==================== data_mem_sequencer
==> data_mem_sequencer/ff_map.png <==
Other sequential cells in the stronger gray, the rest of the logic in the fainter gray.
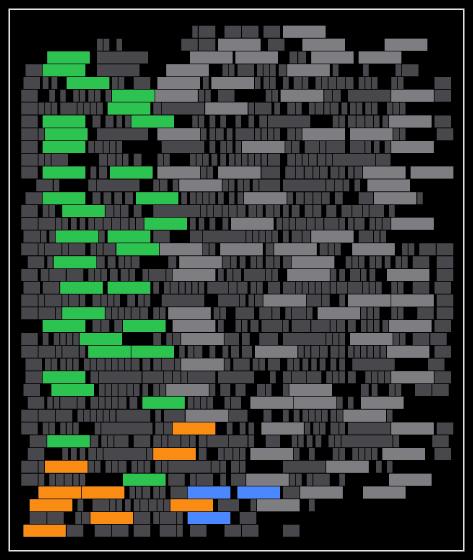

$ cat config.mk
export PLATFORM = sky130hd
export DESIGN_NAME = data_mem_sequencer
export DESIGN_NICKNAME = d
export VERILOG_FILES = /design/src/rtl/data_mem_sequencer.sv
export SDC_FILE = /design/constraint.sdc
export NUM_CORES = 1
export LEC_CHECK = 0
export ABC_AREA = 1
export CAP_MARGIN = 30
export CORE_ASPECT_RATIO = 1.2
export CORE_MARGIN = 2
export CORE_UTILIZATION = 57
export DETAILED_ROUTE_END_ITERATION = 10
export GPL_ROUTABILITY_DRIVEN = 0
export GPL_TIMING_DRIVEN = 0
export PLACE_DENSITY = 0.94
export SETUP_SLACK_MARGIN = 0.1
export SYNTH_ARGS = -nofsm -noshare
export SYNTH_HDL_FRONTEND = slang
export SYNTH_SLANG_ARGS = --single-unit
export TNS_END_PERCENT = 50
$ cat constraint.sdc
create_clock -name clk -period 9.2 [get_ports clk]
set_input_delay 1.84 -clock clk [delete_from_list [all_inputs] [get_ports clk]]
set_output_delay 1.84 -clock clk [all_outputs]
set_load 0.005 [all_outputs]
$ cat src/rtl/data_mem_sequencer.sv
// Purpose: sequences byte/halfword/word MEM-stage accesses onto a byte-wide RAM as little-endian single-byte beats.
// Latency: Stall is high for 1 + N*(WAIT_CYCLES+1) cycles; the load result and Ready appear in the following cycle.
// Backpressure: Stall freezes the pipeline while a request waits or is in flight; requests are latched, so later input changes are ignored.
module data_mem_sequencer #(
    parameter int ADDR_WIDTH  = 9,
    parameter int WAIT_CYCLES = 0
) (
    input  logic                  clk,
    input  logic                  Reset,
    input  logic                  Enable,
    input  logic                  ReadWrite,
    input  logic [1:0]            Size,
    input  logic                  SE,
    input  logic [ADDR_WIDTH-1:0] Address,
    input  logic [31:0]           DataIn,
    output logic [31:0]           DataOut,
    output logic                  Ready,
    output logic                  Stall,
    output logic [ADDR_WIDTH-1:0] mem_addr,
    output logic [7:0]            mem_wdata,
    output logic                  mem_we,
    input  logic [7:0]            mem_rdata
);

    typedef enum logic [1:0] {
        IDLE = 2'd0,
        BUSY = 2'd1,
        DONE = 2'd2
    } state_t;

    // Wait counter is 3 bits wide, enough for 0..7 idle cycles per beat.
    localparam logic [2:0] LP_WAIT = 3'(WAIT_CYCLES);

    state_t                  r_state;
    state_t                  w_state_nxt;

    // Request fields captured when the access is accepted.
    logic [ADDR_WIDTH-1:0]   r_addr;
    logic [31:0]             r_wdat;
    logic [1:0]              r_size;
    logic                    r_se;
    logic                    r_rw;

    logic [1:0]              r_beat;
    logic [2:0]              r_wait;
    logic [31:0]             r_res;
    logic [31:0]             r_dout;

    logic [1:0]              w_beat_max;
    logic                    w_last_beat;
    logic                    w_beat_done;
    logic [4:0]              w_lane;
    logic [31:0]             w_res_cap;
    logic [31:0]             w_load_ext;
    logic [31:0]             w_dout_nxt;

    // Last beat index follows the latched size; size 11 behaves as a word.
    assign w_beat_max  = (r_size == 2'b00) ? 2'd0 :
                         (r_size == 2'b01) ? 2'd1 : 2'd3;
    assign w_last_beat = (r_beat == w_beat_max);
    assign w_beat_done = (r_state == BUSY) && (r_wait == LP_WAIT);
    assign w_lane      = {r_beat, 3'b000};

    // Merge the byte currently on the RAM read port into its little-endian lane.
    always_comb begin
        w_res_cap               = r_res;
        w_res_cap[w_lane +: 8]  = mem_rdata;
    end

    // Sign or zero extension of the assembled load according to the latched size.
    always_comb begin
        w_load_ext = w_res_cap;
        case (r_size)
            2'b00:   w_load_ext = {{24{r_se & w_res_cap[7]}},  w_res_cap[7:0]};
            2'b01:   w_load_ext = {{16{r_se & w_res_cap[15]}}, w_res_cap[15:0]};
            default: w_load_ext = w_res_cap;
        endcase
    end

    // Stores report zero so DataOut never carries stale store data.
    assign w_dout_nxt = r_rw ? 32'd0 : w_load_ext;

    // State register.
    always_ff @(posedge clk or posedge Reset) begin
        if (Reset) begin
            r_state <= IDLE;
        end else begin
            r_state <= w_state_nxt;
        end
    end

    // Next-state logic; DONE always falls back to IDLE so a held request is not reissued.
    always_comb begin
        w_state_nxt = r_state;
        case (r_state)
            IDLE: begin
                if (Enable) begin
                    w_state_nxt = BUSY;
                end
            end
            BUSY: begin
                if (w_beat_done && w_last_beat) begin
                    w_state_nxt = DONE;
                end
            end
            DONE: begin
                w_state_nxt = IDLE;
            end
            default: begin
                w_state_nxt = IDLE;
            end
        endcase
    end

    // Request capture, beat/wait sequencing and load result assembly.
    always_ff @(posedge clk or posedge Reset) begin
        if (Reset) begin
            r_addr <= '0;
            r_wdat <= '0;
            r_size <= '0;
            r_se   <= 1'b0;
            r_rw   <= 1'b0;
            r_beat <= '0;
            r_wait <= '0;
            r_res  <= '0;
            r_dout <= '0;
        end else begin
            case (r_state)
                IDLE: begin
                    if (Enable) begin
                        r_addr <= Address;
                        r_wdat <= DataIn;
                        r_size <= Size;
                        r_se   <= SE;
                        r_rw   <= ReadWrite;
                        r_beat <= '0;
                        r_wait <= '0;
                        r_res  <= '0;
                    end
                end
                BUSY: begin
                    if (w_beat_done) begin
                        if (!r_rw) begin
                            r_res <= w_res_cap;
                        end
                        if (w_last_beat) begin
                            r_dout <= w_dout_nxt;
                        end else begin
                            r_beat <= r_beat + 2'd1;
                            r_wait <= '0;
                        end
                    end else begin
                        r_wait <= r_wait + 3'd1;
                    end
                end
                default: begin
                end
            endcase
        end
    end

    // RAM port is only driven while a beat is in flight; the write strobe fires on the completing cycle.
    assign mem_addr  = (r_state == BUSY) ? (r_addr + ADDR_WIDTH'(r_beat)) : '0;
    assign mem_wdata = (r_state == BUSY) ? r_wdat[w_lane +: 8] : 8'd0;
    assign mem_we    = w_beat_done && r_rw;

    // A waiting request stalls combinationally in IDLE; Reset overrides everything.
    assign Stall   = !Reset && (((r_state == IDLE) && Enable) || (r_state == BUSY));
    assign Ready   = (r_state == DONE);
    assign DataOut = r_dout;

endmodule

==================== fetch_instr_queue
`src/rtl/fetch_instr_queue.sv`:
```
`default_nettype none

`ifndef ADDR_WIDTH
`define ADDR_WIDTH 32
`endif

// ============================================================================
// Module   : fetch_instr_queue
// Purpose  : Compacting, multi-lane instruction queue between fetch and
//            decode. Accepts up to WIDTH fetched lanes per cycle, squeezes
//            out invalid lanes, buffers DEPTH entries in program order and
//            presents the oldest WIDTH entries to decode.
// Ports    : clk, reset (sync, active-high), flush
//            in_valid/in_pc/in_instr/in_prediction/in_guesses_branch : fetch
//            in_ready        : room for a full WIDTH-lane bundle
//            out_valid/out_pc/out_instr/out_prediction/out_guesses_branch
//                            : oldest entries, lane 0 = oldest
//            deq_count       : lanes consumed by decode this cycle
//            occupancy       : registered entry count
// Revision : 1.0 - initial release
// ============================================================================
module fetch_instr_queue #(
    parameter int WIDTH = 2,
    parameter int DEPTH = 8,
    parameter int AW    = `ADDR_WIDTH
) (
    input  logic                          clk,
    input  logic                          reset,
    input  logic                          flush,
    input  logic [WIDTH-1:0]              in_valid,
    input  logic [WIDTH*AW-1:0]           in_pc,
    input  logic [WIDTH*32-1:0]           in_instr,
    input  logic [WIDTH*AW-1:0]           in_prediction,
    input  logic [WIDTH-1:0]              in_guesses_branch,
    output logic                          in_ready,
    output logic [WIDTH-1:0]              out_valid,
    output logic [WIDTH*AW-1:0]           out_pc,
    output logic [WIDTH*32-1:0]           out_instr,
    output logic [WIDTH*AW-1:0]           out_prediction,
    output logic [WIDTH-1:0]              out_guesses_branch,
    input  logic [$clog2(WIDTH+1)-1:0]    deq_count,
    output logic [$clog2(DEPTH+1)-1:0]    occupancy
);

    localparam int c_pw = $clog2(DEPTH);       // pointer width
    localparam int c_ow = $clog2(DEPTH+1);     // occupancy width
    localparam int c_cw = $clog2(WIDTH+1);     // per-cycle lane count width

    // Illegal geometry must stop elaboration rather than build a broken queue.
    generate
        if (WIDTH < 1 || DEPTH < 2*WIDTH || (DEPTH & (DEPTH-1)) != 0) begin : g_bad_params
            $error("fetch_instr_queue: DEPTH must be a power of two >= 2*WIDTH, WIDTH >= 1");
        end
    endgenerate

    // ------------------------------------------------------------------
    // State
    // ------------------------------------------------------------------
    logic [c_pw-1:0] r_head;
    logic [c_pw-1:0] r_tail;
    logic [c_ow-1:0] r_occ;

    // Payload storage is intentionally not reset.
    logic [AW-1:0]   r_pc    [DEPTH];
    logic [31:0]     r_instr [DEPTH];
    logic [AW-1:0]   r_pred  [DEPTH];
    logic            r_gb    [DEPTH];

    // ------------------------------------------------------------------
    // Control
    // ------------------------------------------------------------------
    logic [c_ow-1:0] w_free;
    logic            w_enq;
    logic [c_cw-1:0] w_nenq;
    logic [c_cw-1:0] w_nenq_eff;
    logic [c_cw-1:0] w_lane_off [WIDTH];
    logic [c_pw-1:0] w_wr_slot  [WIDTH];
    logic [c_cw-1:0] w_deq_req;
    logic [c_ow-1:0] w_ndeq;

    // Readiness looks only at registered occupancy, so decode's dequeue
    // never feeds combinationally back into fetch.
    assign w_free   = c_ow'(DEPTH) - r_occ;
    assign in_ready = (w_free >= c_ow'(WIDTH));
    assign w_enq    = in_ready && (|in_valid) && !flush;

    // Compaction: each valid lane lands at tail + (number of valid lanes
    // below it), so valid lanes pack densely in ascending lane order.
    always_comb begin
        w_nenq = '0;
        for (int i = 0; i < WIDTH; i++) begin
            w_lane_off[i] = w_nenq;
            w_wr_slot[i]  = r_tail + c_pw'(w_nenq);
            if (in_valid[i]) begin
                w_nenq = w_nenq + c_cw'(1);
            end
        end
    end

    assign w_nenq_eff = w_enq ? w_nenq : '0;

    // Requests beyond WIDTH or beyond what is buffered are clamped.
    assign w_deq_req = (deq_count > c_cw'(WIDTH)) ? c_cw'(WIDTH) : deq_count;
    assign w_ndeq    = (c_ow'(w_deq_req) > r_occ) ? r_occ : c_ow'(w_deq_req);

    // ------------------------------------------------------------------
    // Pointers and occupancy (reset outranks flush; both empty the queue)
    // ------------------------------------------------------------------
    always_ff @(posedge clk) begin
        if (reset) begin
            r_head <= '0;
            r_tail <= '0;
            r_occ  <= '0;
        end else if (flush) begin
            r_head <= '0;
            r_tail <= '0;
            r_occ  <= '0;
        end else begin
            r_head <= r_head + c_pw'(w_ndeq);
            r_tail <= r_tail + c_pw'(w_nenq_eff);
            r_occ  <= r_occ + c_ow'(w_nenq_eff) - w_ndeq;
        end
    end

    // ------------------------------------------------------------------
    // Payload write
    // ------------------------------------------------------------------
    always_ff @(posedge clk) begin
        if (w_enq && !reset) begin
            for (int i = 0; i < WIDTH; i++) begin
                if (in_valid[i]) begin
                    r_pc[w_wr_slot[i]]    <= in_pc[i*AW +: AW];
                    r_instr[w_wr_slot[i]] <= in_instr[i*32 +: 32];
                    r_pred[w_wr_slot[i]]  <= in_prediction[i*AW +: AW];
                    r_gb[w_wr_slot[i]]    <= in_guesses_branch[i];
                end
            end
        end
    end

    // ------------------------------------------------------------------
    // Output lanes: lane i shows entry head+i, valid when occupancy > i
    // ------------------------------------------------------------------
    generate
        for (genvar i = 0; i < WIDTH; i++) begin : g_out
            logic [c_pw-1:0] w_rd_slot;
            assign w_rd_slot                   = r_head + c_pw'(i);
            assign out_valid[i]                = (r_occ > c_ow'(i));
            assign out_pc[i*AW +: AW]          = r_pc[w_rd_slot];
            assign out_instr[i*32 +: 32]       = r_instr[w_rd_slot];
            assign out_prediction[i*AW +: AW]  = r_pred[w_rd_slot];
            assign out_guesses_branch[i]       = r_gb[w_rd_slot];
        end
    endgenerate

    assign occupancy = r_occ;

endmodule

`default_nettype wire
```
`config.mk`:
```
export PLATFORM = sky130hd
export DESIGN_NAME = fetch_instr_queue
export DESIGN_NICKNAME = d
export VERILOG_FILES = /design/src/rtl/fetch_instr_queue.sv
export SDC_FILE = /design/constraint.sdc
export NUM_CORES = 2
export LEC_CHECK = 0
export ABC_AREA = 1
export CORE_MARGIN = 1
export CORE_UTILIZATION = 40
export CTS_CLUSTER_SIZE = 30
export DETAILED_ROUTE_END_ITERATION = 8
export REMOVE_ABC_BUFFERS = 1
export SYNTH_ARGS = -nofsm -noshare
export SYNTH_HDL_FRONTEND = slang
export SYNTH_SLANG_ARGS = --single-unit
```
`constraint.sdc`:
```
create_clock -name clk -period 4.7 [get_ports clk]
set_input_delay 0.94 -clock clk [delete_from_list [all_inputs] [get_ports clk]]
set_output_delay 0.94 -clock clk [all_outputs]
set_load 0.05 [all_outputs]
```
==================== demux3_router_flat
File: config.mk
export PLATFORM = sky130hd
export DESIGN_NAME = demux3_router_flat
export DESIGN_NICKNAME = d
export VERILOG_FILES = /design/src/rtl/demux3_router_if.sv /design/src/rtl/demux3_router.sv /design/src/flat_wrapper.sv
export SDC_FILE = /design/constraint.sdc
export NUM_CORES = 1
export LEC_CHECK = 0
export ABC_AREA = 1
export CAP_MARGIN = 20
export CELL_PAD_IN_SITES_DETAIL_PLACEMENT = 1
export CELL_PAD_IN_SITES_GLOBAL_PLACEMENT = 1
export CORE_UTILIZATION = 43
export CTS_CLUSTER_SIZE = 28
export DETAILED_ROUTE_END_ITERATION = 10
export PLACE_DENSITY_LB_ADDON = 0.12
export SLEW_MARGIN = 40
export SYNTH_ARGS = -nofsm -noshare
export SYNTH_HDL_FRONTEND = slang
export SYNTH_SLANG_ARGS = --single-unit
File: constraint.sdc
create_clock -name clk -period 2.9 [get_ports clk]
set_clock_uncertainty 0.05 [all_clocks]
set_input_delay 0.58 -clock clk [delete_from_list [all_inputs] [get_ports clk]]
set_output_delay 0.58 -clock clk [all_outputs]
set_load 0.02 [all_outputs]
File: src/rtl/demux3_router_if.sv
// Bundle of the producer stream, the three consumer streams and the per-channel
// accept counters that connect demux3_router to its environment.
interface demux3_router_if #(
  parameter int W = 3
);
  // Handshake rules for every stream in this bundle (m, u, v, w):
  // a word transfers on a rising edge where valid && ready are both 1.
  // valid never waits for ready. The router raises m_ready from its select
  // and stored fill level only, and X_valid/X are driven from registers only.
  logic         s1;
  logic         s0;
  logic [W-1:0] m;
  logic         m_valid;
  logic         m_ready;

  logic [W-1:0] u;
  logic [W-1:0] v;
  logic [W-1:0] w;
  logic         u_valid;
  logic         v_valid;
  logic         w_valid;
  logic         u_ready;
  logic         v_ready;
  logic         w_ready;

  logic [7:0]   cnt_u;
  logic [7:0]   cnt_v;
  logic [7:0]   cnt_w;

  modport slave (
    input  s1, s0, m, m_valid, u_ready, v_ready, w_ready,
    output m_ready, u, v, w, u_valid, v_valid, w_valid, cnt_u, cnt_v, cnt_w
  );

  modport master (
    output s1, s0, m, m_valid, u_ready, v_ready, w_ready,
    input  m_ready, u, v, w, u_valid, v_valid, w_valid, cnt_u, cnt_v, cnt_w
  );
endinterface

File: src/rtl/demux3_router.sv
// Registered 1-to-3 stream distributor: each input word goes to channel u, v or w
// by {s1,s0} and waits in that channel's own FIFO until its consumer takes it.
module demux3_router #(
  parameter int W     = 3,
  parameter int DEPTH = 2
) (
  input  logic            clk,
  input  logic            rst,
  demux3_router_if.slave  bus
);
  localparam int AW = (DEPTH > 1) ? $clog2(DEPTH) : 1;
  localparam int CW = $clog2(DEPTH) + 1;

  localparam logic [1:0] CH_U = 2'd0;
  localparam logic [1:0] CH_V = 2'd1;
  localparam logic [1:0] CH_W = 2'd2;

  logic [1:0]          tgt;
  logic                m_ready_int;
  logic [2:0]          full;
  logic [2:0]          nonempty;
  logic [2:0]          push;
  logic [2:0]          pop;
  logic [2:0]          cons_ready;
  logic [2:0][W-1:0]   head;
  logic [2:0][7:0]     acc;

  // Select 11 aliases to u, matching the companion 3:1 mux table.
  always_comb begin
    tgt = CH_U;
    case ({bus.s1, bus.s0})
      2'b01:   tgt = CH_V;
      2'b10:   tgt = CH_W;
      default: tgt = CH_U;
    endcase
  end

  // No bypass: a pop in this cycle does not free the slot for a push.
  assign m_ready_int = !full[tgt];
  assign cons_ready  = {bus.w_ready, bus.v_ready, bus.u_ready};

  for (genvar c = 0; c < 3; c++) begin : g_ch
    logic [W-1:0]  mem [DEPTH];
    logic [AW-1:0] wr_ptr;
    logic [AW-1:0] rd_ptr;
    logic [CW-1:0] count;
    logic [7:0]    acc_cnt;

    assign full[c]     = (count == CW'(DEPTH));
    assign nonempty[c] = (count != '0);
    assign push[c]     = bus.m_valid && m_ready_int && (tgt == 2'(c));
    assign pop[c]      = nonempty[c] && cons_ready[c];

    always_ff @(posedge clk or posedge rst) begin
      if (rst) begin
        wr_ptr  <= '0;
        rd_ptr  <= '0;
        count   <= '0;
        acc_cnt <= '0;
        for (int i = 0; i < DEPTH; i++) begin
          mem[i] <= '0;
        end
      end else begin
        if (push[c]) begin
          mem[wr_ptr] <= bus.m;
          wr_ptr      <= wr_ptr + 1'b1;
          acc_cnt     <= acc_cnt + 8'd1;
        end
        if (pop[c]) begin
          rd_ptr <= rd_ptr + 1'b1;
        end
        if (push[c] && !pop[c]) begin
          count <= count + 1'b1;
        end else if (pop[c] && !push[c]) begin
          count <= count - 1'b1;
        end
      end
    end

    // Empty FIFOs present zero rather than a stale entry.
    assign head[c] = nonempty[c] ? mem[rd_ptr] : '0;
    assign acc[c]  = acc_cnt;

    a_count_bound: assert property (@(posedge clk) disable iff (rst)
      count <= CW'(DEPTH));
    a_no_push_full: assert property (@(posedge clk) disable iff (rst)
      full[c] |-> !push[c]);
    a_no_pop_empty: assert property (@(posedge clk) disable iff (rst)
      !nonempty[c] |-> !pop[c]);
  end

  assign bus.m_ready = m_ready_int;
  assign bus.u       = head[0];
  assign bus.v       = head[1];
  assign bus.w       = head[2];
  assign bus.u_valid = nonempty[0];
  assign bus.v_valid = nonempty[1];
  assign bus.w_valid = nonempty[2];
  assign bus.cnt_u   = acc[0];
  assign bus.cnt_v   = acc[1];
  assign bus.cnt_w   = acc[2];

  a_one_hot_push: assert property (@(posedge clk) disable iff (rst)
    $onehot0(push));
endmodule
File: src/flat_wrapper.sv
// flat-port wrapper written by rule: the top's interface ports become plain ports
module demux3_router_flat 
#(
  parameter int W     = 3,
  parameter int DEPTH = 2
)
  (clk, rst, bus_s1, bus_s0, bus_m, bus_m_valid, bus_u_ready, bus_v_ready, bus_w_ready, bus_m_ready, bus_u, bus_v, bus_w, bus_u_valid, bus_v_valid, bus_w_valid, bus_cnt_u, bus_cnt_v, bus_cnt_w);
  demux3_router_if #(.W(W)) bus_i ();
  input  logic clk;
  input  logic rst;
  input wire logic [$bits(bus_i.s1)-1:0] bus_s1;
  input wire logic [$bits(bus_i.s0)-1:0] bus_s0;
  input wire logic [$bits(bus_i.m)-1:0] bus_m;
  input wire logic [$bits(bus_i.m_valid)-1:0] bus_m_valid;
  input wire logic [$bits(bus_i.u_ready)-1:0] bus_u_ready;
  input wire logic [$bits(bus_i.v_ready)-1:0] bus_v_ready;
  input wire logic [$bits(bus_i.w_ready)-1:0] bus_w_ready;
  output wire logic [$bits(bus_i.m_ready)-1:0] bus_m_ready;
  output wire logic [$bits(bus_i.u)-1:0] bus_u;
  output wire logic [$bits(bus_i.v)-1:0] bus_v;
  output wire logic [$bits(bus_i.w)-1:0] bus_w;
  output wire logic [$bits(bus_i.u_valid)-1:0] bus_u_valid;
  output wire logic [$bits(bus_i.v_valid)-1:0] bus_v_valid;
  output wire logic [$bits(bus_i.w_valid)-1:0] bus_w_valid;
  output wire logic [$bits(bus_i.cnt_u)-1:0] bus_cnt_u;
  output wire logic [$bits(bus_i.cnt_v)-1:0] bus_cnt_v;
  output wire logic [$bits(bus_i.cnt_w)-1:0] bus_cnt_w;
  assign bus_i.s1 = bus_s1;
  assign bus_i.s0 = bus_s0;
  assign bus_i.m = bus_m;
  assign bus_i.m_valid = bus_m_valid;
  assign bus_i.u_ready = bus_u_ready;
  assign bus_i.v_ready = bus_v_ready;
  assign bus_i.w_ready = bus_w_ready;
  assign bus_m_ready = bus_i.m_ready;
  assign bus_u = bus_i.u;
  assign bus_v = bus_i.v;
  assign bus_w = bus_i.w;
  assign bus_u_valid = bus_i.u_valid;
  assign bus_v_valid = bus_i.v_valid;
  assign bus_w_valid = bus_i.w_valid;
  assign bus_cnt_u = bus_i.cnt_u;
  assign bus_cnt_v = bus_i.cnt_v;
  assign bus_cnt_w = bus_i.cnt_w;
  demux3_router #(.W(W), .DEPTH(DEPTH)) u_core (.clk(clk), .rst(rst), .bus(bus_i));
endmodule
==================== sipo_deframer
`src/rtl/sipo_deframer.sv`:
```
// Serial-in/parallel-out deframer behind the 4-bit PISO: rebuilds MSB-first words into a one-entry valid/ready buffer.
// Define PARITY_CHECK_EN to add a trailing even-parity bit (PAR state) and drive par_err.
module sipo_deframer #(
  parameter int WIDTH = 4,
  localparam int CNTW = $clog2(WIDTH + 1)
) (
  input  logic             clk,
  input  logic             rst,
  input  logic             sin,
  input  logic             start,
  output logic [WIDTH-1:0] out_data,
  output logic             out_valid,
  input  logic             out_ready,
  output logic             busy,
  output logic             abort,
  output logic             overflow,
  output logic             par_err
);

  // Without parity the last bit goes straight from sin into the word, so one fewer stored bit is needed.
`ifdef PARITY_CHECK_EN
  localparam int SHW = WIDTH;
`else
  localparam int SHW = WIDTH - 1;
`endif
  localparam logic [CNTW-1:0] LAST = CNTW'(WIDTH - 1);

  typedef enum logic [1:0] {
    IDLE  = 2'd0,
    SHIFT = 2'd1
`ifdef PARITY_CHECK_EN
    ,
    PAR   = 2'd2
`endif
  } state_t;

  state_t           state, state_nxt;
  logic [CNTW-1:0]  cnt, cnt_nxt;
  logic [SHW-1:0]   shreg, shreg_nxt;
  logic             abort_nxt;
  logic             done;
  logic [WIDTH-1:0] word;
`ifdef PARITY_CHECK_EN
  logic             perr_nxt;
  logic             par_err_q;
`endif

  always_comb begin
    state_nxt = state;
    cnt_nxt   = cnt;
    shreg_nxt = shreg;
    abort_nxt = 1'b0;
    done      = 1'b0;
    word      = '0;
`ifdef PARITY_CHECK_EN
    perr_nxt  = 1'b0;
`endif
    case (state)
      IDLE: begin
        if (start) begin
          state_nxt = SHIFT;
          cnt_nxt   = '0;
        end
      end
      SHIFT: begin
        if (start) begin
          // restart: an empty partial frame (start held high) is not reported as an abort
          cnt_nxt   = '0;
          shreg_nxt = '0;
          abort_nxt = (cnt != '0);
        end else begin
          shreg_nxt = SHW'({shreg, sin});
          if (cnt == LAST) begin
            cnt_nxt = '0;
`ifdef PARITY_CHECK_EN
            state_nxt = PAR;
`else
            state_nxt = IDLE;
            done      = 1'b1;
            word      = {shreg, sin};
`endif
          end else begin
            cnt_nxt = cnt + CNTW'(1);
          end
        end
      end
`ifdef PARITY_CHECK_EN
      PAR: begin
        if (start) begin
          state_nxt = SHIFT;
          shreg_nxt = '0;
          abort_nxt = 1'b1;
        end else begin
          state_nxt = IDLE;
          done      = 1'b1;
          word      = shreg;
          perr_nxt  = (^shreg) ^ sin;
        end
      end
`endif
      default: begin
        state_nxt = IDLE;
        cnt_nxt   = '0;
      end
    endcase
  end

  always_ff @(posedge clk or posedge rst) begin
    if (rst) begin
      state     <= IDLE;
      cnt       <= '0;
      shreg     <= '0;
      abort     <= 1'b0;
      out_data  <= '0;
      out_valid <= 1'b0;
      overflow  <= 1'b0;
`ifdef PARITY_CHECK_EN
      par_err_q <= 1'b0;
`endif
    end else begin
      state <= state_nxt;
      cnt   <= cnt_nxt;
      shreg <= shreg_nxt;
      abort <= abort_nxt;
      if (done) begin
        // a consume on the same edge frees the buffer, so the new word lands without a gap
        if (!out_valid || out_ready) begin
          out_data  <= word;
          out_valid <= 1'b1;
`ifdef PARITY_CHECK_EN
          par_err_q <= perr_nxt;
`endif
        end else begin
          overflow <= 1'b1;
        end
      end else if (out_valid && out_ready) begin
        out_valid <= 1'b0;
      end
    end
  end

  assign busy = (state != IDLE);

`ifdef PARITY_CHECK_EN
  assign par_err = par_err_q;
`else
  assign par_err = 1'b0;
`endif

endmodule

```
`config.mk`:
```
export PLATFORM = sky130hd
export DESIGN_NAME = sipo_deframer
export DESIGN_NICKNAME = d
export VERILOG_FILES = /design/src/rtl/sipo_deframer.sv
export SDC_FILE = /design/constraint.sdc
export NUM_CORES = 1
export LEC_CHECK = 0
export ABC_AREA = 1
export CAP_MARGIN = 20
export CORE_MARGIN = 1.5
export CORE_UTILIZATION = 46
export DETAILED_ROUTE_END_ITERATION = 6
export HOLD_SLACK_MARGIN = 0.12
export PLACE_DENSITY = 0.73
export SLEW_MARGIN = 10
export SYNTH_ARGS = -nofsm -noshare
export SYNTH_HDL_FRONTEND = slang
export SYNTH_SLANG_ARGS = --single-unit
```
`constraint.sdc`:
```
create_clock -name clk -period 1.3 [get_ports clk]
set_clock_uncertainty 0.05 [all_clocks]
set_input_delay 0.195 -clock clk [delete_from_list [all_inputs] [get_ports clk]]
set_output_delay 0.195 -clock clk [all_outputs]
set_load 0.005 [all_outputs]
```
==> sipo_deframer/ff_map.png <==
Other sequential cells in the stronger gray, the rest of the logic in the fainter gray.
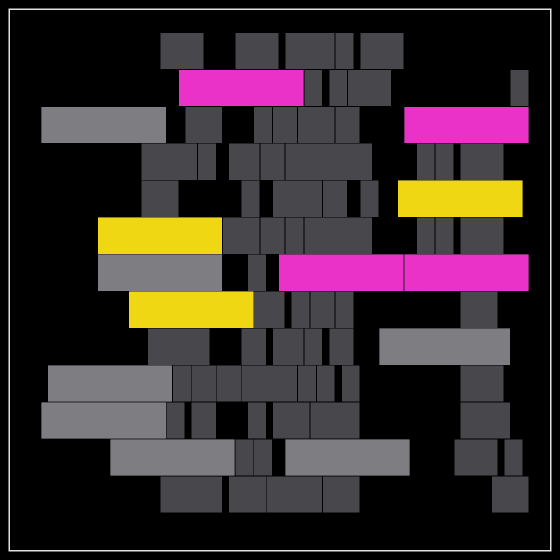
| signal | color | placed flops |
|---|---|---|
| `shreg` | yellow | 3 |
| `out_data` | magenta | 4 |
not colored: 7
final core occ: 63.0%
sequential power: 0.000584 W
sequential share of cell area: 43.4%
Register Area: 352 µm²

==> flow_summary.yaml, sipo_deframer <==
# yosys + openroad results
power_and_ir_drop:
  power_frac_seq_pct: 46.8
  p_comb_share_pct: 28.1
  switching_share_pct: 29.6
clocking:
  postCtsHoldBufs: 0
  cts-resized-gates: 9
  clk_pin_slew_worst_paths_ps: 90
  cts_tree: "built"
hold_path:
  min_path_type: "in -> async"
setup_path:
  cp-end-kind: "output port"
  crit_slowest_cell: "dfrtp_2"
  crit_required_ps: 1050
  r2r_setup_slack_ps: 170
synth:
  yosysWarnings: 0
  simple_gate_area_share_pct: 22.4
  synth-main-ff-cell: "dfrtp_1"
  syn_area_um2: 621
  logic_family: "simple AND/OR/NAND/NOR gates"
  ys_sh_xor_pct: 0
final_timing:
  finalClockPeriodUsage_pct: 90.9
  slew_viol_final: 0
  setup_violations: 0
routing:
  topRoutingLayerUsed: "met4"
final_layout:
  finalNonFillerCells: 97
  nNonClkInverters: 10
  dominant-cell-class: "registers"
global_routing:
  grt_use_total_pct: 18.2
run_status:
  status: "completed"
==> data_mem_sequencer/placed.png <==
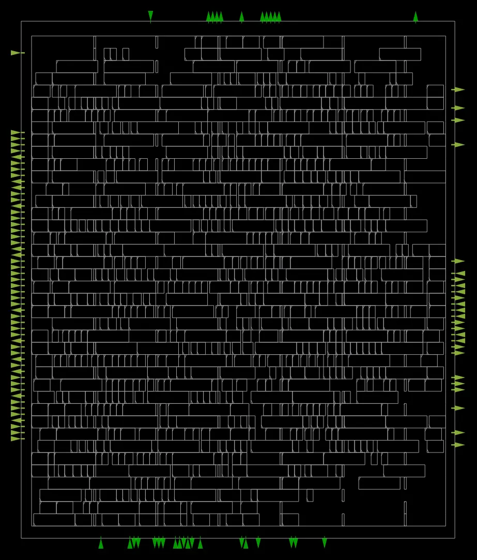
# Taps: 126
final core occ: 77.0%

==> data_mem_sequencer/m3.png <==
Bar = 20 µm.
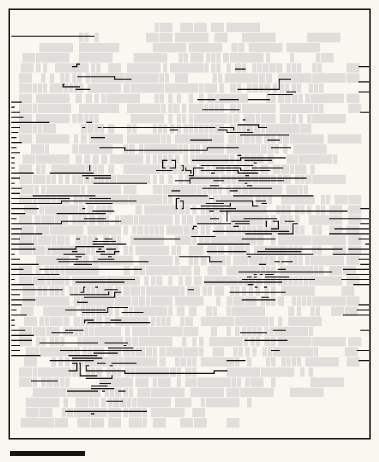
share of all routed wire: 11%
main direction: horizontal
wire length on this layer: 1760 µm
nets with wire on the layer: 189
longest straight run: 34.0 µm
Post-Route WL: 16.4 mm
Vias: 5795
met3 GRT Util: 8.91%

Notes on data_mem_sequencer/ff_map.png above:
| signal | color | placed flops |
|---|---|---|
| `r_addr` | orange | 9 |
| `r_wait` | blue | 3 |
| `r_wdat` | green | 32 |
not colored: 72
Register Area: 2900 µm²
sequential share of cell area: 37.7%

==> flow_summary.yaml, data_mem_sequencer <==
# yosys + openroad results
global_routing:
  grt_max_degree: 66
  grt_pass1_vias: 5693
  top_usage_layer: "met2"
routing:
  wl_per_cell_um: 16.0
  dr_wl_met2_mm: 7.97
synth:
  ys_cells: 764
  fp_nets: 830
  ys_seq_share_pct: 49.8
  syn_area_um2: 5830
  syn_inst: 764
  top_cell: "nand2_1"
setup_path:
  reg2reg_to: "DataOut[24]$_DFFE_PP0P_"
  critPathMaxStageDelay_ps: 520
final_layout:
  nClkBuffers: 17
  lay_top_count: "nand2_1"
  finalNonFillerCells: 1030
  diodes: 0
final_timing:
  finClkSkew_ps: 10.9
  clock.fmax_mhz: 186
  final.setup.worst_slack_ps: 3820
hold_path:
  hold_path_depth: 2
clocking:
  post_cts_buffers: 0
  clock_sinks: 116
  postCtsHoldBufs: 0
  clk_pin_slew_worst_paths_ps: 50
power_and_ir_drop:
  p_comb_share_pct: 43.7
  p_total_w: 0.00267
place:
  placed_area_um2: 7090
run_status:
  status: "completed"
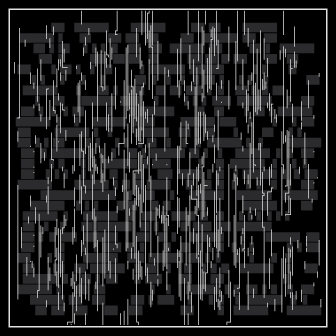
(demux3_router_flat/m2.png)
wire length on this layer: 2920 µm
longest straight run: 34.3 µm
share of all routed wire: 48%
Post-Route WL: 6.12 mm
met2 Use GR: 33.8%

==> demux3_router_flat/ff_map.png <==
Other sequential cells in the stronger gray, the rest of the logic in the fainter gray.
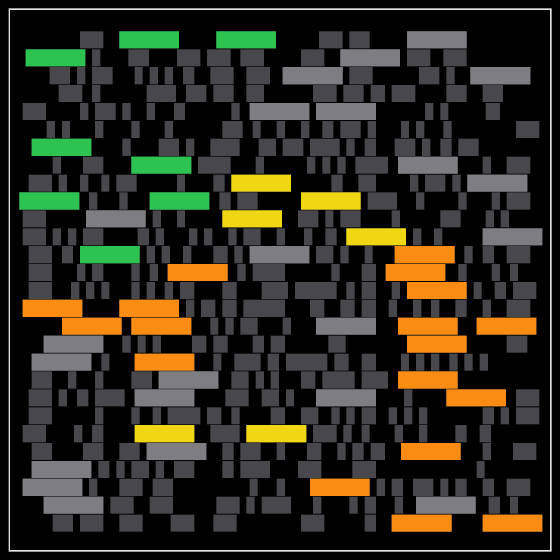
| signal | color | placed flops |
|---|---|---|
| `u_core.g_ch.count` | yellow | 6 |
| `u_core.g_ch.mem` | orange | 18 |
| `u_core.bus.cnt_u` | green | 8 |
Register Area: 1350 µm²
final core occ: 56.3%
sequential share of cell area: 39.6%
sequential power: 0.00135 W

==> flow_summary.yaml, demux3_router_flat <==
# yosys + openroad results
run_status:
  status: "completed"
synth:
  simple_gate_area_share_pct: 26.1
  async_flop_share_pct: 100
clocking:
  clk_pin_slew_worst_paths_ps: 90
  post_cts_buffers: 0
power_and_ir_drop:
  peakVddDrop_mv: 0.508
  power_leakage_nw: 1.61
  switching_share_pct: 41.5
final_timing:
  finalClockPeriodUsage_pct: 92.0
  rsz0062_at_grt: "false"
  hold_ws_ps: 429
  relSlewSlack_pct: 73.5
routing:
  firstDrtPassIters: 4
  drc_errors: 0
floorplan:
  rows: 28
  die_w_um: 82.1
  pin_count: 48
final_layout:
  finalNonFillerCells: 440
  drive_above_1_share_pct: 10.4
  sh_comb_area_pct: 36.4
  dominant-cell-class: "registers"
  top_register: "u_core.g_ch.mem"
  lay_top_count: "nand2_1"
  final_cell_mix: "nand2_1, dfrtp_1, clkdlybuf4s50_1"
place:
  place_congestion: 0.723
  pre_cts_ws_ps: -29.0
  place_inst: 433
global_routing:
  grtUsageMet1_pct: 27.9
  top_usage_layer: "met2"
  antenna_found_initial: 0
setup_path:
  cp-end-kind: "output port"
  start_kind: "input pin"
  crit_family: "buffers and inverters"
  cp_max_fo: 3
  endpoint: "bus_m_ready"
hold_path:
  hold_path_depth: 2
flow_run:
  warning_count: 27
==> fetch_instr_queue/placed.png <==
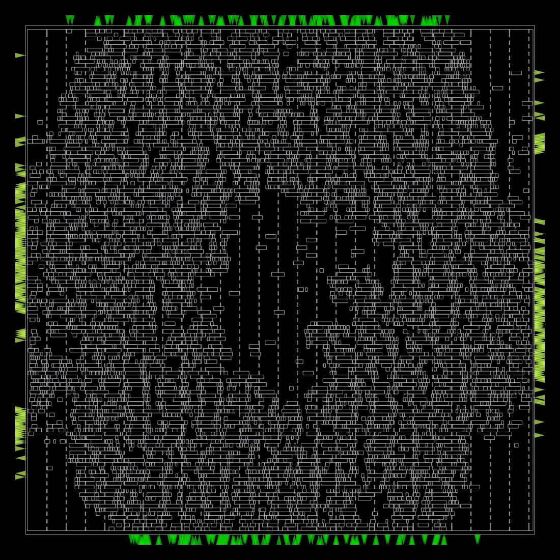
Flop Count: 786
sequential share of cell area: 38.2%
# rows: 132
final non-filler cell total: 8331

==> flow_summary.yaml, fetch_instr_queue <==
# yosys + openroad results
power_and_ir_drop:
  p_int_w: 0.0183
  p_sw_w: 0.0160
  peakVddDrop_mv: 0.511
  power_leakage_nw: 22.0
run_status:
  status: "completed"
final_layout:
  utilization_pct: 47.4
  nets: 6736
  fillers: 12300
  final-clk-cell-share_pct: 4.62
hold_path:
  hold_path_depth: 2
  hold_start: "r_tail[2]$_SDFF_PP0_"
final_timing:
  setup_violations: 0
  clock.fmax_mhz: 213
  slew_viol_final: 0
  final.setup.worst_slack_ps: 10.2
  finalClockPeriodUsage_pct: 99.8
floorplan:
  die_w_um: 364
  pin_count: 402
global_routing:
  use_met2_pct: 48.4
synth:
  edf_count: 776
  ys.flops: 786
  synth-main-ff-cell: "edfxtp_1"
  ys_cells: 6617
  yosys.area.top_type_share_pct: 44.3
place:
  pre_cts_ws_ps: 659
  io_buffers: 401
  place_inst: 8158
routing:
  drc_errors: 0
  wirelength_mm: 204
setup_path:
  crit_family: "buffers and inverters"
  path_cells: "ha_4, inv_8, buf_12, a21oi_1, o21ai_0, nand2_1, nor2_1, a31oi_1, buf_12"

==> notes/layouts.md <==
Pictures saved along the way, in no particular order.

Signal wires on met1.
Plate I
Bar = 10 µm.
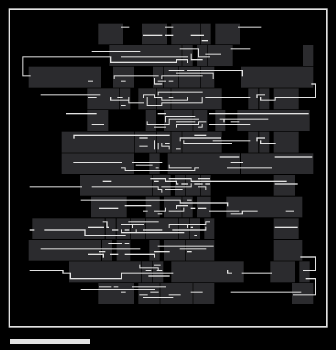
Plate II
Bar = 100 µm.
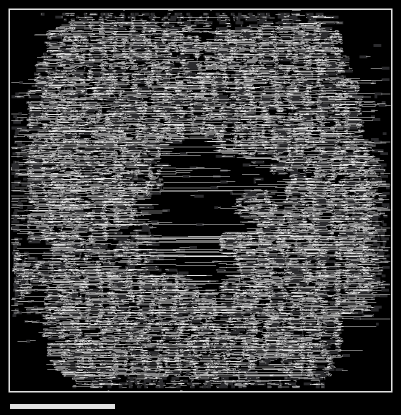
Plate III
Bar = 20 µm.
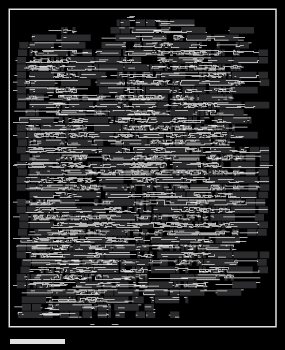
Plate IV
Bar = 20 µm.
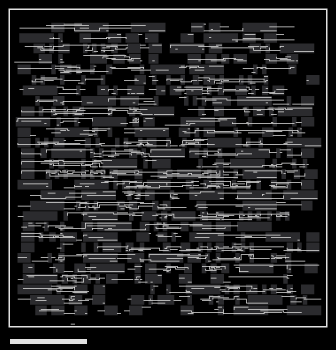
For fetch_instr_queue, see Plate II.
For demux3_router_flat, see Plate IV.
For sipo_deframer, see Plate I.
For data_mem_sequencer, see Plate III.
- smallest die: Plate I

Key to Plate I:
wire length on this layer: 521 µm
main direction: horizontal
longest straight run: 12.4 µm
nets with wire on the layer: 77


==================== fetch_ctrl
==> fetch_ctrl/ff_map.png <==
Other sequential cells in the stronger gray, the rest of the logic in the fainter gray.
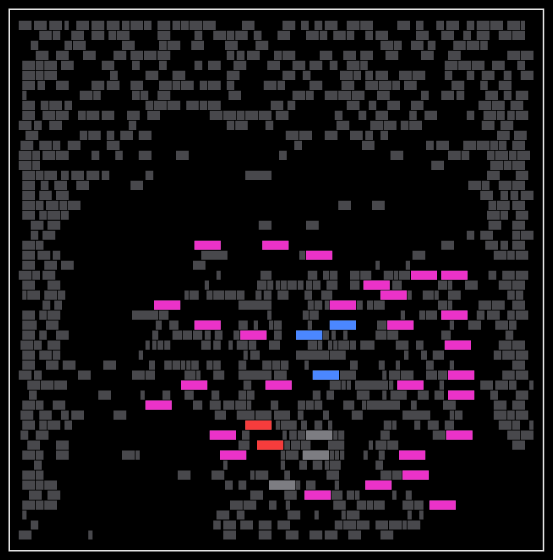

<file path="src/rtl/fetch_pkg.sv">
// Shared types and helpers for the instruction fetch controller.
// Contents: fetch_state_e (FSM states), line geometry constants, line_align().
package fetch_pkg;

  typedef enum logic [1:0] {
    StIdle,
    StFetch,
    StBackoff,
    StFault
  } fetch_state_e;

  localparam int unsigned LINE_BYTES = 16;
  localparam int unsigned LINE_W     = 128;
  localparam int unsigned FQ_W       = 160;

  // Clear the byte offset so a PC points at the start of its 16 B line.
  function automatic logic [31:0] line_align(input logic [31:0] pc);
    return {pc[31:4], 4'h0};
  endfunction

endpackage

</file>
<file path="src/rtl/fetch_backoff_timer.sv">
// Back-off down-counter used between a miss and the retry of the same line.
// Ports:
//   clk, rst  - clock and synchronous active-high reset
//   clear     - force count to 0 (redirect)
//   load      - load MISS_LAT-1 (entering back-off)
//   dec       - decrement while non-zero
//   zero      - count is 0
module fetch_backoff_timer #(
  parameter int unsigned MISS_LAT = 4
) (
  input  logic clk,
  input  logic rst,
  input  logic clear,
  input  logic load,
  input  logic dec,
  output logic zero
);

  localparam int unsigned W = $clog2(MISS_LAT + 1);
  localparam logic [W-1:0] LoadVal = W'(MISS_LAT - 1);

  logic [W-1:0] cnt_q, cnt_d;

  always_comb begin
    cnt_d = cnt_q;
    if (clear) begin
      cnt_d = '0;
    end else if (load) begin
      cnt_d = LoadVal;
    end else if (dec && (cnt_q != '0)) begin
      cnt_d = cnt_q - 1'b1;
    end
  end

  always_ff @(posedge clk) begin
    if (rst) begin
      cnt_q <= '0;
    end else begin
      cnt_q <= cnt_d;
    end
  end

  assign zero = (cnt_q == '0);

endmodule

</file>
<file path="src/rtl/fetch_ctrl.sv">
// Instruction fetch sequencer: owns the fetch PC, reads 128-bit lines from a
// combinational i_cache, pushes valid lines to the fetch queue, backs off and
// retries on invalid lines, faults after MAX_RETRY misses, and obeys redirects.
// Optional build macro: FETCH_PERF_CNT_EN adds saturating perf counters
//   perf_lines / perf_miss / perf_stall.
// Ports:
//   clk, rst                     - clock, synchronous active-high reset
//   fetch_en                     - allow fetching
//   redirect_valid, redirect_pc  - back-end redirect pulse and target
//   ic_pc, ic_rd_en, ic_abort    - i_cache request side
//   ic_dout, ic_dout_valid       - i_cache line and its validity
//   fq_full, fq_wr_en, fq_din    - fetch queue push interface ({pc, line})
//   fetch_fault                  - sticky retry-exhausted flag
module fetch_ctrl
  import fetch_pkg::*;
#(
  parameter logic [31:0] RESET_PC  = 32'h0000_0000,
  parameter int unsigned MISS_LAT  = 4,
  parameter int unsigned MAX_RETRY = 3
) (
  input  logic              clk,
  input  logic              rst,
  input  logic              fetch_en,
  input  logic              redirect_valid,
  input  logic [31:0]       redirect_pc,
  output logic [31:0]       ic_pc,
  output logic              ic_rd_en,
  output logic              ic_abort,
  input  logic [LINE_W-1:0] ic_dout,
  input  logic              ic_dout_valid,
  input  logic              fq_full,
  output logic              fq_wr_en,
  output logic [FQ_W-1:0]   fq_din,
  output logic              fetch_fault
`ifdef FETCH_PERF_CNT_EN
  ,
  output logic [31:0]       perf_lines,
  output logic [31:0]       perf_miss,
  output logic [31:0]       perf_stall
`endif
);

  localparam int unsigned RW = $clog2(MAX_RETRY + 1);
  localparam logic [RW-1:0] RetryLim = RW'(MAX_RETRY);

  fetch_state_e   state_q, state_d;
  logic [31:0]    pc_q, pc_d;
  logic [RW-1:0]  retry_q, retry_d;
  logic           fault_q, fault_d;
  logic           rd_en, push;
  logic           tmr_clear, tmr_load, tmr_dec, tmr_zero;

  fetch_backoff_timer #(
    .MISS_LAT (MISS_LAT)
  ) u_backoff (
    .clk   (clk),
    .rst   (rst),
    .clear (tmr_clear),
    .load  (tmr_load),
    .dec   (tmr_dec),
    .zero  (tmr_zero)
  );

  always_comb begin
    state_d   = state_q;
    pc_d      = pc_q;
    retry_d   = retry_q;
    fault_d   = fault_q;
    rd_en     = 1'b0;
    push      = 1'b0;
    tmr_clear = 1'b0;
    tmr_load  = 1'b0;
    tmr_dec   = 1'b0;

    unique case (state_q)
      StIdle: begin
        if (fetch_en) state_d = StFetch;
      end
      StFetch: begin
        rd_en = 1'b1;
        if (ic_dout_valid) begin
          // A full queue is a stall, not a miss: PC and retry count hold.
          if (!fq_full) begin
            push    = 1'b1;
            pc_d    = pc_q + 32'(LINE_BYTES);
            retry_d = '0;
          end
          if (!fetch_en) state_d = StIdle;
        end else begin
          retry_d = retry_q + 1'b1;
          if (retry_d == RetryLim) begin
            state_d = StFault;
            fault_d = 1'b1;
          end else begin
            state_d  = StBackoff;
            tmr_load = 1'b1;
          end
        end
      end
      StBackoff: begin
        tmr_dec = 1'b1;
        if (tmr_zero) state_d = fetch_en ? StFetch : StIdle;
      end
      StFault: begin
        // Only a redirect or reset leaves this state.
      end
      default: state_d = StIdle;
    endcase

    // Redirect overrides every state decision; any line read this cycle is dropped.
    if (redirect_valid) begin
      push      = 1'b0;
      tmr_load  = 1'b0;
      tmr_clear = 1'b1;
      pc_d      = line_align(redirect_pc);
      retry_d   = '0;
      fault_d   = 1'b0;
      state_d   = fetch_en ? StFetch : StIdle;
    end
  end

  always_ff @(posedge clk) begin
    if (rst) begin
      state_q <= StIdle;
      pc_q    <= line_align(RESET_PC);
      retry_q <= '0;
      fault_q <= 1'b0;
    end else begin
      state_q <= state_d;
      pc_q    <= pc_d;
      retry_q <= retry_d;
      fault_q <= fault_d;
    end
  end

  // Outputs are forced quiet while rst is high, since state only resets at the edge.
  assign ic_pc       = pc_q;
  assign ic_rd_en    = rd_en & ~rst;
  assign ic_abort    = redirect_valid & ~rst;
  assign fq_wr_en    = push & ~rst;
  assign fq_din      = rst ? '0 : {pc_q, ic_dout};
  assign fetch_fault = fault_q & ~rst;

`ifdef FETCH_PERF_CNT_EN
  logic        miss_ev, stall_ev;
  logic [31:0] lines_q, miss_q, stall_q;

  assign miss_ev  = (state_q == StFetch) & ~ic_dout_valid & ~redirect_valid;
  assign stall_ev = (state_q == StFetch) & ic_dout_valid & fq_full & ~redirect_valid;

  always_ff @(posedge clk) begin
    if (rst) begin
      lines_q <= '0;
      miss_q  <= '0;
      stall_q <= '0;
    end else begin
      if (push && (lines_q != '1))     lines_q <= lines_q + 1'b1;
      if (miss_ev && (miss_q != '1))   miss_q  <= miss_q + 1'b1;
      if (stall_ev && (stall_q != '1)) stall_q <= stall_q + 1'b1;
    end
  end

  assign perf_lines = rst ? '0 : lines_q;
  assign perf_miss  = rst ? '0 : miss_q;
  assign perf_stall = rst ? '0 : stall_q;
`endif

endmodule

</file>
<file path="config.mk">
export PLATFORM = sky130hd
export DESIGN_NAME = fetch_ctrl
export DESIGN_NICKNAME = d
export VERILOG_FILES = /design/src/rtl/fetch_pkg.sv /design/src/rtl/fetch_backoff_timer.sv /design/src/rtl/fetch_ctrl.sv
export SDC_FILE = /design/constraint.sdc
export NUM_CORES = 1
export LEC_CHECK = 0
export CORE_AREA = 2 2 143 145
export CTS_BUF_LIST = sky130_fd_sc_hd__clkbuf_8 sky130_fd_sc_hd__clkbuf_16
export CTS_CLUSTER_DIAMETER = 30
export DETAILED_ROUTE_END_ITERATION = 6
export DIE_AREA = 0 0 145 147
export PLACE_DENSITY = 0.52
export SYNTH_ARGS = -nofsm -noshare
export SYNTH_HDL_FRONTEND = slang
export SYNTH_SLANG_ARGS = --single-unit
</file>
<file path="constraint.sdc">
create_clock -name clk -period 5.75 [get_ports clk]
set_clock_uncertainty 0.15 [all_clocks]
set_input_delay 1.15 -clock clk [delete_from_list [all_inputs] [get_ports clk]]
set_output_delay 1.15 -clock clk [all_outputs]
set_load 0.05 [all_outputs]
</file>
==================== mem_store_buffer_flat
===== src/rtl/mem_store_buffer_if.sv =====
// Bus bundle for the posted-write store buffer: CPU request side, data-memory
// drive side, and FIFO status.
interface mem_store_buffer_if #(
  parameter int unsigned DEPTH  = 4,
  parameter int unsigned ADDR_W = 32,
  parameter int unsigned DATA_W = 32
);
  localparam int unsigned CNT_W = $clog2(DEPTH + 1);

  logic              cpu_mem_read;
  logic              cpu_mem_write;
  logic [1:0]        cpu_load_mode;
  logic [ADDR_W-1:0] cpu_address;
  logic [DATA_W-1:0] cpu_write_data;

  logic              stall;
  logic              dmem_mem_read;
  logic              dmem_mem_write;
  logic [1:0]        dmem_load_mode;
  logic [ADDR_W-1:0] dmem_address;
  logic [DATA_W-1:0] dmem_write_data;

  logic [CNT_W-1:0]  count;
  logic              full;
  logic              empty;

  modport master (
    output cpu_mem_read, cpu_mem_write, cpu_load_mode, cpu_address, cpu_write_data,
    input  stall, dmem_mem_read, dmem_mem_write, dmem_load_mode, dmem_address,
           dmem_write_data, count, full, empty
  );

  modport slave (
    input  cpu_mem_read, cpu_mem_write, cpu_load_mode, cpu_address, cpu_write_data,
    output stall, dmem_mem_read, dmem_mem_write, dmem_load_mode, dmem_address,
           dmem_write_data, count, full, empty
  );
endinterface


===== src/rtl/mem_store_buffer.sv =====
// Posted-write store buffer: stores queue in a FIFO and drain when loads leave
// the memory port free; loads bypass unless they overlap a queued store.
module mem_store_buffer #(
  parameter int unsigned DEPTH  = 4,
  parameter int unsigned ADDR_W = 32,
  parameter int unsigned DATA_W = 32
) (
  input  logic             clk,
  input  logic             reset,
  mem_store_buffer_if.slave bus
);
  localparam int unsigned PTR_W = $clog2(DEPTH);
  localparam int unsigned CNT_W = $clog2(DEPTH + 1);

  logic [ADDR_W-1:0] addr_q [DEPTH];
  logic [DATA_W-1:0] data_q [DEPTH];
  logic [PTR_W-1:0]  head_q, tail_q;
  logic [CNT_W-1:0]  count_q;

  logic              full, empty;
  logic              hazard, ld_go, drain, enq;
  logic [ADDR_W-1:0] ld_len;
  logic [PTR_W-1:0]  offset;

  assign full  = (count_q == CNT_W'(DEPTH));
  assign empty = (count_q == '0);

  // Hazard uses modular distance so address wrap at 2^ADDR_W counts as adjacent.
  always_comb begin
    hazard = 1'b0;
    offset = '0;
    ld_len = (bus.cpu_load_mode == 2'b00) ? ADDR_W'(4) : ADDR_W'(2);
    for (int unsigned i = 0; i < DEPTH; i++) begin
      offset = PTR_W'(i) - head_q;
      if ((CNT_W'(offset) < count_q) &&
          (((bus.cpu_address - addr_q[i]) < ADDR_W'(4)) ||
           ((addr_q[i] - bus.cpu_address) < ld_len)))
        hazard = 1'b1;
    end
    hazard = hazard && bus.cpu_mem_read;
  end

  always_comb begin
    ld_go = !reset && bus.cpu_mem_read && !hazard;
    drain = !reset && !empty && !ld_go;
    enq   = !reset && bus.cpu_mem_write && !bus.cpu_mem_read && !full;

    bus.stall           = !reset && ((bus.cpu_mem_read && hazard) ||
                                     (bus.cpu_mem_write && !bus.cpu_mem_read && full));
    bus.dmem_mem_read   = ld_go;
    bus.dmem_mem_write  = drain;
    bus.dmem_load_mode  = bus.cpu_load_mode;
    bus.dmem_address    = ld_go ? bus.cpu_address : addr_q[head_q];
    bus.dmem_write_data = data_q[head_q];
    bus.count           = count_q;
    bus.full            = full;
    bus.empty           = empty;
  end

  always_ff @(posedge clk) begin
    if (enq) begin
      addr_q[tail_q] <= bus.cpu_address;
      data_q[tail_q] <= bus.cpu_write_data;
    end
  end

  always_ff @(posedge clk or posedge reset) begin
    if (reset) begin
      head_q  <= '0;
      tail_q  <= '0;
      count_q <= '0;
    end else begin
      if (enq)   tail_q <= tail_q + PTR_W'(1);
      if (drain) head_q <= head_q + PTR_W'(1);
      unique case ({enq, drain})
        2'b10:   count_q <= count_q + CNT_W'(1);
        2'b01:   count_q <= count_q - CNT_W'(1);
        default: count_q <= count_q;
      endcase
    end
  end
endmodule


===== src/flat_wrapper.sv =====
// flat-port wrapper written by rule: the top's interface ports become plain ports
module mem_store_buffer_flat 
#(
  parameter int unsigned DEPTH  = 4,
  parameter int unsigned ADDR_W = 32,
  parameter int unsigned DATA_W = 32
)
  (clk, reset, bus_cpu_mem_read, bus_cpu_mem_write, bus_cpu_load_mode, bus_cpu_address, bus_cpu_write_data, bus_stall, bus_dmem_mem_read, bus_dmem_mem_write, bus_dmem_load_mode, bus_dmem_address, bus_dmem_write_data, bus_count, bus_full, bus_empty);
  mem_store_buffer_if #(.DEPTH(DEPTH), .ADDR_W(ADDR_W), .DATA_W(DATA_W)) bus_i ();
  input  logic clk;
  input  logic reset;
  input wire logic [$bits(bus_i.cpu_mem_read)-1:0] bus_cpu_mem_read;
  input wire logic [$bits(bus_i.cpu_mem_write)-1:0] bus_cpu_mem_write;
  input wire logic [$bits(bus_i.cpu_load_mode)-1:0] bus_cpu_load_mode;
  input wire logic [$bits(bus_i.cpu_address)-1:0] bus_cpu_address;
  input wire logic [$bits(bus_i.cpu_write_data)-1:0] bus_cpu_write_data;
  output wire logic [$bits(bus_i.stall)-1:0] bus_stall;
  output wire logic [$bits(bus_i.dmem_mem_read)-1:0] bus_dmem_mem_read;
  output wire logic [$bits(bus_i.dmem_mem_write)-1:0] bus_dmem_mem_write;
  output wire logic [$bits(bus_i.dmem_load_mode)-1:0] bus_dmem_load_mode;
  output wire logic [$bits(bus_i.dmem_address)-1:0] bus_dmem_address;
  output wire logic [$bits(bus_i.dmem_write_data)-1:0] bus_dmem_write_data;
  output wire logic [$bits(bus_i.count)-1:0] bus_count;
  output wire logic [$bits(bus_i.full)-1:0] bus_full;
  output wire logic [$bits(bus_i.empty)-1:0] bus_empty;
  assign bus_i.cpu_mem_read = bus_cpu_mem_read;
  assign bus_i.cpu_mem_write = bus_cpu_mem_write;
  assign bus_i.cpu_load_mode = bus_cpu_load_mode;
  assign bus_i.cpu_address = bus_cpu_address;
  assign bus_i.cpu_write_data = bus_cpu_write_data;
  assign bus_stall = bus_i.stall;
  assign bus_dmem_mem_read = bus_i.dmem_mem_read;
  assign bus_dmem_mem_write = bus_i.dmem_mem_write;
  assign bus_dmem_load_mode = bus_i.dmem_load_mode;
  assign bus_dmem_address = bus_i.dmem_address;
  assign bus_dmem_write_data = bus_i.dmem_write_data;
  assign bus_count = bus_i.count;
  assign bus_full = bus_i.full;
  assign bus_empty = bus_i.empty;
  mem_store_buffer #(.DEPTH(DEPTH), .ADDR_W(ADDR_W), .DATA_W(DATA_W)) u_core (.clk(clk), .reset(reset), .bus(bus_i));
endmodule

===== config.mk =====
export PLATFORM = sky130hd
export DESIGN_NAME = mem_store_buffer_flat
export DESIGN_NICKNAME = d
export VERILOG_FILES = /design/src/rtl/mem_store_buffer_if.sv /design/src/rtl/mem_store_buffer.sv /design/src/flat_wrapper.sv
export SDC_FILE = /design/constraint.sdc
export NUM_CORES = 1
export LEC_CHECK = 0
export ABC_AREA = 1
export ABC_CLOCK_PERIOD_IN_PS = 5100
export CAP_MARGIN = 10
export CORE_MARGIN = 10
export CORE_UTILIZATION = 50
export CTS_BUF_LIST = sky130_fd_sc_hd__clkbuf_8 sky130_fd_sc_hd__clkbuf_16
export CTS_CLUSTER_DIAMETER = 50
export CTS_CLUSTER_SIZE = 10
export DETAILED_ROUTE_END_ITERATION = 10
export DONT_BUFFER_PORTS = 1
export GPL_TIMING_DRIVEN = 0
export PLACE_DENSITY = 0.73
export SETUP_SLACK_MARGIN = 0.02
export SYNTH_ARGS = -nofsm -noshare
export SYNTH_HDL_FRONTEND = slang
export SYNTH_SLANG_ARGS = --single-unit

===== constraint.sdc =====
create_clock -name clk -period 5.1 [get_ports clk]
set_input_delay 1.02 -clock clk [delete_from_list [all_inputs] [get_ports clk]]
set_output_delay 1.02 -clock clk [all_outputs]
set_load 0.03 [all_outputs]

==================== ham_secded_pipe_flat
--- config.mk ---
export PLATFORM = sky130hd
export DESIGN_NAME = ham_secded_pipe_flat
export DESIGN_NICKNAME = d
export VERILOG_FILES = /design/src/rtl/ham_secded_pipe_if.sv /design/src/rtl/ham_secded_pipe.sv /design/src/flat_wrapper.sv
export SDC_FILE = /design/constraint.sdc
export NUM_CORES = 1
export LEC_CHECK = 0
export ABC_AREA = 0
export ABC_CLOCK_PERIOD_IN_PS = 1500
export CORE_MARGIN = 2
export CORE_UTILIZATION = 45
export CTS_CLUSTER_SIZE = 8
export DETAILED_ROUTE_END_ITERATION = 10
export GPL_TIMING_DRIVEN = 0
export PLACE_DENSITY = 0.74
export SYNTH_ARGS = -nofsm -noshare
export SYNTH_HDL_FRONTEND = slang
export SYNTH_SLANG_ARGS = --single-unit
--- constraint.sdc ---
create_clock -name clock -period 1.5 [get_ports clock]
set_input_delay 0.15 -clock clock [delete_from_list [all_inputs] [get_ports clock]]
set_output_delay 0.15 -clock clock [all_outputs]
set_load 0.01 [all_outputs]
--- src/rtl/ham_secded_pipe_if.sv ---
// Bus bundle for the SECDED decoder pipeline: input and output handshakes,
// decoded result fields and the error-counter interface.
interface ham_secded_pipe_if #(
    parameter int P     = 4,
    parameter int CNT_W = 16
);
    localparam int N = 1 << P;
    localparam int K = N - 1 - P;

    logic             in_valid;
    logic             in_ready;
    logic [N-1:0]     code_in;
    logic             out_valid;
    logic             out_ready;
    logic [K-1:0]     data_out;
    logic [P-1:0]     syndrome;
    logic             corrected;
    logic             uncorrectable;
    logic             clear_counts;
    logic [CNT_W-1:0] corr_count;
    logic [CNT_W-1:0] uncorr_count;

    // Producer/consumer side that drives codewords and takes results
    modport master (
        output in_valid, code_in, out_ready, clear_counts,
        input  in_ready, out_valid, data_out, syndrome, corrected,
               uncorrectable, corr_count, uncorr_count
    );

    // Decoder side
    modport slave (
        input  in_valid, code_in, out_ready, clear_counts,
        output in_ready, out_valid, data_out, syndrome, corrected,
               uncorrectable, corr_count, uncorr_count
    );
endinterface

--- src/rtl/ham_secded_pipe.sv ---
// Extended-Hamming SECDED decoder for 2^P-bit codewords. Stage 1 captures the
// word with its syndrome and overall parity; stage 2 corrects, extracts the
// data bits and classifies the error. Elastic valid/ready on both sides, plus
// saturating counters of corrected and uncorrectable words.
module ham_secded_pipe #(
    parameter int P     = 4,
    parameter int CNT_W = 16
) (
    input logic              clock,
    input logic              reset,
    ham_secded_pipe_if.slave bus
);
    localparam int N  = 1 << P;
    localparam int K  = N - 1 - P;
    localparam int KW = $clog2(K);
    localparam logic [CNT_W-1:0] CNT_MAX = '1;

    // XOR of the indices of all set bits in Hamming positions 1..N-1
    function automatic logic [P-1:0] calc_syn(input logic [N-1:0] c);
        logic [P-1:0] s;
        s = '0;
        for (int i = 1; i < N; i++) begin
            if (c[i[P-1:0]]) s = s ^ i[P-1:0];
        end
        return s;
    endfunction

    // Gather the non-power-of-two positions in ascending order
    function automatic logic [K-1:0] extract(input logic [N-1:0] c);
        logic [K-1:0]  d;
        logic [KW-1:0] j;
        d = '0;
        j = '0;
        for (int i = 3; i < N; i++) begin
            if ((i & (i - 1)) != 0) begin
                d[j] = c[i[P-1:0]];
                j    = j + KW'(1);
            end
        end
        return d;
    endfunction

    logic             vld_p1_q, vld_p2_q;
    logic [N-1:0]     code_p1_q;
    logic [P-1:0]     syn_p1_q;
    logic             par_p1_q;

    logic [K-1:0]     data_p2_q, data_p2_d;
    logic [P-1:0]     syn_p2_q;
    logic             corr_p2_q, corr_p2_d;
    logic             unc_p2_q, unc_p2_d;
    logic [N-1:0]     code_fix;

    logic [CNT_W-1:0] corr_cnt_q, corr_cnt_d;
    logic [CNT_W-1:0] unc_cnt_q, unc_cnt_d;

    logic             in_ready;
    logic             load_p2;
    logic             accept;
    logic             out_xfer;

    assign load_p2  = !vld_p2_q || bus.out_ready;
    assign in_ready = !vld_p1_q || !vld_p2_q || bus.out_ready;
    assign accept   = bus.in_valid && in_ready;
    assign out_xfer = vld_p2_q && bus.out_ready;

    assign bus.in_ready      = in_ready;
    assign bus.out_valid     = vld_p2_q;
    assign bus.data_out      = data_p2_q;
    assign bus.syndrome      = syn_p2_q;
    assign bus.corrected     = corr_p2_q;
    assign bus.uncorrectable = unc_p2_q;
    assign bus.corr_count    = corr_cnt_q;
    assign bus.uncorr_count  = unc_cnt_q;

    // ---- stage 1: capture codeword, syndrome and overall parity ----
    // Stage 1 payload; only meaningful while vld_p1_q is set, so it needs no reset
    always_ff @(posedge clock) begin
        if (accept) begin
            code_p1_q <= bus.code_in;
            syn_p1_q  <= calc_syn(bus.code_in);
            par_p1_q  <= ^bus.code_in;
        end
    end

    // ---- stage 2: correct, extract and classify ----
    // With odd parity the single bad bit is at index s (s==0 means bit 0, which
    // extraction ignores), so one unconditional flip covers both cases
    always_comb begin
        code_fix = code_p1_q;
        if (par_p1_q) code_fix[syn_p1_q] = ~code_fix[syn_p1_q];
        data_p2_d = extract(code_fix);
        corr_p2_d = par_p1_q;
        unc_p2_d  = (syn_p1_q != '0) && !par_p1_q;
    end

    // Valid flags of both stages; stage 1 refills on accept, drains when stage 2 loads
    always_ff @(posedge clock or posedge reset) begin
        if (reset) begin
            vld_p1_q <= 1'b0;
            vld_p2_q <= 1'b0;
        end else begin
            if (accept)       vld_p1_q <= 1'b1;
            else if (load_p2) vld_p1_q <= 1'b0;
            if (load_p2)      vld_p2_q <= vld_p1_q;
        end
    end

    // Output registers hold their value whenever stage 2 is stalled
    always_ff @(posedge clock or posedge reset) begin
        if (reset) begin
            data_p2_q <= '0;
            syn_p2_q  <= '0;
            corr_p2_q <= 1'b0;
            unc_p2_q  <= 1'b0;
        end else if (load_p2 && vld_p1_q) begin
            data_p2_q <= data_p2_d;
            syn_p2_q  <= syn_p1_q;
            corr_p2_q <= corr_p2_d;
            unc_p2_q  <= unc_p2_d;
        end
    end

    // Counter next state: clear wins over a same-cycle increment; saturate at max
    always_comb begin
        corr_cnt_d = corr_cnt_q;
        unc_cnt_d  = unc_cnt_q;
        if (bus.clear_counts) begin
            corr_cnt_d = '0;
            unc_cnt_d  = '0;
        end else if (out_xfer) begin
            if (corr_p2_q && corr_cnt_q != CNT_MAX) corr_cnt_d = corr_cnt_q + CNT_W'(1);
            if (unc_p2_q && unc_cnt_q != CNT_MAX)   unc_cnt_d  = unc_cnt_q + CNT_W'(1);
        end
    end

    // Error counter registers
    always_ff @(posedge clock or posedge reset) begin
        if (reset) begin
            corr_cnt_q <= '0;
            unc_cnt_q  <= '0;
        end else begin
            corr_cnt_q <= corr_cnt_d;
            unc_cnt_q  <= unc_cnt_d;
        end
    end
endmodule

--- src/flat_wrapper.sv ---
// flat-port wrapper written by rule: the top's interface ports become plain ports
module ham_secded_pipe_flat 
#(
    parameter int P     = 4,
    parameter int CNT_W = 16
)
  (clock, reset, bus_in_valid, bus_code_in, bus_out_ready, bus_clear_counts, bus_in_ready, bus_out_valid, bus_data_out, bus_syndrome, bus_corrected, bus_uncorrectable, bus_corr_count, bus_uncorr_count);
  ham_secded_pipe_if #(.P(P), .CNT_W(CNT_W)) bus_i ();
  input logic clock;
  input logic reset;
  input wire logic [$bits(bus_i.in_valid)-1:0] bus_in_valid;
  input wire logic [$bits(bus_i.code_in)-1:0] bus_code_in;
  input wire logic [$bits(bus_i.out_ready)-1:0] bus_out_ready;
  input wire logic [$bits(bus_i.clear_counts)-1:0] bus_clear_counts;
  output wire logic [$bits(bus_i.in_ready)-1:0] bus_in_ready;
  output wire logic [$bits(bus_i.out_valid)-1:0] bus_out_valid;
  output wire logic [$bits(bus_i.data_out)-1:0] bus_data_out;
  output wire logic [$bits(bus_i.syndrome)-1:0] bus_syndrome;
  output wire logic [$bits(bus_i.corrected)-1:0] bus_corrected;
  output wire logic [$bits(bus_i.uncorrectable)-1:0] bus_uncorrectable;
  output wire logic [$bits(bus_i.corr_count)-1:0] bus_corr_count;
  output wire logic [$bits(bus_i.uncorr_count)-1:0] bus_uncorr_count;
  assign bus_i.in_valid = bus_in_valid;
  assign bus_i.code_in = bus_code_in;
  assign bus_i.out_ready = bus_out_ready;
  assign bus_i.clear_counts = bus_clear_counts;
  assign bus_in_ready = bus_i.in_ready;
  assign bus_out_valid = bus_i.out_valid;
  assign bus_data_out = bus_i.data_out;
  assign bus_syndrome = bus_i.syndrome;
  assign bus_corrected = bus_i.corrected;
  assign bus_uncorrectable = bus_i.uncorrectable;
  assign bus_corr_count = bus_i.corr_count;
  assign bus_uncorr_count = bus_i.uncorr_count;
  ham_secded_pipe #(.P(P), .CNT_W(CNT_W)) u_core (.clock(clock), .reset(reset), .bus(bus_i));
endmodule
==================== alu_arbiter
===== src/rtl/alu_pkg.sv =====
// Shared ALU op encodings ({funct7[5], funct3}) and the legality check used by
// the arbiter's response slots.
package alu_pkg;

  localparam int OPW = 4;

  localparam logic [OPW-1:0] OP_ADD  = 4'b0000;
  localparam logic [OPW-1:0] OP_SUB  = 4'b1000;
  localparam logic [OPW-1:0] OP_SLL  = 4'b0001;
  localparam logic [OPW-1:0] OP_SLT  = 4'b0010;
  localparam logic [OPW-1:0] OP_SLTU = 4'b0011;
  localparam logic [OPW-1:0] OP_XOR  = 4'b0100;
  localparam logic [OPW-1:0] OP_SRL  = 4'b0101;
  localparam logic [OPW-1:0] OP_SRA  = 4'b1101;
  localparam logic [OPW-1:0] OP_OR   = 4'b0110;
  localparam logic [OPW-1:0] OP_AND  = 4'b0111;

  function automatic logic op_is_legal(input logic [OPW-1:0] op);
    case (op)
      OP_ADD, OP_SUB, OP_SLL, OP_SLT, OP_SLTU,
      OP_XOR, OP_SRL, OP_SRA, OP_OR, OP_AND: return 1'b1;
      default:                               return 1'b0;
    endcase
  endfunction

endpackage


===== src/rtl/alu_rsp_slot.sv =====
// One-entry response buffer: loads the ALU result on a grant, holds it until the
// consumer takes it; unsupported ops load a zero result with the error flag set.
module alu_rsp_slot
  import alu_pkg::*;
#(
  parameter int WIDTH = 32
) (
  input  logic             clk,
  input  logic             rst_n,
  input  logic             i_load,
  input  logic [OPW-1:0]   i_op,
  input  logic [WIDTH-1:0] i_din,
  input  logic             i_ready,
  output logic             o_valid,
  output logic [WIDTH-1:0] o_out,
  output logic             o_err
);

  logic             r_valid;
  logic [WIDTH-1:0] r_out;
  logic             r_err;
  logic             w_legal;

  assign w_legal = op_is_legal(i_op);

  // A load in the same cycle as a drain wins, so the slot simply reloads.
  always_ff @(posedge clk or negedge rst_n) begin
    if (!rst_n) begin
      r_valid <= 1'b0;
      r_out   <= '0;
      r_err   <= 1'b0;
    end else if (i_load) begin
      r_valid <= 1'b1;
      r_out   <= w_legal ? i_din : '0;
      r_err   <= !w_legal;
    end else if (r_valid && i_ready) begin
      r_valid <= 1'b0;
    end
  end

  assign o_valid = r_valid;
  assign o_out   = r_out;
  assign o_err   = r_err;

endmodule


===== src/rtl/alu_arbiter.sv =====
// Round-robin arbiter letting two requesters share one combinational ALU, with a
// per-requester response slot and a saturating contention counter.
module alu_arbiter #(
  parameter int WIDTH = 32,
  parameter int OPW   = alu_pkg::OPW,
  parameter int CNTW  = 16
) (
  input  logic             clk,
  input  logic             rst_n,
  input  logic             req0_valid,
  output logic             req0_ready,
  input  logic [WIDTH-1:0] req0_a,
  input  logic [WIDTH-1:0] req0_b,
  input  logic [OPW-1:0]   req0_op,
  input  logic             req1_valid,
  output logic             req1_ready,
  input  logic [WIDTH-1:0] req1_a,
  input  logic [WIDTH-1:0] req1_b,
  input  logic [OPW-1:0]   req1_op,
  output logic             rsp0_valid,
  input  logic             rsp0_ready,
  output logic [WIDTH-1:0] rsp0_out,
  output logic             rsp0_err,
  output logic             rsp1_valid,
  input  logic             rsp1_ready,
  output logic [WIDTH-1:0] rsp1_out,
  output logic             rsp1_err,
  output logic [WIDTH-1:0] alu_a,
  output logic [WIDTH-1:0] alu_b,
  output logic [OPW-1:0]   alu_op,
  input  logic [WIDTH-1:0] alu_out,
  output logic [CNTW-1:0]  conflict_cnt
);

  import alu_pkg::*;

  logic [1:0]       w_req_valid;
  logic [1:0]       w_rsp_ready;
  logic [1:0]       w_rsp_valid;
  logic [1:0]       w_rsp_err;
  logic [WIDTH-1:0] w_rsp_out [2];
  logic [1:0]       w_elig;
  logic [1:0]       w_grant;
  logic             r_last_grant;
  logic [CNTW-1:0]  r_conflict_cnt;

  assign w_req_valid = {req1_valid, req0_valid};
  assign w_rsp_ready = {rsp1_ready, rsp0_ready};

  genvar gi;
  generate
    for (gi = 0; gi < 2; gi++) begin : g_port
      // No handshake is offered while reset is asserted.
      assign w_elig[gi] = rst_n && w_req_valid[gi] && (!w_rsp_valid[gi] || w_rsp_ready[gi]);

      alu_rsp_slot #(.WIDTH(WIDTH)) u_slot (
        .clk     (clk),
        .rst_n   (rst_n),
        .i_load  (w_grant[gi]),
        .i_op    (alu_op),
        .i_din   (alu_out),
        .i_ready (w_rsp_ready[gi]),
        .o_valid (w_rsp_valid[gi]),
        .o_out   (w_rsp_out[gi]),
        .o_err   (w_rsp_err[gi])
      );
    end
  endgenerate

  // On a tie, the requester that was not granted last wins.
  assign w_grant[0] = w_elig[0] && (!w_elig[1] || r_last_grant);
  assign w_grant[1] = w_elig[1] && (!w_elig[0] || !r_last_grant);

  always_ff @(posedge clk or negedge rst_n) begin
    if (!rst_n) begin
      r_last_grant <= 1'b1;
    end else if (w_grant[0]) begin
      r_last_grant <= 1'b0;
    end else if (w_grant[1]) begin
      r_last_grant <= 1'b1;
    end
  end

  always_ff @(posedge clk or negedge rst_n) begin
    if (!rst_n) begin
      r_conflict_cnt <= '0;
    end else if (w_elig == 2'b11 && r_conflict_cnt != '1) begin
      r_conflict_cnt <= r_conflict_cnt + 1'b1;
    end
  end

  assign alu_a  = w_grant[0] ? req0_a  : (w_grant[1] ? req1_a  : '0);
  assign alu_b  = w_grant[0] ? req0_b  : (w_grant[1] ? req1_b  : '0);
  assign alu_op = w_grant[0] ? req0_op : (w_grant[1] ? req1_op : '0);

  assign req0_ready   = w_grant[0];
  assign req1_ready   = w_grant[1];
  assign rsp0_valid   = w_rsp_valid[0];
  assign rsp1_valid   = w_rsp_valid[1];
  assign rsp0_out     = w_rsp_out[0];
  assign rsp1_out     = w_rsp_out[1];
  assign rsp0_err     = w_rsp_err[0];
  assign rsp1_err     = w_rsp_err[1];
  assign conflict_cnt = r_conflict_cnt;

endmodule

===== config.mk =====
export PLATFORM = sky130hd
export DESIGN_NAME = alu_arbiter
export DESIGN_NICKNAME = d
export VERILOG_FILES = /design/src/rtl/alu_pkg.sv /design/src/rtl/alu_rsp_slot.sv /design/src/rtl/alu_arbiter.sv
export SDC_FILE = /design/constraint.sdc
export NUM_CORES = 1
export LEC_CHECK = 0
export ABC_AREA = 1
export CAP_MARGIN = 15
export CORE_AREA = 2 2 128 130
export DETAILED_ROUTE_END_ITERATION = 8
export DIE_AREA = 0 0 130 132
export DONT_BUFFER_PORTS = 1
export SKIP_LAST_GASP = 1
export SLEW_MARGIN = 20
export SYNTH_ARGS = -nofsm -noshare
export SYNTH_HDL_FRONTEND = slang
export SYNTH_SLANG_ARGS = --single-unit
export TNS_END_PERCENT = 50

===== constraint.sdc =====
create_clock -name clk -period 4.6 [get_ports clk]
set_input_delay 1.15 -clock clk [delete_from_list [all_inputs] [get_ports clk]]
set_output_delay 1.15 -clock clk [all_outputs]
set_load 0.02 [all_outputs]


==> notes/layouts.md <==
Pictures saved along the way, in no particular order.

Placed standard cells.
picture 1
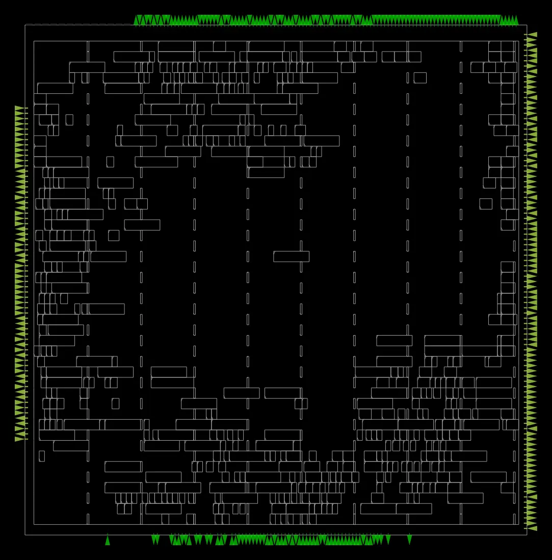
picture 2
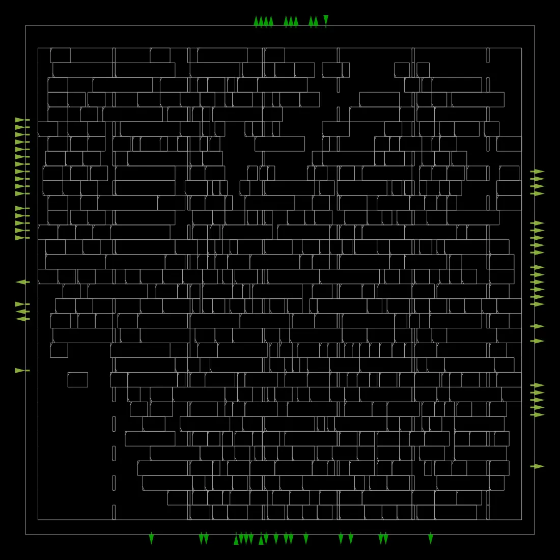
picture 3
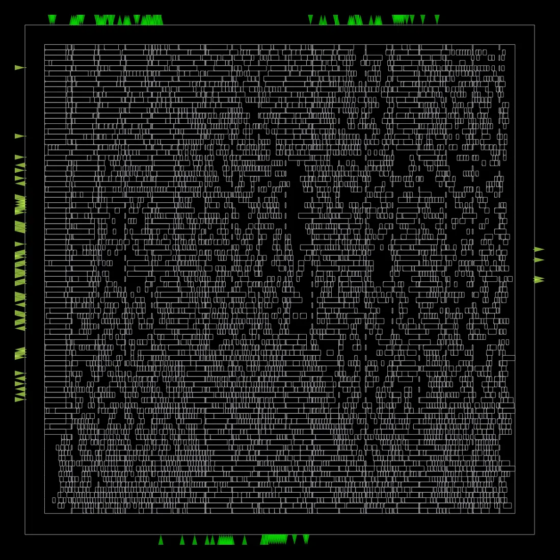
picture 4
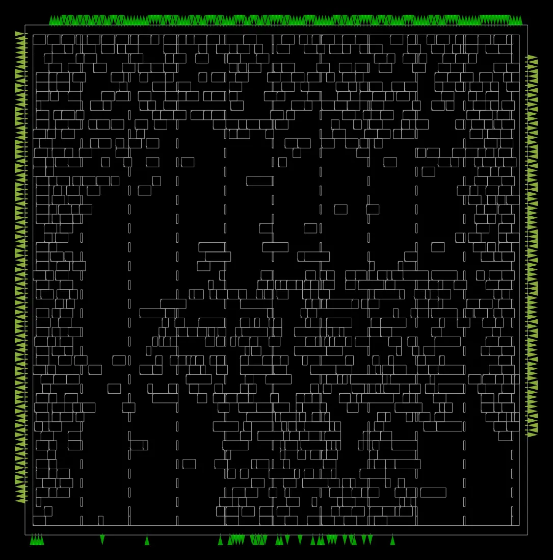
Picture 3 comes from mem_store_buffer_flat.
Picture 4 comes from fetch_ctrl.
Picture 2 comes from ham_secded_pipe_flat.
Picture 1 comes from alu_arbiter.

==> alu_arbiter/m2.png <==
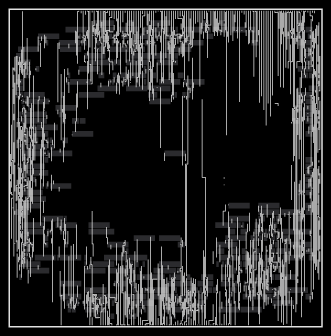
main direction: vertical
longest straight run: 90.9 µm
wire length on this layer: 8380 µm
nets with wire on the layer: 545
share of all routed wire: 46%
Post-Route WL: 18.0 mm
Vias: 3811
met2 Use GR: 31.5%

==> alu_arbiter/m1.png <==
Bar = 50 µm.
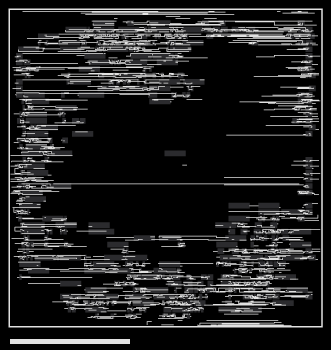
wire length on this layer: 6280 µm
share of all routed wire: 35%
longest straight run: 103 µm
main direction: horizontal
met1 Use GR: 21.6%

==> flow_summary.yaml, alu_arbiter <==
# yosys + openroad results
final_timing:
  fin_setup_tns_ps: 0
  finalClockPeriodUsage_pct: 80.2
final_layout:
  buf_share_pct: 1.55
  fillers: 1651
floorplan:
  die_w_um: 130
routing:
  wl_per_cell_um: 25.2
  topRoutingLayerUsed: "met5"
power_and_ir_drop:
  pwr_density_cell_nw_per_um2: 503
  peakVddDrop_mv: 0.177
flow_run:
  drv_cap: 0
setup_path:
  crit_slowest_cell: "a22o_1"
  cp_max_fo: 87
synth:
  ys_types: 22
  yosys.area.top_type_share_pct: 48.6
global_routing:
  grt_use_met3_pct: 13.1
run_status:
  status: "completed"
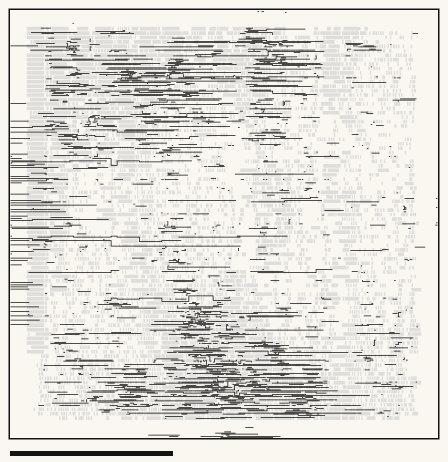
(mem_store_buffer_flat/m3.png)
Bar = 100 µm.
share of all routed wire: 8.6%
wire length on this layer: 11800 µm
nets with wire on the layer: 776
longest straight run: 79.3 µm
main direction: horizontal
met3 GRT Util: 6.81%
Post-Route WL: 138 mm
Vias: 33700

==> flow_summary.yaml, mem_store_buffer_flat <==
# yosys + openroad results
clocking:
  cts-resized-gates: 714
  cts_tree: "built"
final_layout:
  nets: 5375
  regArea_um2: 7860
final_timing:
  rsz0062_at_grt: "true"
  final.setup.worst_slack_ps: -283
  hold_ws_ps: 281
  finClkSkew_ps: 50.0
  setup_violations: 39
  finalClockPeriodUsage_pct: 106
run_status:
  violations: "setup timing"
  status: "complete, but fails checks"
routing:
  dr_wl_met2_mm: 68.1
synth:
  synth-main-ff-cell: "edfxtp_1"
  yosysWarnings: 0
==> ham_secded_pipe_flat/m2.png <==
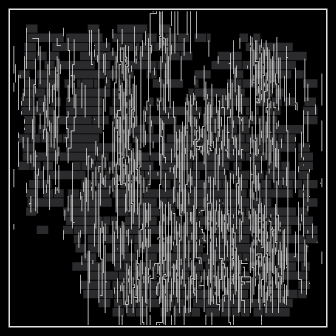
share of all routed wire: 53%
longest straight run: 49.0 µm
met2 Use GR: 38.0%
Post-Route WL: 10.1 mm
Vias: 3315

==> flow_summary.yaml, ham_secded_pipe_flat <==
# yosys + openroad results
run_status:
  status: "complete, but fails checks"
  violations: "setup timing"
floorplan:
  die_h_um: 93.9
  die_w_um: 93.9
  core_area_um2: 7770
clocking:
  cts_tree: "built"
final_timing:
  rsz0062_at_grt: "true"
  final.setup.worst_slack_ps: -183
  slew_viol_final: 0
  setup_violations: 25
power_and_ir_drop:
  peakVddDrop_mv: 0.593
  power_frac_clock_pct: 28.8
final_layout:
  nNonClkInverters: 2
  utilization_pct: 70.9
  sh_comb_area_pct: 36.7
  nets: 506
synth:
  async_flop_share_pct: 73.9
setup_path:
  r2r_setup_slack_ps: -180
  path_buffers: 1
global_routing:
  grtUsageMet1_pct: 26.0
routing:
  topRoutingLayerUsed: "met4"
==> fetch_ctrl/m1.png <==
Bar = 50 µm.
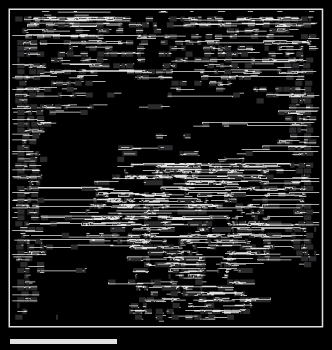
main direction: horizontal
longest straight run: 53.8 µm
nets with wire on the layer: 792
share of all routed wire: 43%
met1 Use GR: 18.5%
Vias: 4429
Post-Route WL: 16.8 mm

## Picture notes: fetch_ctrl/ff_map.png
| signal | color | placed flops |
|---|---|---|
| `state_q` | red | 2 |
| `ic_pc` | magenta | 28 |
| `u_backoff.cnt_q` | blue | 3 |
sequential share of cell area: 10.0%
Register Area: 721 µm²
sequential power: 0.000294 W
final core occ: 36.3%

==> flow_summary.yaml, fetch_ctrl <==
# yosys + openroad results
place:
  placed_area_um2: 7050
  place_congestion: 0.767
power_and_ir_drop:
  peakVddDrop_mv: 0.0966
  power_frac_seq_pct: 24.2
synth:
  synth-main-ff-cell: "dfxtp_1"
  logic_family: "simple AND/OR/NAND/NOR gates"
  syn_avg_cell_area_um2: 7.17
  ys_types: 52
final_timing:
  hold_ws_ps: 314
  finalClockPeriodUsage_pct: 78.2
  clock.fmax_mhz: 222
  hold_viol: 0
  period_minus_slack_ps: 4500
  final.setup.worst_slack_ps: 1250
  worst_pin_slew_ps: 864
setup_path:
  endpoint: "fq_wr_en"
  crit_family: "buffers and inverters"
  cp-startpoint: "redirect_valid"
  critPathMaxStageDelay_ps: 820
  arrival_ps: 3200
  path_cells: "clkdlybuf4s50_1, buf_4, or2_2, nor2_1, clkdlybuf4s50_1"
global_routing:
  grt_use_total_pct: 14.6
  grt_use_met3_pct: 3.91
clocking:
  clock_sinks: 36
  cts_buffers: 5
  clockBufferDepth: 2
final_layout:
  fillers: 2096
  nClkBuffers: 6
routing:
  vias_per_cell: 4.18
  met3WireLength_mm: 1.38
  m1WireLength_mm: 7.13
  route.antenna.remaining_nets: 0
  drc_errors: 0
run_status:
  status: "completed"
floorplan:
  pin_count: 362

==================== spi_master_ctrl
==> spi_master_ctrl/ff_map.png <==
Other sequential cells in the stronger gray, the rest of the logic in the fainter gray.
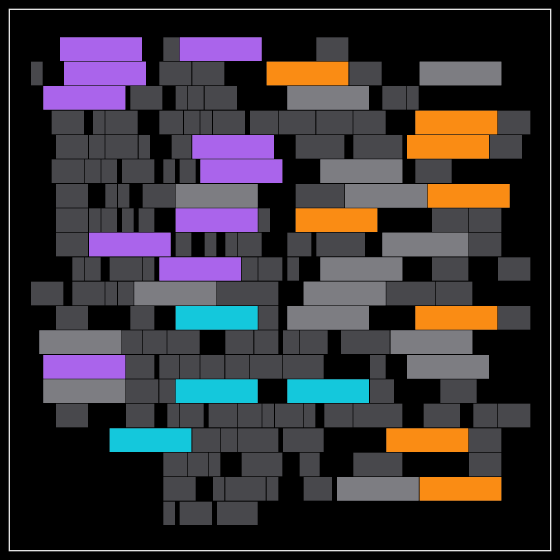

===== src/rtl/spi_pkg.sv =====
// Shared definitions for the SPI master link: opcodes, frame sizes and the
// controller state encoding (also used by the slave verification model).
package spi_pkg;

    localparam int FRAME_BITS = 10;
    localparam int DATA_BITS  = 8;

    localparam logic [1:0] OP_WR_ADDR = 2'b00;
    localparam logic [1:0] OP_WR_DATA = 2'b01;
    localparam logic [1:0] OP_RD_ADDR = 2'b10;
    localparam logic [1:0] OP_RD_DATA = 2'b11;

    typedef enum logic [2:0] {
        ST_IDLE    = 3'd0,
        ST_SHIFT   = 3'd1,
        ST_WAIT_RD = 3'd2,
        ST_CAPTURE = 3'd3,
        ST_GAP     = 3'd4
    } spi_state_e;

    function automatic logic [1:0] cmd_opcode(input logic [FRAME_BITS-1:0] word);
        return word[FRAME_BITS-1 -: 2];
    endfunction

endpackage


===== src/rtl/spi_master_shreg.sv =====
// Frame shifter for the SPI master: parallel-load 10-bit transmit register
// with MSB serial out, plus an 8-bit MSB-first serial-in capture register.
module spi_master_shreg
    import spi_pkg::*;
(
    input  logic                  clk,
    input  logic                  rst_n,
    input  logic                  load,
    input  logic                  shift,
    input  logic                  capture,
    input  logic [FRAME_BITS-1:0] load_word,
    input  logic                  miso,
    output logic                  mosi_bit,
    output logic [DATA_BITS-1:0]  cap_data
);

    logic [FRAME_BITS-1:0] tx_r;
    logic [DATA_BITS-1:0]  rx_r;

    // Transmit register: load wins over shift, zeros fill from the bottom.
    always_ff @(posedge clk or negedge rst_n) begin
        if (!rst_n) begin
            tx_r <= '0;
        end else if (load) begin
            tx_r <= load_word;
        end else if (shift) begin
            tx_r <= {tx_r[FRAME_BITS-2:0], 1'b0};
        end
    end

    // Capture register: first sampled bit ends up in the MSB.
    always_ff @(posedge clk or negedge rst_n) begin
        if (!rst_n) begin
            rx_r <= '0;
        end else if (capture) begin
            rx_r <= {rx_r[DATA_BITS-2:0], miso};
        end
    end

    assign mosi_bit = tx_r[FRAME_BITS-1];
    assign cap_data = rx_r;

endmodule


===== src/rtl/spi_master_ctrl.sv =====
// SPI master controller: serialises 10-bit commands, captures read replies.
// Optional read-sequence check enabled by defining SPI_MASTER_SEQ_CHECK_EN.
module spi_master_ctrl
    import spi_pkg::*;
#(
    parameter int unsigned RD_LATENCY = 3,
    parameter int unsigned GAP_CYCLES = 1
) (
    input  logic                  clk,
    input  logic                  rst_n,
    input  logic                  cmd_valid,
    output logic                  cmd_ready,
    input  logic [FRAME_BITS-1:0] cmd_word,
    output logic                  SS_n,
    output logic                  MOSI,
    input  logic                  MISO,
    output logic                  rd_valid,
    output logic [DATA_BITS-1:0]  rd_data,
    output logic                  busy,
    output logic                  err
);

    spi_state_e           state_r, state_s;
    logic [3:0]           cnt_r, cnt_s;
    logic                 rd_frame_r;
    logic                 load_s, shift_s, cap_s, accept_s, seq_err_s, first_gap_s;
    logic                 ss_n_r, mosi_r, rd_valid_r;
    logic [DATA_BITS-1:0] rd_data_r;
    logic                 mosi_bit_s;
    logic [DATA_BITS-1:0] cap_data_s;

    assign accept_s    = (state_r == ST_IDLE) && cmd_valid;
    assign first_gap_s = (state_r == ST_GAP) && (cnt_r == 4'd0);

`ifdef SPI_MASTER_SEQ_CHECK_EN
    logic rd_pend_r, err_r;

    assign seq_err_s = (cmd_opcode(cmd_word) == OP_RD_DATA) && !rd_pend_r;

    // Read-pending flag: armed by rd-addr, consumed by rd-data.
    always_ff @(posedge clk or negedge rst_n) begin
        if (!rst_n) begin
            rd_pend_r <= 1'b0;
            err_r     <= 1'b0;
        end else begin
            err_r <= accept_s && seq_err_s;
            if (accept_s && (cmd_opcode(cmd_word) == OP_RD_ADDR)) begin
                rd_pend_r <= 1'b1;
            end else if (accept_s && (cmd_opcode(cmd_word) == OP_RD_DATA)) begin
                rd_pend_r <= 1'b0;
            end
        end
    end

    assign err = err_r;
`else
    assign seq_err_s = 1'b0;
    assign err       = 1'b0;
`endif

    // State, shared phase counter and frame-type register.
    always_ff @(posedge clk or negedge rst_n) begin
        if (!rst_n) begin
            state_r    <= ST_IDLE;
            cnt_r      <= 4'd0;
            rd_frame_r <= 1'b0;
        end else begin
            state_r <= state_s;
            cnt_r   <= cnt_s;
            if (accept_s) begin
                rd_frame_r <= (cmd_opcode(cmd_word) == OP_RD_DATA) && !seq_err_s;
            end
        end
    end

    // Next-state decode; the counter restarts at every phase change.
    always_comb begin
        state_s = state_r;
        cnt_s   = cnt_r + 4'd1;
        load_s  = 1'b0;
        shift_s = 1'b0;
        cap_s   = 1'b0;
        case (state_r)
            ST_IDLE: begin
                cnt_s = 4'd0;
                if (cmd_valid) begin
                    load_s  = 1'b1;
                    state_s = seq_err_s ? ST_GAP : ST_SHIFT;
                end else begin
                    state_s = ST_IDLE;
                end
            end
            ST_SHIFT: begin
                shift_s = 1'b1;
                if (cnt_r == 4'(FRAME_BITS - 1)) begin
                    cnt_s   = 4'd0;
                    state_s = rd_frame_r ? ST_WAIT_RD : ST_GAP;
                end else begin
                    state_s = ST_SHIFT;
                end
            end
            ST_WAIT_RD: begin
                if (cnt_r == 4'(RD_LATENCY - 1)) begin
                    cnt_s   = 4'd0;
                    state_s = ST_CAPTURE;
                end else begin
                    state_s = ST_WAIT_RD;
                end
            end
            ST_CAPTURE: begin
                cap_s = 1'b1;
                if (cnt_r == 4'(DATA_BITS - 1)) begin
                    cnt_s   = 4'd0;
                    state_s = ST_GAP;
                end else begin
                    state_s = ST_CAPTURE;
                end
            end
            ST_GAP: begin
                // Outputs lag state by a cycle, so one extra cycle keeps SS_n high long enough.
                if (cnt_r == 4'(GAP_CYCLES)) begin
                    cnt_s   = 4'd0;
                    state_s = ST_IDLE;
                end else begin
                    state_s = ST_GAP;
                end
            end
            default: begin
                cnt_s   = 4'd0;
                state_s = ST_IDLE;
            end
        endcase
    end

    // Registered pin and read-result outputs, decoded from the current state.
    always_ff @(posedge clk or negedge rst_n) begin
        if (!rst_n) begin
            ss_n_r     <= 1'b1;
            mosi_r     <= 1'b0;
            rd_valid_r <= 1'b0;
            rd_data_r  <= '0;
        end else begin
            ss_n_r     <= !((state_r == ST_SHIFT) || (state_r == ST_WAIT_RD) ||
                            (state_r == ST_CAPTURE));
            mosi_r     <= (state_r == ST_SHIFT) && mosi_bit_s;
            rd_valid_r <= first_gap_s && rd_frame_r;
            if (first_gap_s && rd_frame_r) begin
                rd_data_r <= cap_data_s;
            end
        end
    end

    spi_master_shreg u_shreg (
        .clk       (clk),
        .rst_n     (rst_n),
        .load      (load_s),
        .shift     (shift_s),
        .capture   (cap_s),
        .load_word (cmd_word),
        .miso      (MISO),
        .mosi_bit  (mosi_bit_s),
        .cap_data  (cap_data_s)
    );

    assign cmd_ready = (state_r == ST_IDLE);
    assign busy      = (state_r != ST_IDLE);
    assign SS_n      = ss_n_r;
    assign MOSI      = mosi_r;
    assign rd_valid  = rd_valid_r;
    assign rd_data   = rd_data_r;

endmodule


===== config.mk =====
export PLATFORM = sky130hd
export DESIGN_NAME = spi_master_ctrl
export DESIGN_NICKNAME = d
export VERILOG_FILES = /design/src/rtl/spi_pkg.sv /design/src/rtl/spi_master_shreg.sv /design/src/rtl/spi_master_ctrl.sv
export SDC_FILE = /design/constraint.sdc
export NUM_CORES = 1
export LEC_CHECK = 0
export CORE_MARGIN = 2
export CORE_UTILIZATION = 56
export DETAILED_ROUTE_END_ITERATION = 16
export PLACE_DENSITY = 0.83
export REMOVE_ABC_BUFFERS = 1
export SLEW_MARGIN = 20
export SYNTH_ARGS = -nofsm -noshare
export SYNTH_HDL_FRONTEND = slang
export SYNTH_HIERARCHICAL = 1
export SYNTH_SLANG_ARGS = --single-unit
export TNS_END_PERCENT = 1

===== constraint.sdc =====
create_clock -name clk -period 4.4 [get_ports clk]
set_input_delay 1.1 -clock clk [delete_from_list [all_inputs] [get_ports clk]]
set_output_delay 1.1 -clock clk [all_outputs]
set_load 0.005 [all_outputs]

==================== booth_mac_accumulator
==> config.mk <==
export PLATFORM = sky130hd
export DESIGN_NAME = booth_mac_accumulator
export DESIGN_NICKNAME = d
export VERILOG_FILES = /design/src/rtl/booth_pkg.sv /design/src/rtl/booth_done_edge.sv /design/src/rtl/booth_mac_accumulator.sv
export SDC_FILE = /design/constraint.sdc
export NUM_CORES = 1
export LEC_CHECK = 0
export CORE_MARGIN = 1.5
export CORE_UTILIZATION = 52
export DETAILED_ROUTE_END_ITERATION = 10
export MAX_ROUTING_LAYER = met4
export PLACE_DENSITY_LB_ADDON = 0.3
export SETUP_SLACK_MARGIN = 0.3
export SLEW_MARGIN = 20
export SYNTH_ARGS = -nofsm -noshare
export SYNTH_HDL_FRONTEND = slang
export SYNTH_SLANG_ARGS = --single-unit
==> constraint.sdc <==
create_clock -name clk -period 2.3 [get_ports clk]
set_input_delay 0.46 -clock clk [delete_from_list [all_inputs] [get_ports clk]]
set_output_delay 0.46 -clock clk [all_outputs]
set_load 0.05 [all_outputs]
==> src/rtl/booth_pkg.sv <==
// Shared types and width helpers for the Booth multiplier accumulator slice.
package booth_pkg;

  typedef enum logic {
    OUT_EMPTY = 1'b0,
    OUT_FULL  = 1'b1
  } out_state_t;

  function automatic int acc_width(input int n, input int g);
    return 2 * n + g;
  endfunction

  function automatic int frame_cnt_width(input int frame);
    return $clog2(frame + 1);
  endfunction

endpackage

==> src/rtl/booth_done_edge.sv <==
// Registered rising-edge detector on the multiplier done level.
module booth_done_edge (
  input  logic clk,
  input  logic rst_n,
  input  logic prod_done,
  output logic ev
);

  logic done_d_reg;

  // Resetting to 1 keeps a done level that is already high at reset release from counting.
  always_ff @(posedge clk or negedge rst_n) begin
    if (!rst_n) begin
      done_d_reg <= 1'b1;
    end else begin
      done_d_reg <= prod_done;
    end
  end

  assign ev = prod_done && !done_d_reg;

endmodule

==> src/rtl/booth_mac_accumulator.sv <==
// Frame accumulator for Booth products with a single-slot valid/ready result port.
module booth_mac_accumulator
  import booth_pkg::*;
#(
  parameter int N     = 4,
  parameter int G     = 4,
  parameter int FRAME = 4
) (
  input  logic                                 clk,
  input  logic                                 rst_n,
  input  logic                                 acc_clr,
  input  logic [2*N-1:0]                       prod_in,
  input  logic                                 prod_done,
  output logic [acc_width(N, G)-1:0]           res_data,
  output logic                                 res_valid,
  input  logic                                 res_ready,
  output logic                                 overrun,
  output logic [frame_cnt_width(FRAME)-1:0]    frame_cnt
);

  localparam int ACC_W = acc_width(N, G);
  localparam int CW    = frame_cnt_width(FRAME);
  localparam logic [CW-1:0] LAST_CNT = CW'(FRAME - 1);

  logic             ev;
  logic [ACC_W-1:0] sext_prod;
  logic [ACC_W-1:0] sum;
  logic             last;
  logic             slot_free;

  logic [ACC_W-1:0] acc_reg, acc_next;
  logic [CW-1:0]    cnt_reg, cnt_next;
  logic [ACC_W-1:0] res_data_reg, res_data_next;
  logic             overrun_reg, overrun_next;
  out_state_t       state_reg, state_next;

  booth_done_edge u_done_edge (
    .clk       (clk),
    .rst_n     (rst_n),
    .prod_done (prod_done),
    .ev        (ev)
  );

  assign sext_prod[2*N-1:0] = prod_in;
  for (genvar gi = 0; gi < G; gi++) begin : g_sext
    assign sext_prod[2*N+gi] = prod_in[2*N-1];
  end

  assign sum       = acc_reg + sext_prod;
  assign last      = (cnt_reg == LAST_CNT);
  assign slot_free = (state_reg == OUT_EMPTY) || res_ready;

  always_ff @(posedge clk or negedge rst_n) begin
    if (!rst_n) begin
      acc_reg      <= '0;
      cnt_reg      <= '0;
      res_data_reg <= '0;
      overrun_reg  <= 1'b0;
      state_reg    <= OUT_EMPTY;
    end else begin
      acc_reg      <= acc_next;
      cnt_reg      <= cnt_next;
      res_data_reg <= res_data_next;
      overrun_reg  <= overrun_next;
      state_reg    <= state_next;
    end
  end

  always_comb begin
    acc_next      = acc_reg;
    cnt_next      = cnt_reg;
    res_data_next = res_data_reg;
    overrun_next  = overrun_reg;
    state_next    = state_reg;

    if (acc_clr) begin
      acc_next     = '0;
      cnt_next     = '0;
      overrun_next = 1'b0;
      state_next   = OUT_EMPTY;
    end else begin
      if (state_reg == OUT_FULL && res_ready) begin
        state_next = OUT_EMPTY;
      end
      if (ev) begin
        if (last) begin
          acc_next = '0;
          cnt_next = '0;
          // A completion landing on an accepted slot reloads it without a bubble.
          if (slot_free) begin
            res_data_next = sum;
            state_next    = OUT_FULL;
          end else begin
            overrun_next = 1'b1;
          end
        end else begin
          acc_next = sum;
          cnt_next = cnt_reg + CW'(1);
        end
      end
    end
  end

  assign res_data  = res_data_reg;
  assign res_valid = (state_reg == OUT_FULL);
  assign overrun   = overrun_reg;
  assign frame_cnt = cnt_reg;

endmodule

==================== const_regfile_stream
**config.mk**
```make
export PLATFORM = sky130hd
export DESIGN_NAME = const_regfile_stream
export DESIGN_NICKNAME = d
export VERILOG_FILES = /design/src/rtl/const_regfile_stream.sv
export SDC_FILE = /design/constraint.sdc
export NUM_CORES = 2
export LEC_CHECK = 0
export CAP_MARGIN = 20
export CORE_ASPECT_RATIO = 0.9
export CORE_UTILIZATION = 35
export DETAILED_ROUTE_END_ITERATION = 8
export PLACE_DENSITY = 0.5
export SLEW_MARGIN = 10
export SYNTH_ARGS = -nofsm -noshare
export SYNTH_HDL_FRONTEND = slang
export SYNTH_SLANG_ARGS = --single-unit
```
**constraint.sdc**
```tcl
create_clock -name Clk -period 3.31 [get_ports Clk]
set_clock_uncertainty 0.2 [all_clocks]
set_input_delay 0.4965 -clock Clk [delete_from_list [all_inputs] [get_ports Clk]]
set_output_delay 0.4965 -clock Clk [all_outputs]
set_load 0.05 [all_outputs]
```
**src/rtl/const_regfile_stream.sv**
```systemverilog
// Constant register file with direct writes, a burst stream loader and registered multi-port sub-word reads.
// Build option: define CRF_BYPASS_EN to forward same-cycle write data to reads of the register being written.
module const_regfile_stream #(
   parameter  int NUM_REGS     = 16,
   parameter  int WORD_W       = 64,
   parameter  int READ_DWIDTH  = 32,
   parameter  int NUM_RD_PORTS = 2,
   localparam int SUBS         = WORD_W / READ_DWIDTH,
   localparam int WA           = $clog2(NUM_REGS),
   localparam int RA           = $clog2(NUM_REGS * SUBS)
) (
   input  logic                                Clk,
   input  logic                                Reset,
   input  logic                                Write_En,
   input  logic [WA-1:0]                       Write_Addr,
   input  logic [WORD_W-1:0]                   In_Const,
   input  logic                                Load_Start,
   input  logic [WA-1:0]                       Load_Base,
   input  logic [WA:0]                         Load_Count,
   input  logic                                In_Valid,
   output logic                                In_Ready,
   output logic                                Load_Busy,
   output logic                                Load_Done,
   input  logic [NUM_RD_PORTS-1:0]             Read_En,
   input  logic [NUM_RD_PORTS*RA-1:0]          Read_Addr,
   output logic [NUM_RD_PORTS*READ_DWIDTH-1:0] Read_Data,
   output logic [NUM_RD_PORTS-1:0]             Read_Valid
);

   typedef enum logic [1:0] {
      IDLE = 2'd0,
      LOAD = 2'd1,
      DONE = 2'd2
   } state_e;

   state_e            state_q, state_d;
   logic [WA-1:0]     ptr_q, ptr_d;
   logic [WA:0]       cnt_q, cnt_d;
   logic [WA:0]       count_clamped;
   logic [WORD_W-1:0] regs_q [NUM_REGS];

   logic              wr_en;
   logic [WA-1:0]     wr_addr;
   logic [WORD_W-1:0] wr_data;

   assign count_clamped = (Load_Count > (WA+1)'(NUM_REGS)) ? (WA+1)'(NUM_REGS) : Load_Count;

   // Direct and stream writes are exclusive by state, so one write port suffices.
   assign wr_en   = ((state_q == IDLE) && Write_En) || ((state_q == LOAD) && In_Valid);
   assign wr_addr = (state_q == LOAD) ? ptr_q : Write_Addr;
   assign wr_data = In_Const;

   assign In_Ready  = (state_q == LOAD);
   assign Load_Busy = (state_q == LOAD);
   assign Load_Done = (state_q == DONE);

   always_comb begin
      // NOTE: every combinationally assigned signal gets a default first so no path infers a latch.
      state_d = state_q;
      ptr_d   = ptr_q;
      cnt_d   = cnt_q;
      unique case (state_q)
         IDLE: begin
            if (Load_Start) begin
               ptr_d   = Load_Base;
               cnt_d   = count_clamped;
               state_d = (count_clamped == '0) ? DONE : LOAD;
            end
         end
         LOAD: begin
            if (In_Valid) begin
               ptr_d = ptr_q + 1'b1;
               cnt_d = cnt_q - 1'b1;
               if (cnt_q == (WA+1)'(1)) state_d = DONE;
            end
         end
         DONE:    state_d = IDLE;
         default: state_d = IDLE;
      endcase
   end

   // NOTE: sequential state is updated with non-blocking assignments only, so every register samples pre-edge values.
   always_ff @(posedge Clk) begin
      if (Reset) begin
         state_q <= IDLE;
         ptr_q   <= '0;
         cnt_q   <= '0;
      end else begin
         state_q <= state_d;
         ptr_q   <= ptr_d;
         cnt_q   <= cnt_d;
      end
   end

   // NOTE: the storage array is reset explicitly because a reset must wipe any partially loaded burst.
   always_ff @(posedge Clk) begin
      if (Reset) begin
         for (int i = 0; i < NUM_REGS; i++) regs_q[i] <= '0;
      end else if (wr_en) begin
         regs_q[wr_addr] <= wr_data;
      end
   end

   for (genvar p = 0; p < NUM_RD_PORTS; p++) begin : g_rd
      logic [RA-1:0]          addr;
      int unsigned            reg_idx;
      int unsigned            sub_idx;
      logic [WORD_W-1:0]      word;
      logic [READ_DWIDTH-1:0] rd_data_d, rd_data_q;
      logic                   rd_valid_q;

      assign addr = Read_Addr[p*RA +: RA];

      always_comb begin
         reg_idx = 32'(addr) / SUBS;
         sub_idx = 32'(addr) % SUBS;
         word    = '0;
         if (reg_idx < NUM_REGS) word = regs_q[reg_idx[WA-1:0]];
`ifdef CRF_BYPASS_EN
         if (wr_en && (32'(wr_addr) == reg_idx)) word = wr_data;
`endif
         rd_data_d = '0;
         // Sub-word 0 is the most significant slice of the word.
         if (Read_En[p]) rd_data_d = READ_DWIDTH'(word >> ((SUBS - 1 - sub_idx) * READ_DWIDTH));
      end

      always_ff @(posedge Clk) begin
         if (Reset) begin
            rd_data_q  <= '0;
            rd_valid_q <= 1'b0;
         end else begin
            rd_data_q  <= rd_data_d;
            rd_valid_q <= Read_En[p];
         end
      end

      assign Read_Data[p*READ_DWIDTH +: READ_DWIDTH] = rd_data_q;
      assign Read_Valid[p]                           = rd_valid_q;
   end

endmodule
```
==================== lfsr_16
==> src/rtl/lfsr_16_pkg.sv <==
// lfsr_16_pkg: shared width, default seed/taps and next-state function for lfsr_16.
package lfsr_16_pkg;
    localparam int LFSR_W = 16;
    localparam logic [LFSR_W-1:0] DEFAULT_SEED = 16'h0001;
    localparam logic [LFSR_W-1:0] DEFAULT_TAPS = 16'hB400;

    // An all-zero state would lock the shifter, so it is replaced by the seed.
    function automatic logic [LFSR_W-1:0] lfsr_next(
        input logic [LFSR_W-1:0] s,
        input logic [LFSR_W-1:0] taps,
        input logic [LFSR_W-1:0] seed
    );
        return (s == '0) ? seed : {s[LFSR_W-2:0], ^(s & taps)};
    endfunction
endpackage

==> src/rtl/lfsr_16_next.sv <==
// lfsr_16_next: combinational Fibonacci step with lockup guard.
module lfsr_16_next
    import lfsr_16_pkg::*;
#(
    parameter logic [LFSR_W-1:0] SEED = DEFAULT_SEED
) (
    input  logic [LFSR_W-1:0] state,
    input  logic [LFSR_W-1:0] taps,
    output logic [LFSR_W-1:0] nxt_state
);
    assign nxt_state = lfsr_next(state, taps, SEED);
endmodule

==> src/rtl/lfsr_16.sv <==
// lfsr_16: 16-bit maximal-length Fibonacci LFSR with sync active-low reset.
// Define LFSR_16_SEED_LOAD_EN to add the load/seed_in reload ports.
module lfsr_16
    import lfsr_16_pkg::*;
#(
    parameter logic [LFSR_W-1:0] SEED = DEFAULT_SEED,
    parameter logic [LFSR_W-1:0] TAPS = DEFAULT_TAPS
) (
    input  logic              clk,
    input  logic              reset_n,
    input  logic              enable,
`ifdef LFSR_16_SEED_LOAD_EN
    input  logic              load,
    input  logic [LFSR_W-1:0] seed_in,
`endif
    output logic [LFSR_W-1:0] lfsr
);
    logic [LFSR_W-1:0] nxt;

    if (SEED == '0) begin : g_bad_seed
        $error("lfsr_16: SEED must be nonzero");
    end

    lfsr_16_next #(.SEED(SEED)) u_next (
        .state     (lfsr),
        .taps      (TAPS),
        .nxt_state (nxt)
    );

    always_ff @(posedge clk) begin
        if (!reset_n)
            lfsr <= SEED;
`ifdef LFSR_16_SEED_LOAD_EN
        else if (load)
            lfsr <= (seed_in == '0) ? SEED : seed_in;
`endif
        else if (enable)
            lfsr <= nxt;
    end
endmodule

==> config.mk <==
export PLATFORM = sky130hd
export DESIGN_NAME = lfsr_16
export DESIGN_NICKNAME = d
export VERILOG_FILES = /design/src/rtl/lfsr_16_pkg.sv /design/src/rtl/lfsr_16_next.sv /design/src/rtl/lfsr_16.sv
export SDC_FILE = /design/constraint.sdc
export NUM_CORES = 1
export LEC_CHECK = 0
export ABC_AREA = 1
export ABC_CLOCK_PERIOD_IN_PS = 1230
export CAP_MARGIN = 5
export CORE_MARGIN = 4
export CORE_UTILIZATION = 40
export CTS_BUF_LIST = sky130_fd_sc_hd__clkbuf_4 sky130_fd_sc_hd__clkbuf_8 sky130_fd_sc_hd__clkbuf_16
export DETAILED_ROUTE_END_ITERATION = 8
export HOLD_SLACK_MARGIN = 0.06
export PLACE_DENSITY = 0.67
export RECOVER_POWER = 25
export SLEW_MARGIN = 10
export SYNTH_ARGS = -nofsm -noshare
export SYNTH_HDL_FRONTEND = slang
export SYNTH_SLANG_ARGS = --single-unit
==> constraint.sdc <==
create_clock -name clk -period 1.23 [get_ports clk]
set_input_delay 0.246 -clock clk [delete_from_list [all_inputs] [get_ports clk]]
set_output_delay 0.246 -clock clk [all_outputs]
set_load 0.005 [all_outputs]
==> spi_master_ctrl/m2.png <==
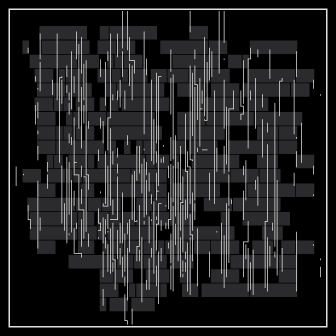
share of all routed wire: 51%
main direction: vertical
wire length on this layer: 1580 µm
met2 Use GR: 32.1%
Post-Route WL: 3.08 mm
Vias: 1172

Notes on spi_master_ctrl/ff_map.png above:
| signal | color | placed flops |
|---|---|---|
| `rd_data` | orange | 8 |
| `cnt_r` | cyan | 4 |
| `u_shreg/tx_r` | purple | 10 |
not colored: 15
Register Area: 927 µm²
sequential power: 0.000500 W
sequential share of cell area: 44.6%
final core occ: 68.7%

==> flow_summary.yaml, spi_master_ctrl <==
# yosys + openroad results
power_and_ir_drop:
  p_comb_w: 0.000351
  p_comb_share_pct: 34.3
  power_leakage_nw: 0.999
  power_frac_clock_pct: 16.8
  power_frac_seq_pct: 48.9
  pwr_density_cell_nw_per_um2: 492
  p_int_w: 0.000665
synth:
  ys_sh_mux_pct: 17.0
  ys_sh_xor_pct: 0.994
  ys.flops: 37
  syn_avg_cell_area_um2: 12.2
  yosys.area.top_type_share_pct: 51.1
  top_area_cell: "dfrtp_1"
clocking:
  clk_pin_slew_worst_paths_ps: 110
  cts_root_buf: "clkbuf_4"
  cts-resized-gates: 0
  post_cts_buffers: 0
final_layout:
  seq_cells: 37
  final_cell_mix: "dfrtp_1, clkdlybuf4s50_1, nand2_1"
  drive_above_1_share_pct: 18.1
  final-clk-cell-share_pct: 2.65
routing:
  wl_per_cell_um: 14.3
  route.antenna.remaining_nets: 0
place:
  place_congestion: 0.819
flow_run:
  warning_count: 28
setup_path:
  cp-startpoint: "state_r[1]$_DFF_PN0_"
  critPathMaxStageDelay_ps: 520
run_status:
  status: "completed"
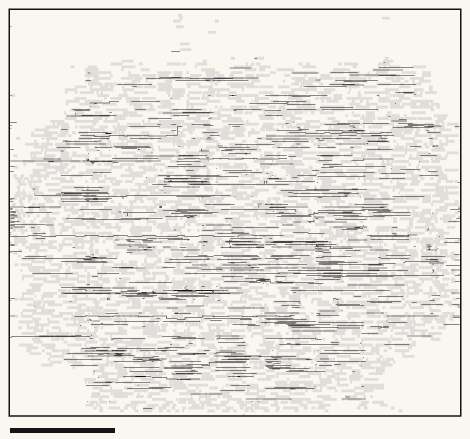
(const_regfile_stream/m3.png)
Bar = 100 µm.
share of all routed wire: 7.5%
longest straight run: 114 µm
nets with wire on the layer: 385
Vias: 35000
met3 GRT Util: 3.89%
Post-Route WL: 205 mm

==> const_regfile_stream/ff_map.png <==
Other sequential cells in the stronger gray, the rest of the logic in the fainter gray.
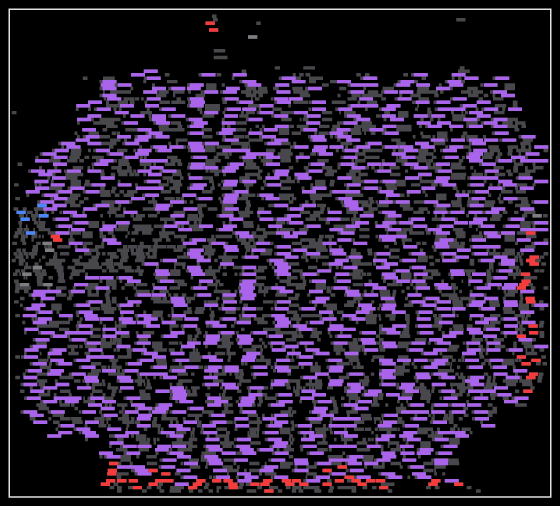
| signal | color | placed flops |
|---|---|---|
| `g_rd.rd_data_q` | red | 64 |
| `regs_q` | purple | 1024 |
| `cnt_q` | blue | 5 |
not colored: 8
Register Area: 32300 µm²
final core occ: 41.3%
sequential share of cell area: 48.7%
sequential power: 0.0161 W

==> flow_summary.yaml, const_regfile_stream <==
# yosys + openroad results
run_status:
  status: "completed"
floorplan:
  chip_area_um2: 164000
place:
  io_buffers: 162
  placed_area_um2: 62200
power_and_ir_drop:
  power_frac_clock_pct: 40.9
  maxPowerGroup: "sequential cells"
  power_clock_w: 0.0140
clocking:
  cts-resized-gates: 3
  clockBufferDepth: 3
  cts_root_buf: "clkbuf_16"
hold_path:
  hold_path_depth: 3
final_timing:
  final.setup.worst_slack_ps: 249
global_routing:
  grt_pass1_wl_mm: 284
  grt_max_degree: 65
final_layout:
  buf_share_pct: 6.89
  comb_cells: 2196
  top_regs: "regs_q: 1024 flops, g_rd.rd_data_q: 64 flops, cnt_q: 5 flops"
  nNonClkInverters: 14
  final-clk-cell-share_pct: 6.13
synth:
  yosysWarnings: 0
  top_area_cell: "edfxtp_1"
  logic_family: "multiplexers"
  simple_gate_area_share_pct: 12.5
  yosys.area.top_type_share_pct: 54.1
  top_cells_by_count: "and2_1, edfxtp_1, mux4_2"
  ys_seq_share_pct: 56.8
flow_run:
  drv_cap: 0
  warning_count: 28
setup_path:
  path_depth: 2
  crit_required_ps: 2610
  reg2reg_to: "regs_q[13][29]$_SDFFCE_PN0P_"
  cp_max_fo: 14
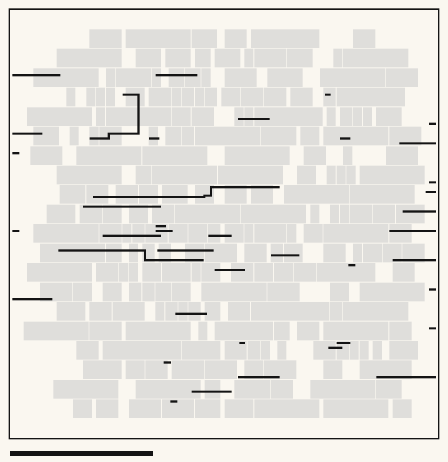
(booth_mac_accumulator/m3.png)
Bar = 20 µm.
main direction: horizontal
wire length on this layer: 186 µm
Post-Route WL: 4.63 mm
met3 GRT Util: 6.49%
Vias: 1488

==> flow_summary.yaml, booth_mac_accumulator <==
# yosys + openroad results
run_status:
  status: "completed"
power_and_ir_drop:
  p_comb_share_pct: 25.4
  p_int_w: 0.00111
routing:
  wl_per_cell_um: 17.5
  vias_per_cell: 5.62
place:
  io_buffers: 29
final_layout:
  stdcell_area_um2: 2480
  nets: 246
  seq_share_pct: 30.4
  comb_area_um2: 1030
floorplan:
  die_w_um: 59.8
  nWellTaps: 44
synth:
  ys.flops: 30
  async_flop_share_pct: 100
  edf_count: 0
final_timing:
  final.setup.worst_slack_ps: 249
clocking:
  post_cts_buffers: 4
  clk_latency_ps: 350
setup_path:
  reg2reg_to: "acc_reg[11]$_DFFE_PN0P_"
  crit-reg2reg-launch: "acc_reg[0]$_DFFE_PN0P_"
flow_run:
  warning_count: 28
==> lfsr_16/m1.png <==
Bar = 10 µm.
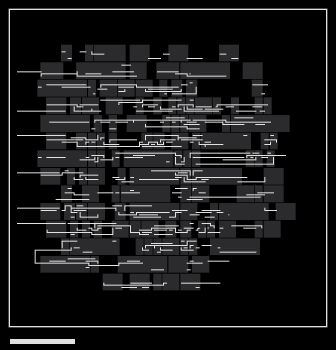
main direction: horizontal
nets with wire on the layer: 125
Post-Route WL: 1.69 mm
Vias: 717
met1 Use GR: 17.9%

==> lfsr_16/m3.png <==
Bar = 10 µm.
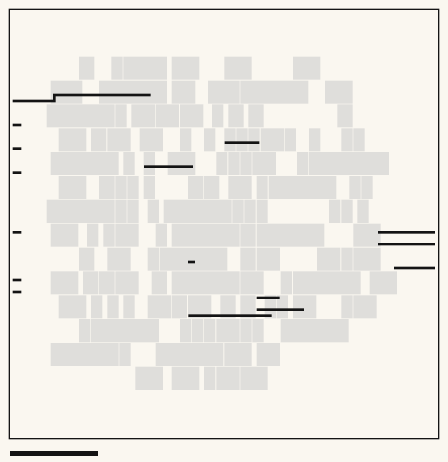
share of all routed wire: 3.7%
longest straight run: 10.8 µm
nets with wire on the layer: 15
main direction: horizontal
wire length on this layer: 62.8 µm
met3 GRT Util: 2.75%

==> flow_summary.yaml, lfsr_16 <==
# yosys + openroad results
power_and_ir_drop:
  power_frac_seq_pct: 49.2
  maxPowerGroup: "sequential cells"
  pwr_density_cell_nw_per_um2: 1160
  power_clock_w: 0.000353
  powerSeq_w: 0.000578
setup_path:
  worstSetupPathType: "reg -> out"
  r2r_cells: 9
  crit_required_ps: 980
  path_buffers: 1
  arrival_ps: 890
  start_kind: "register"
synth:
  ys_types: 14
  top_cell: "nor2_1"
  ys_sh_adder_pct: 1.88
  topCellsByArea: "dfxtp_1, nor2_1, o21ai_0"
  yosys.area.top_type_share_pct: 48.1
  syn_avg_cell_area_um2: 7.16
  yosys_area_um2: 666
  edf_count: 0
hold_path:
  hold_start: "lfsr[12]$_SDFFE_PN0P_"
routing:
  dr.first_iter.drc_count: 10
  dr_wl_met2_um: 870
final_layout:
  top_register: "lfsr"
  top_regs: "lfsr: 16 flops"
  fillers: 148
  comb_area_um2: 305
  nClkBuffers: 4
  sh_comb_area_pct: 30.0
clocking:
  cts_buffers: 3
  clk_pin_slew_worst_paths_ps: 100
  clockBufferDepth: 2
floorplan:
  core_area_um2: 1540
final_timing:
  clock.fmax_mhz: 880
  fin_setup_tns_ps: 0
  hold_ws_ps: 479
  rsz0062_at_grt: "false"
run_status:
  status: "completed"
flow_run:
  warning_count: 26
place:
  placed_area_um2: 873

==> screenshots <==
Placed standard cells.
image #1
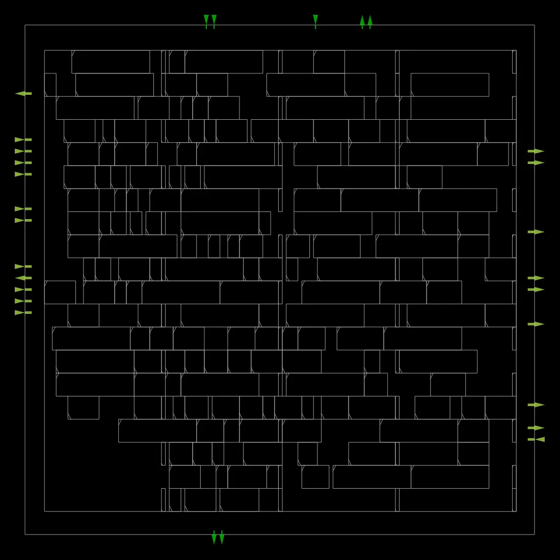
image #2
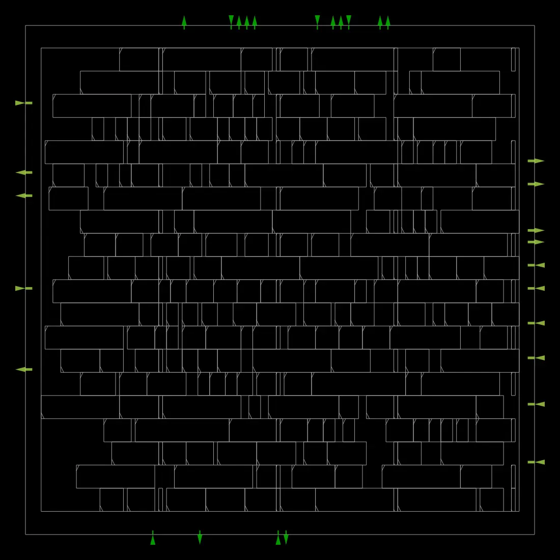
image #3
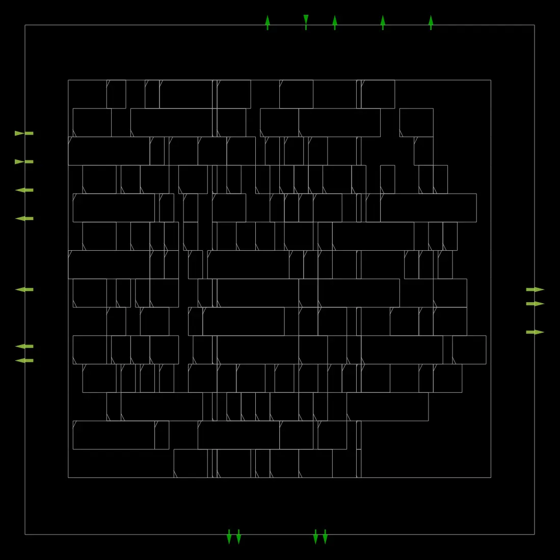
image #4
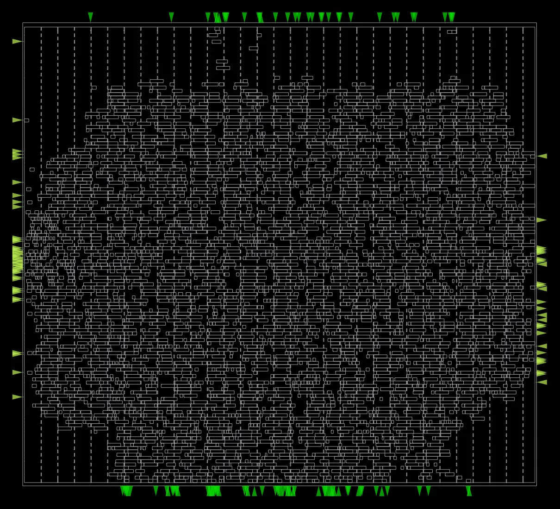
| picture | from |
|---|---|
| image #3 | lfsr_16 |
| image #4 | const_regfile_stream |
| image #2 | booth_mac_accumulator |
| image #1 | spi_master_ctrl |



==> screenshots <==
Where the registers sit.
Other sequential cells in the stronger gray, the rest of the logic in the fainter gray.
panel A
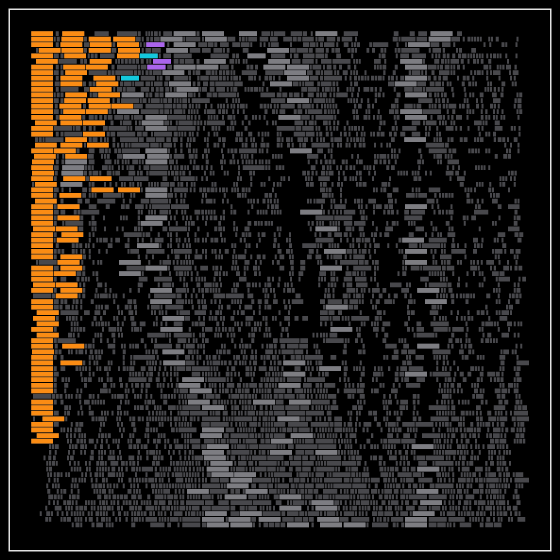
panel B
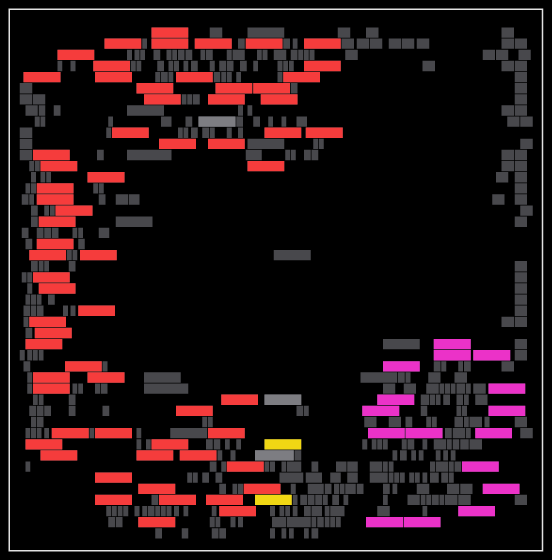
panel C
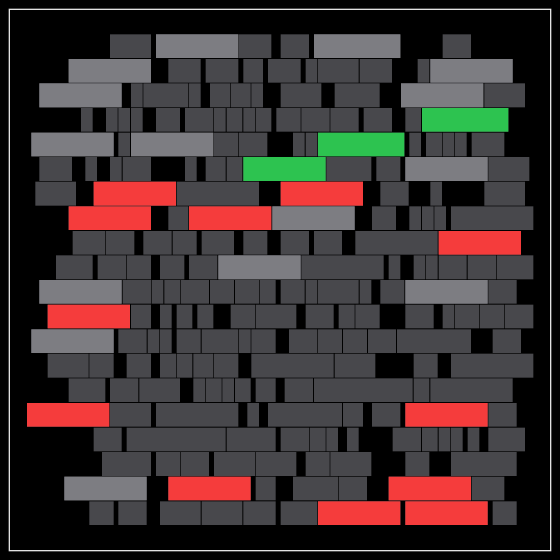
panel D
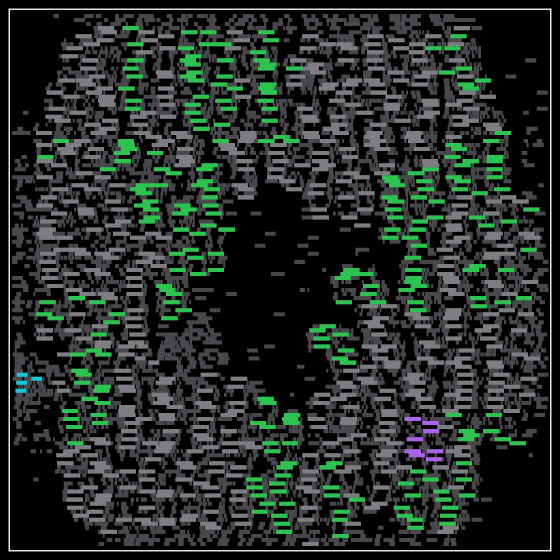
panel E
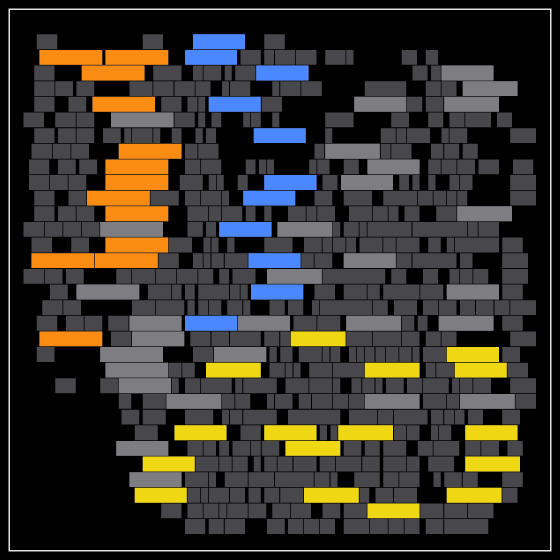
booth_mac_accumulator -> panel C
ham_secded_pipe_flat -> panel E
fetch_instr_queue -> panel D
mem_store_buffer_flat -> panel A
alu_arbiter -> panel B
- most sequential cells: panel D
- fewest cells: panel C


==> notes/layouts.md <==
Pictures saved along the way, in no particular order.

Met3 routing.
shot_01.png
Bar = 50 µm.
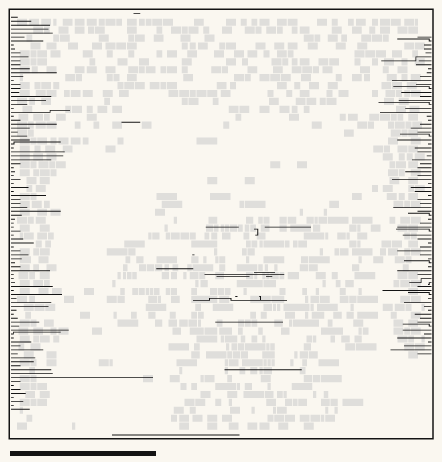
shot_02.png
Bar = 20 µm.
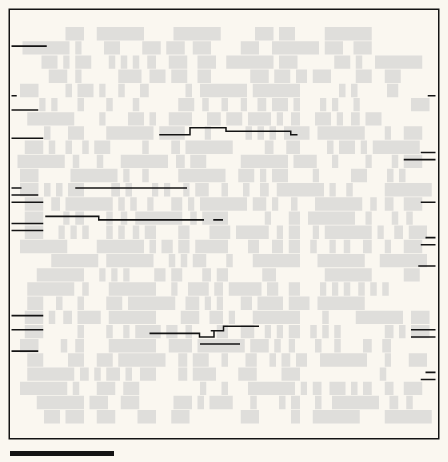
shot_03.png
Bar = 20 µm.
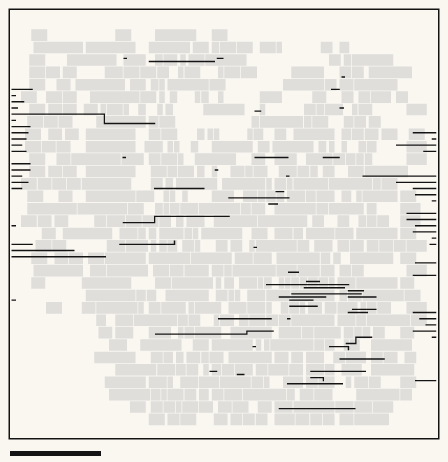
shot_04.png
Bar = 100 µm.
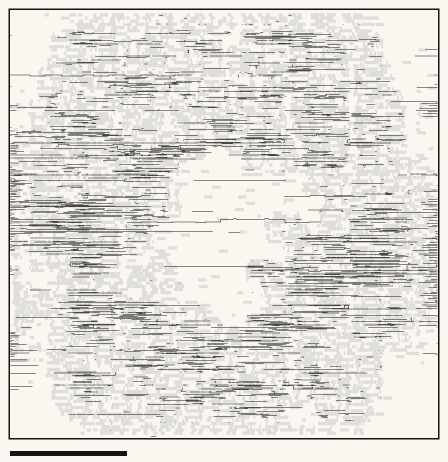
shot_05.png
Bar = 10 µm.
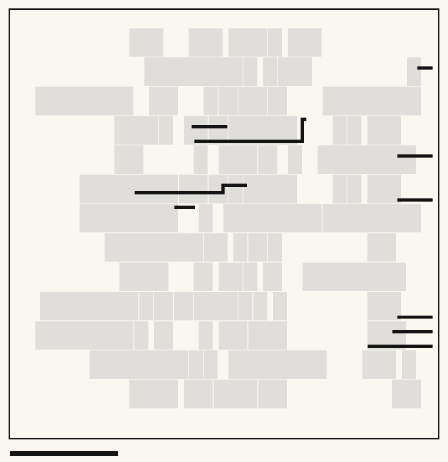
shot_06.png
Bar = 20 µm.
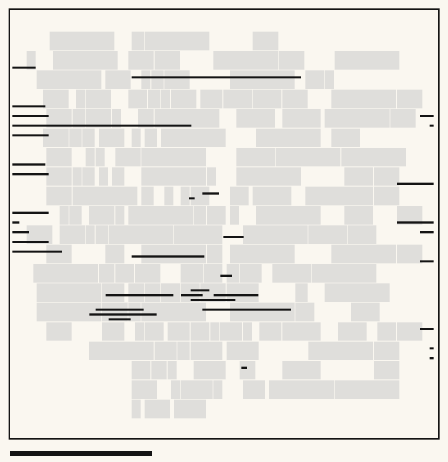
shot_04.png: fetch_instr_queue
shot_06.png: spi_master_ctrl
shot_03.png: ham_secded_pipe_flat
shot_01.png: fetch_ctrl
shot_02.png: demux3_router_flat
shot_05.png: sipo_deframer

Power and IR drop assume default switching activity.
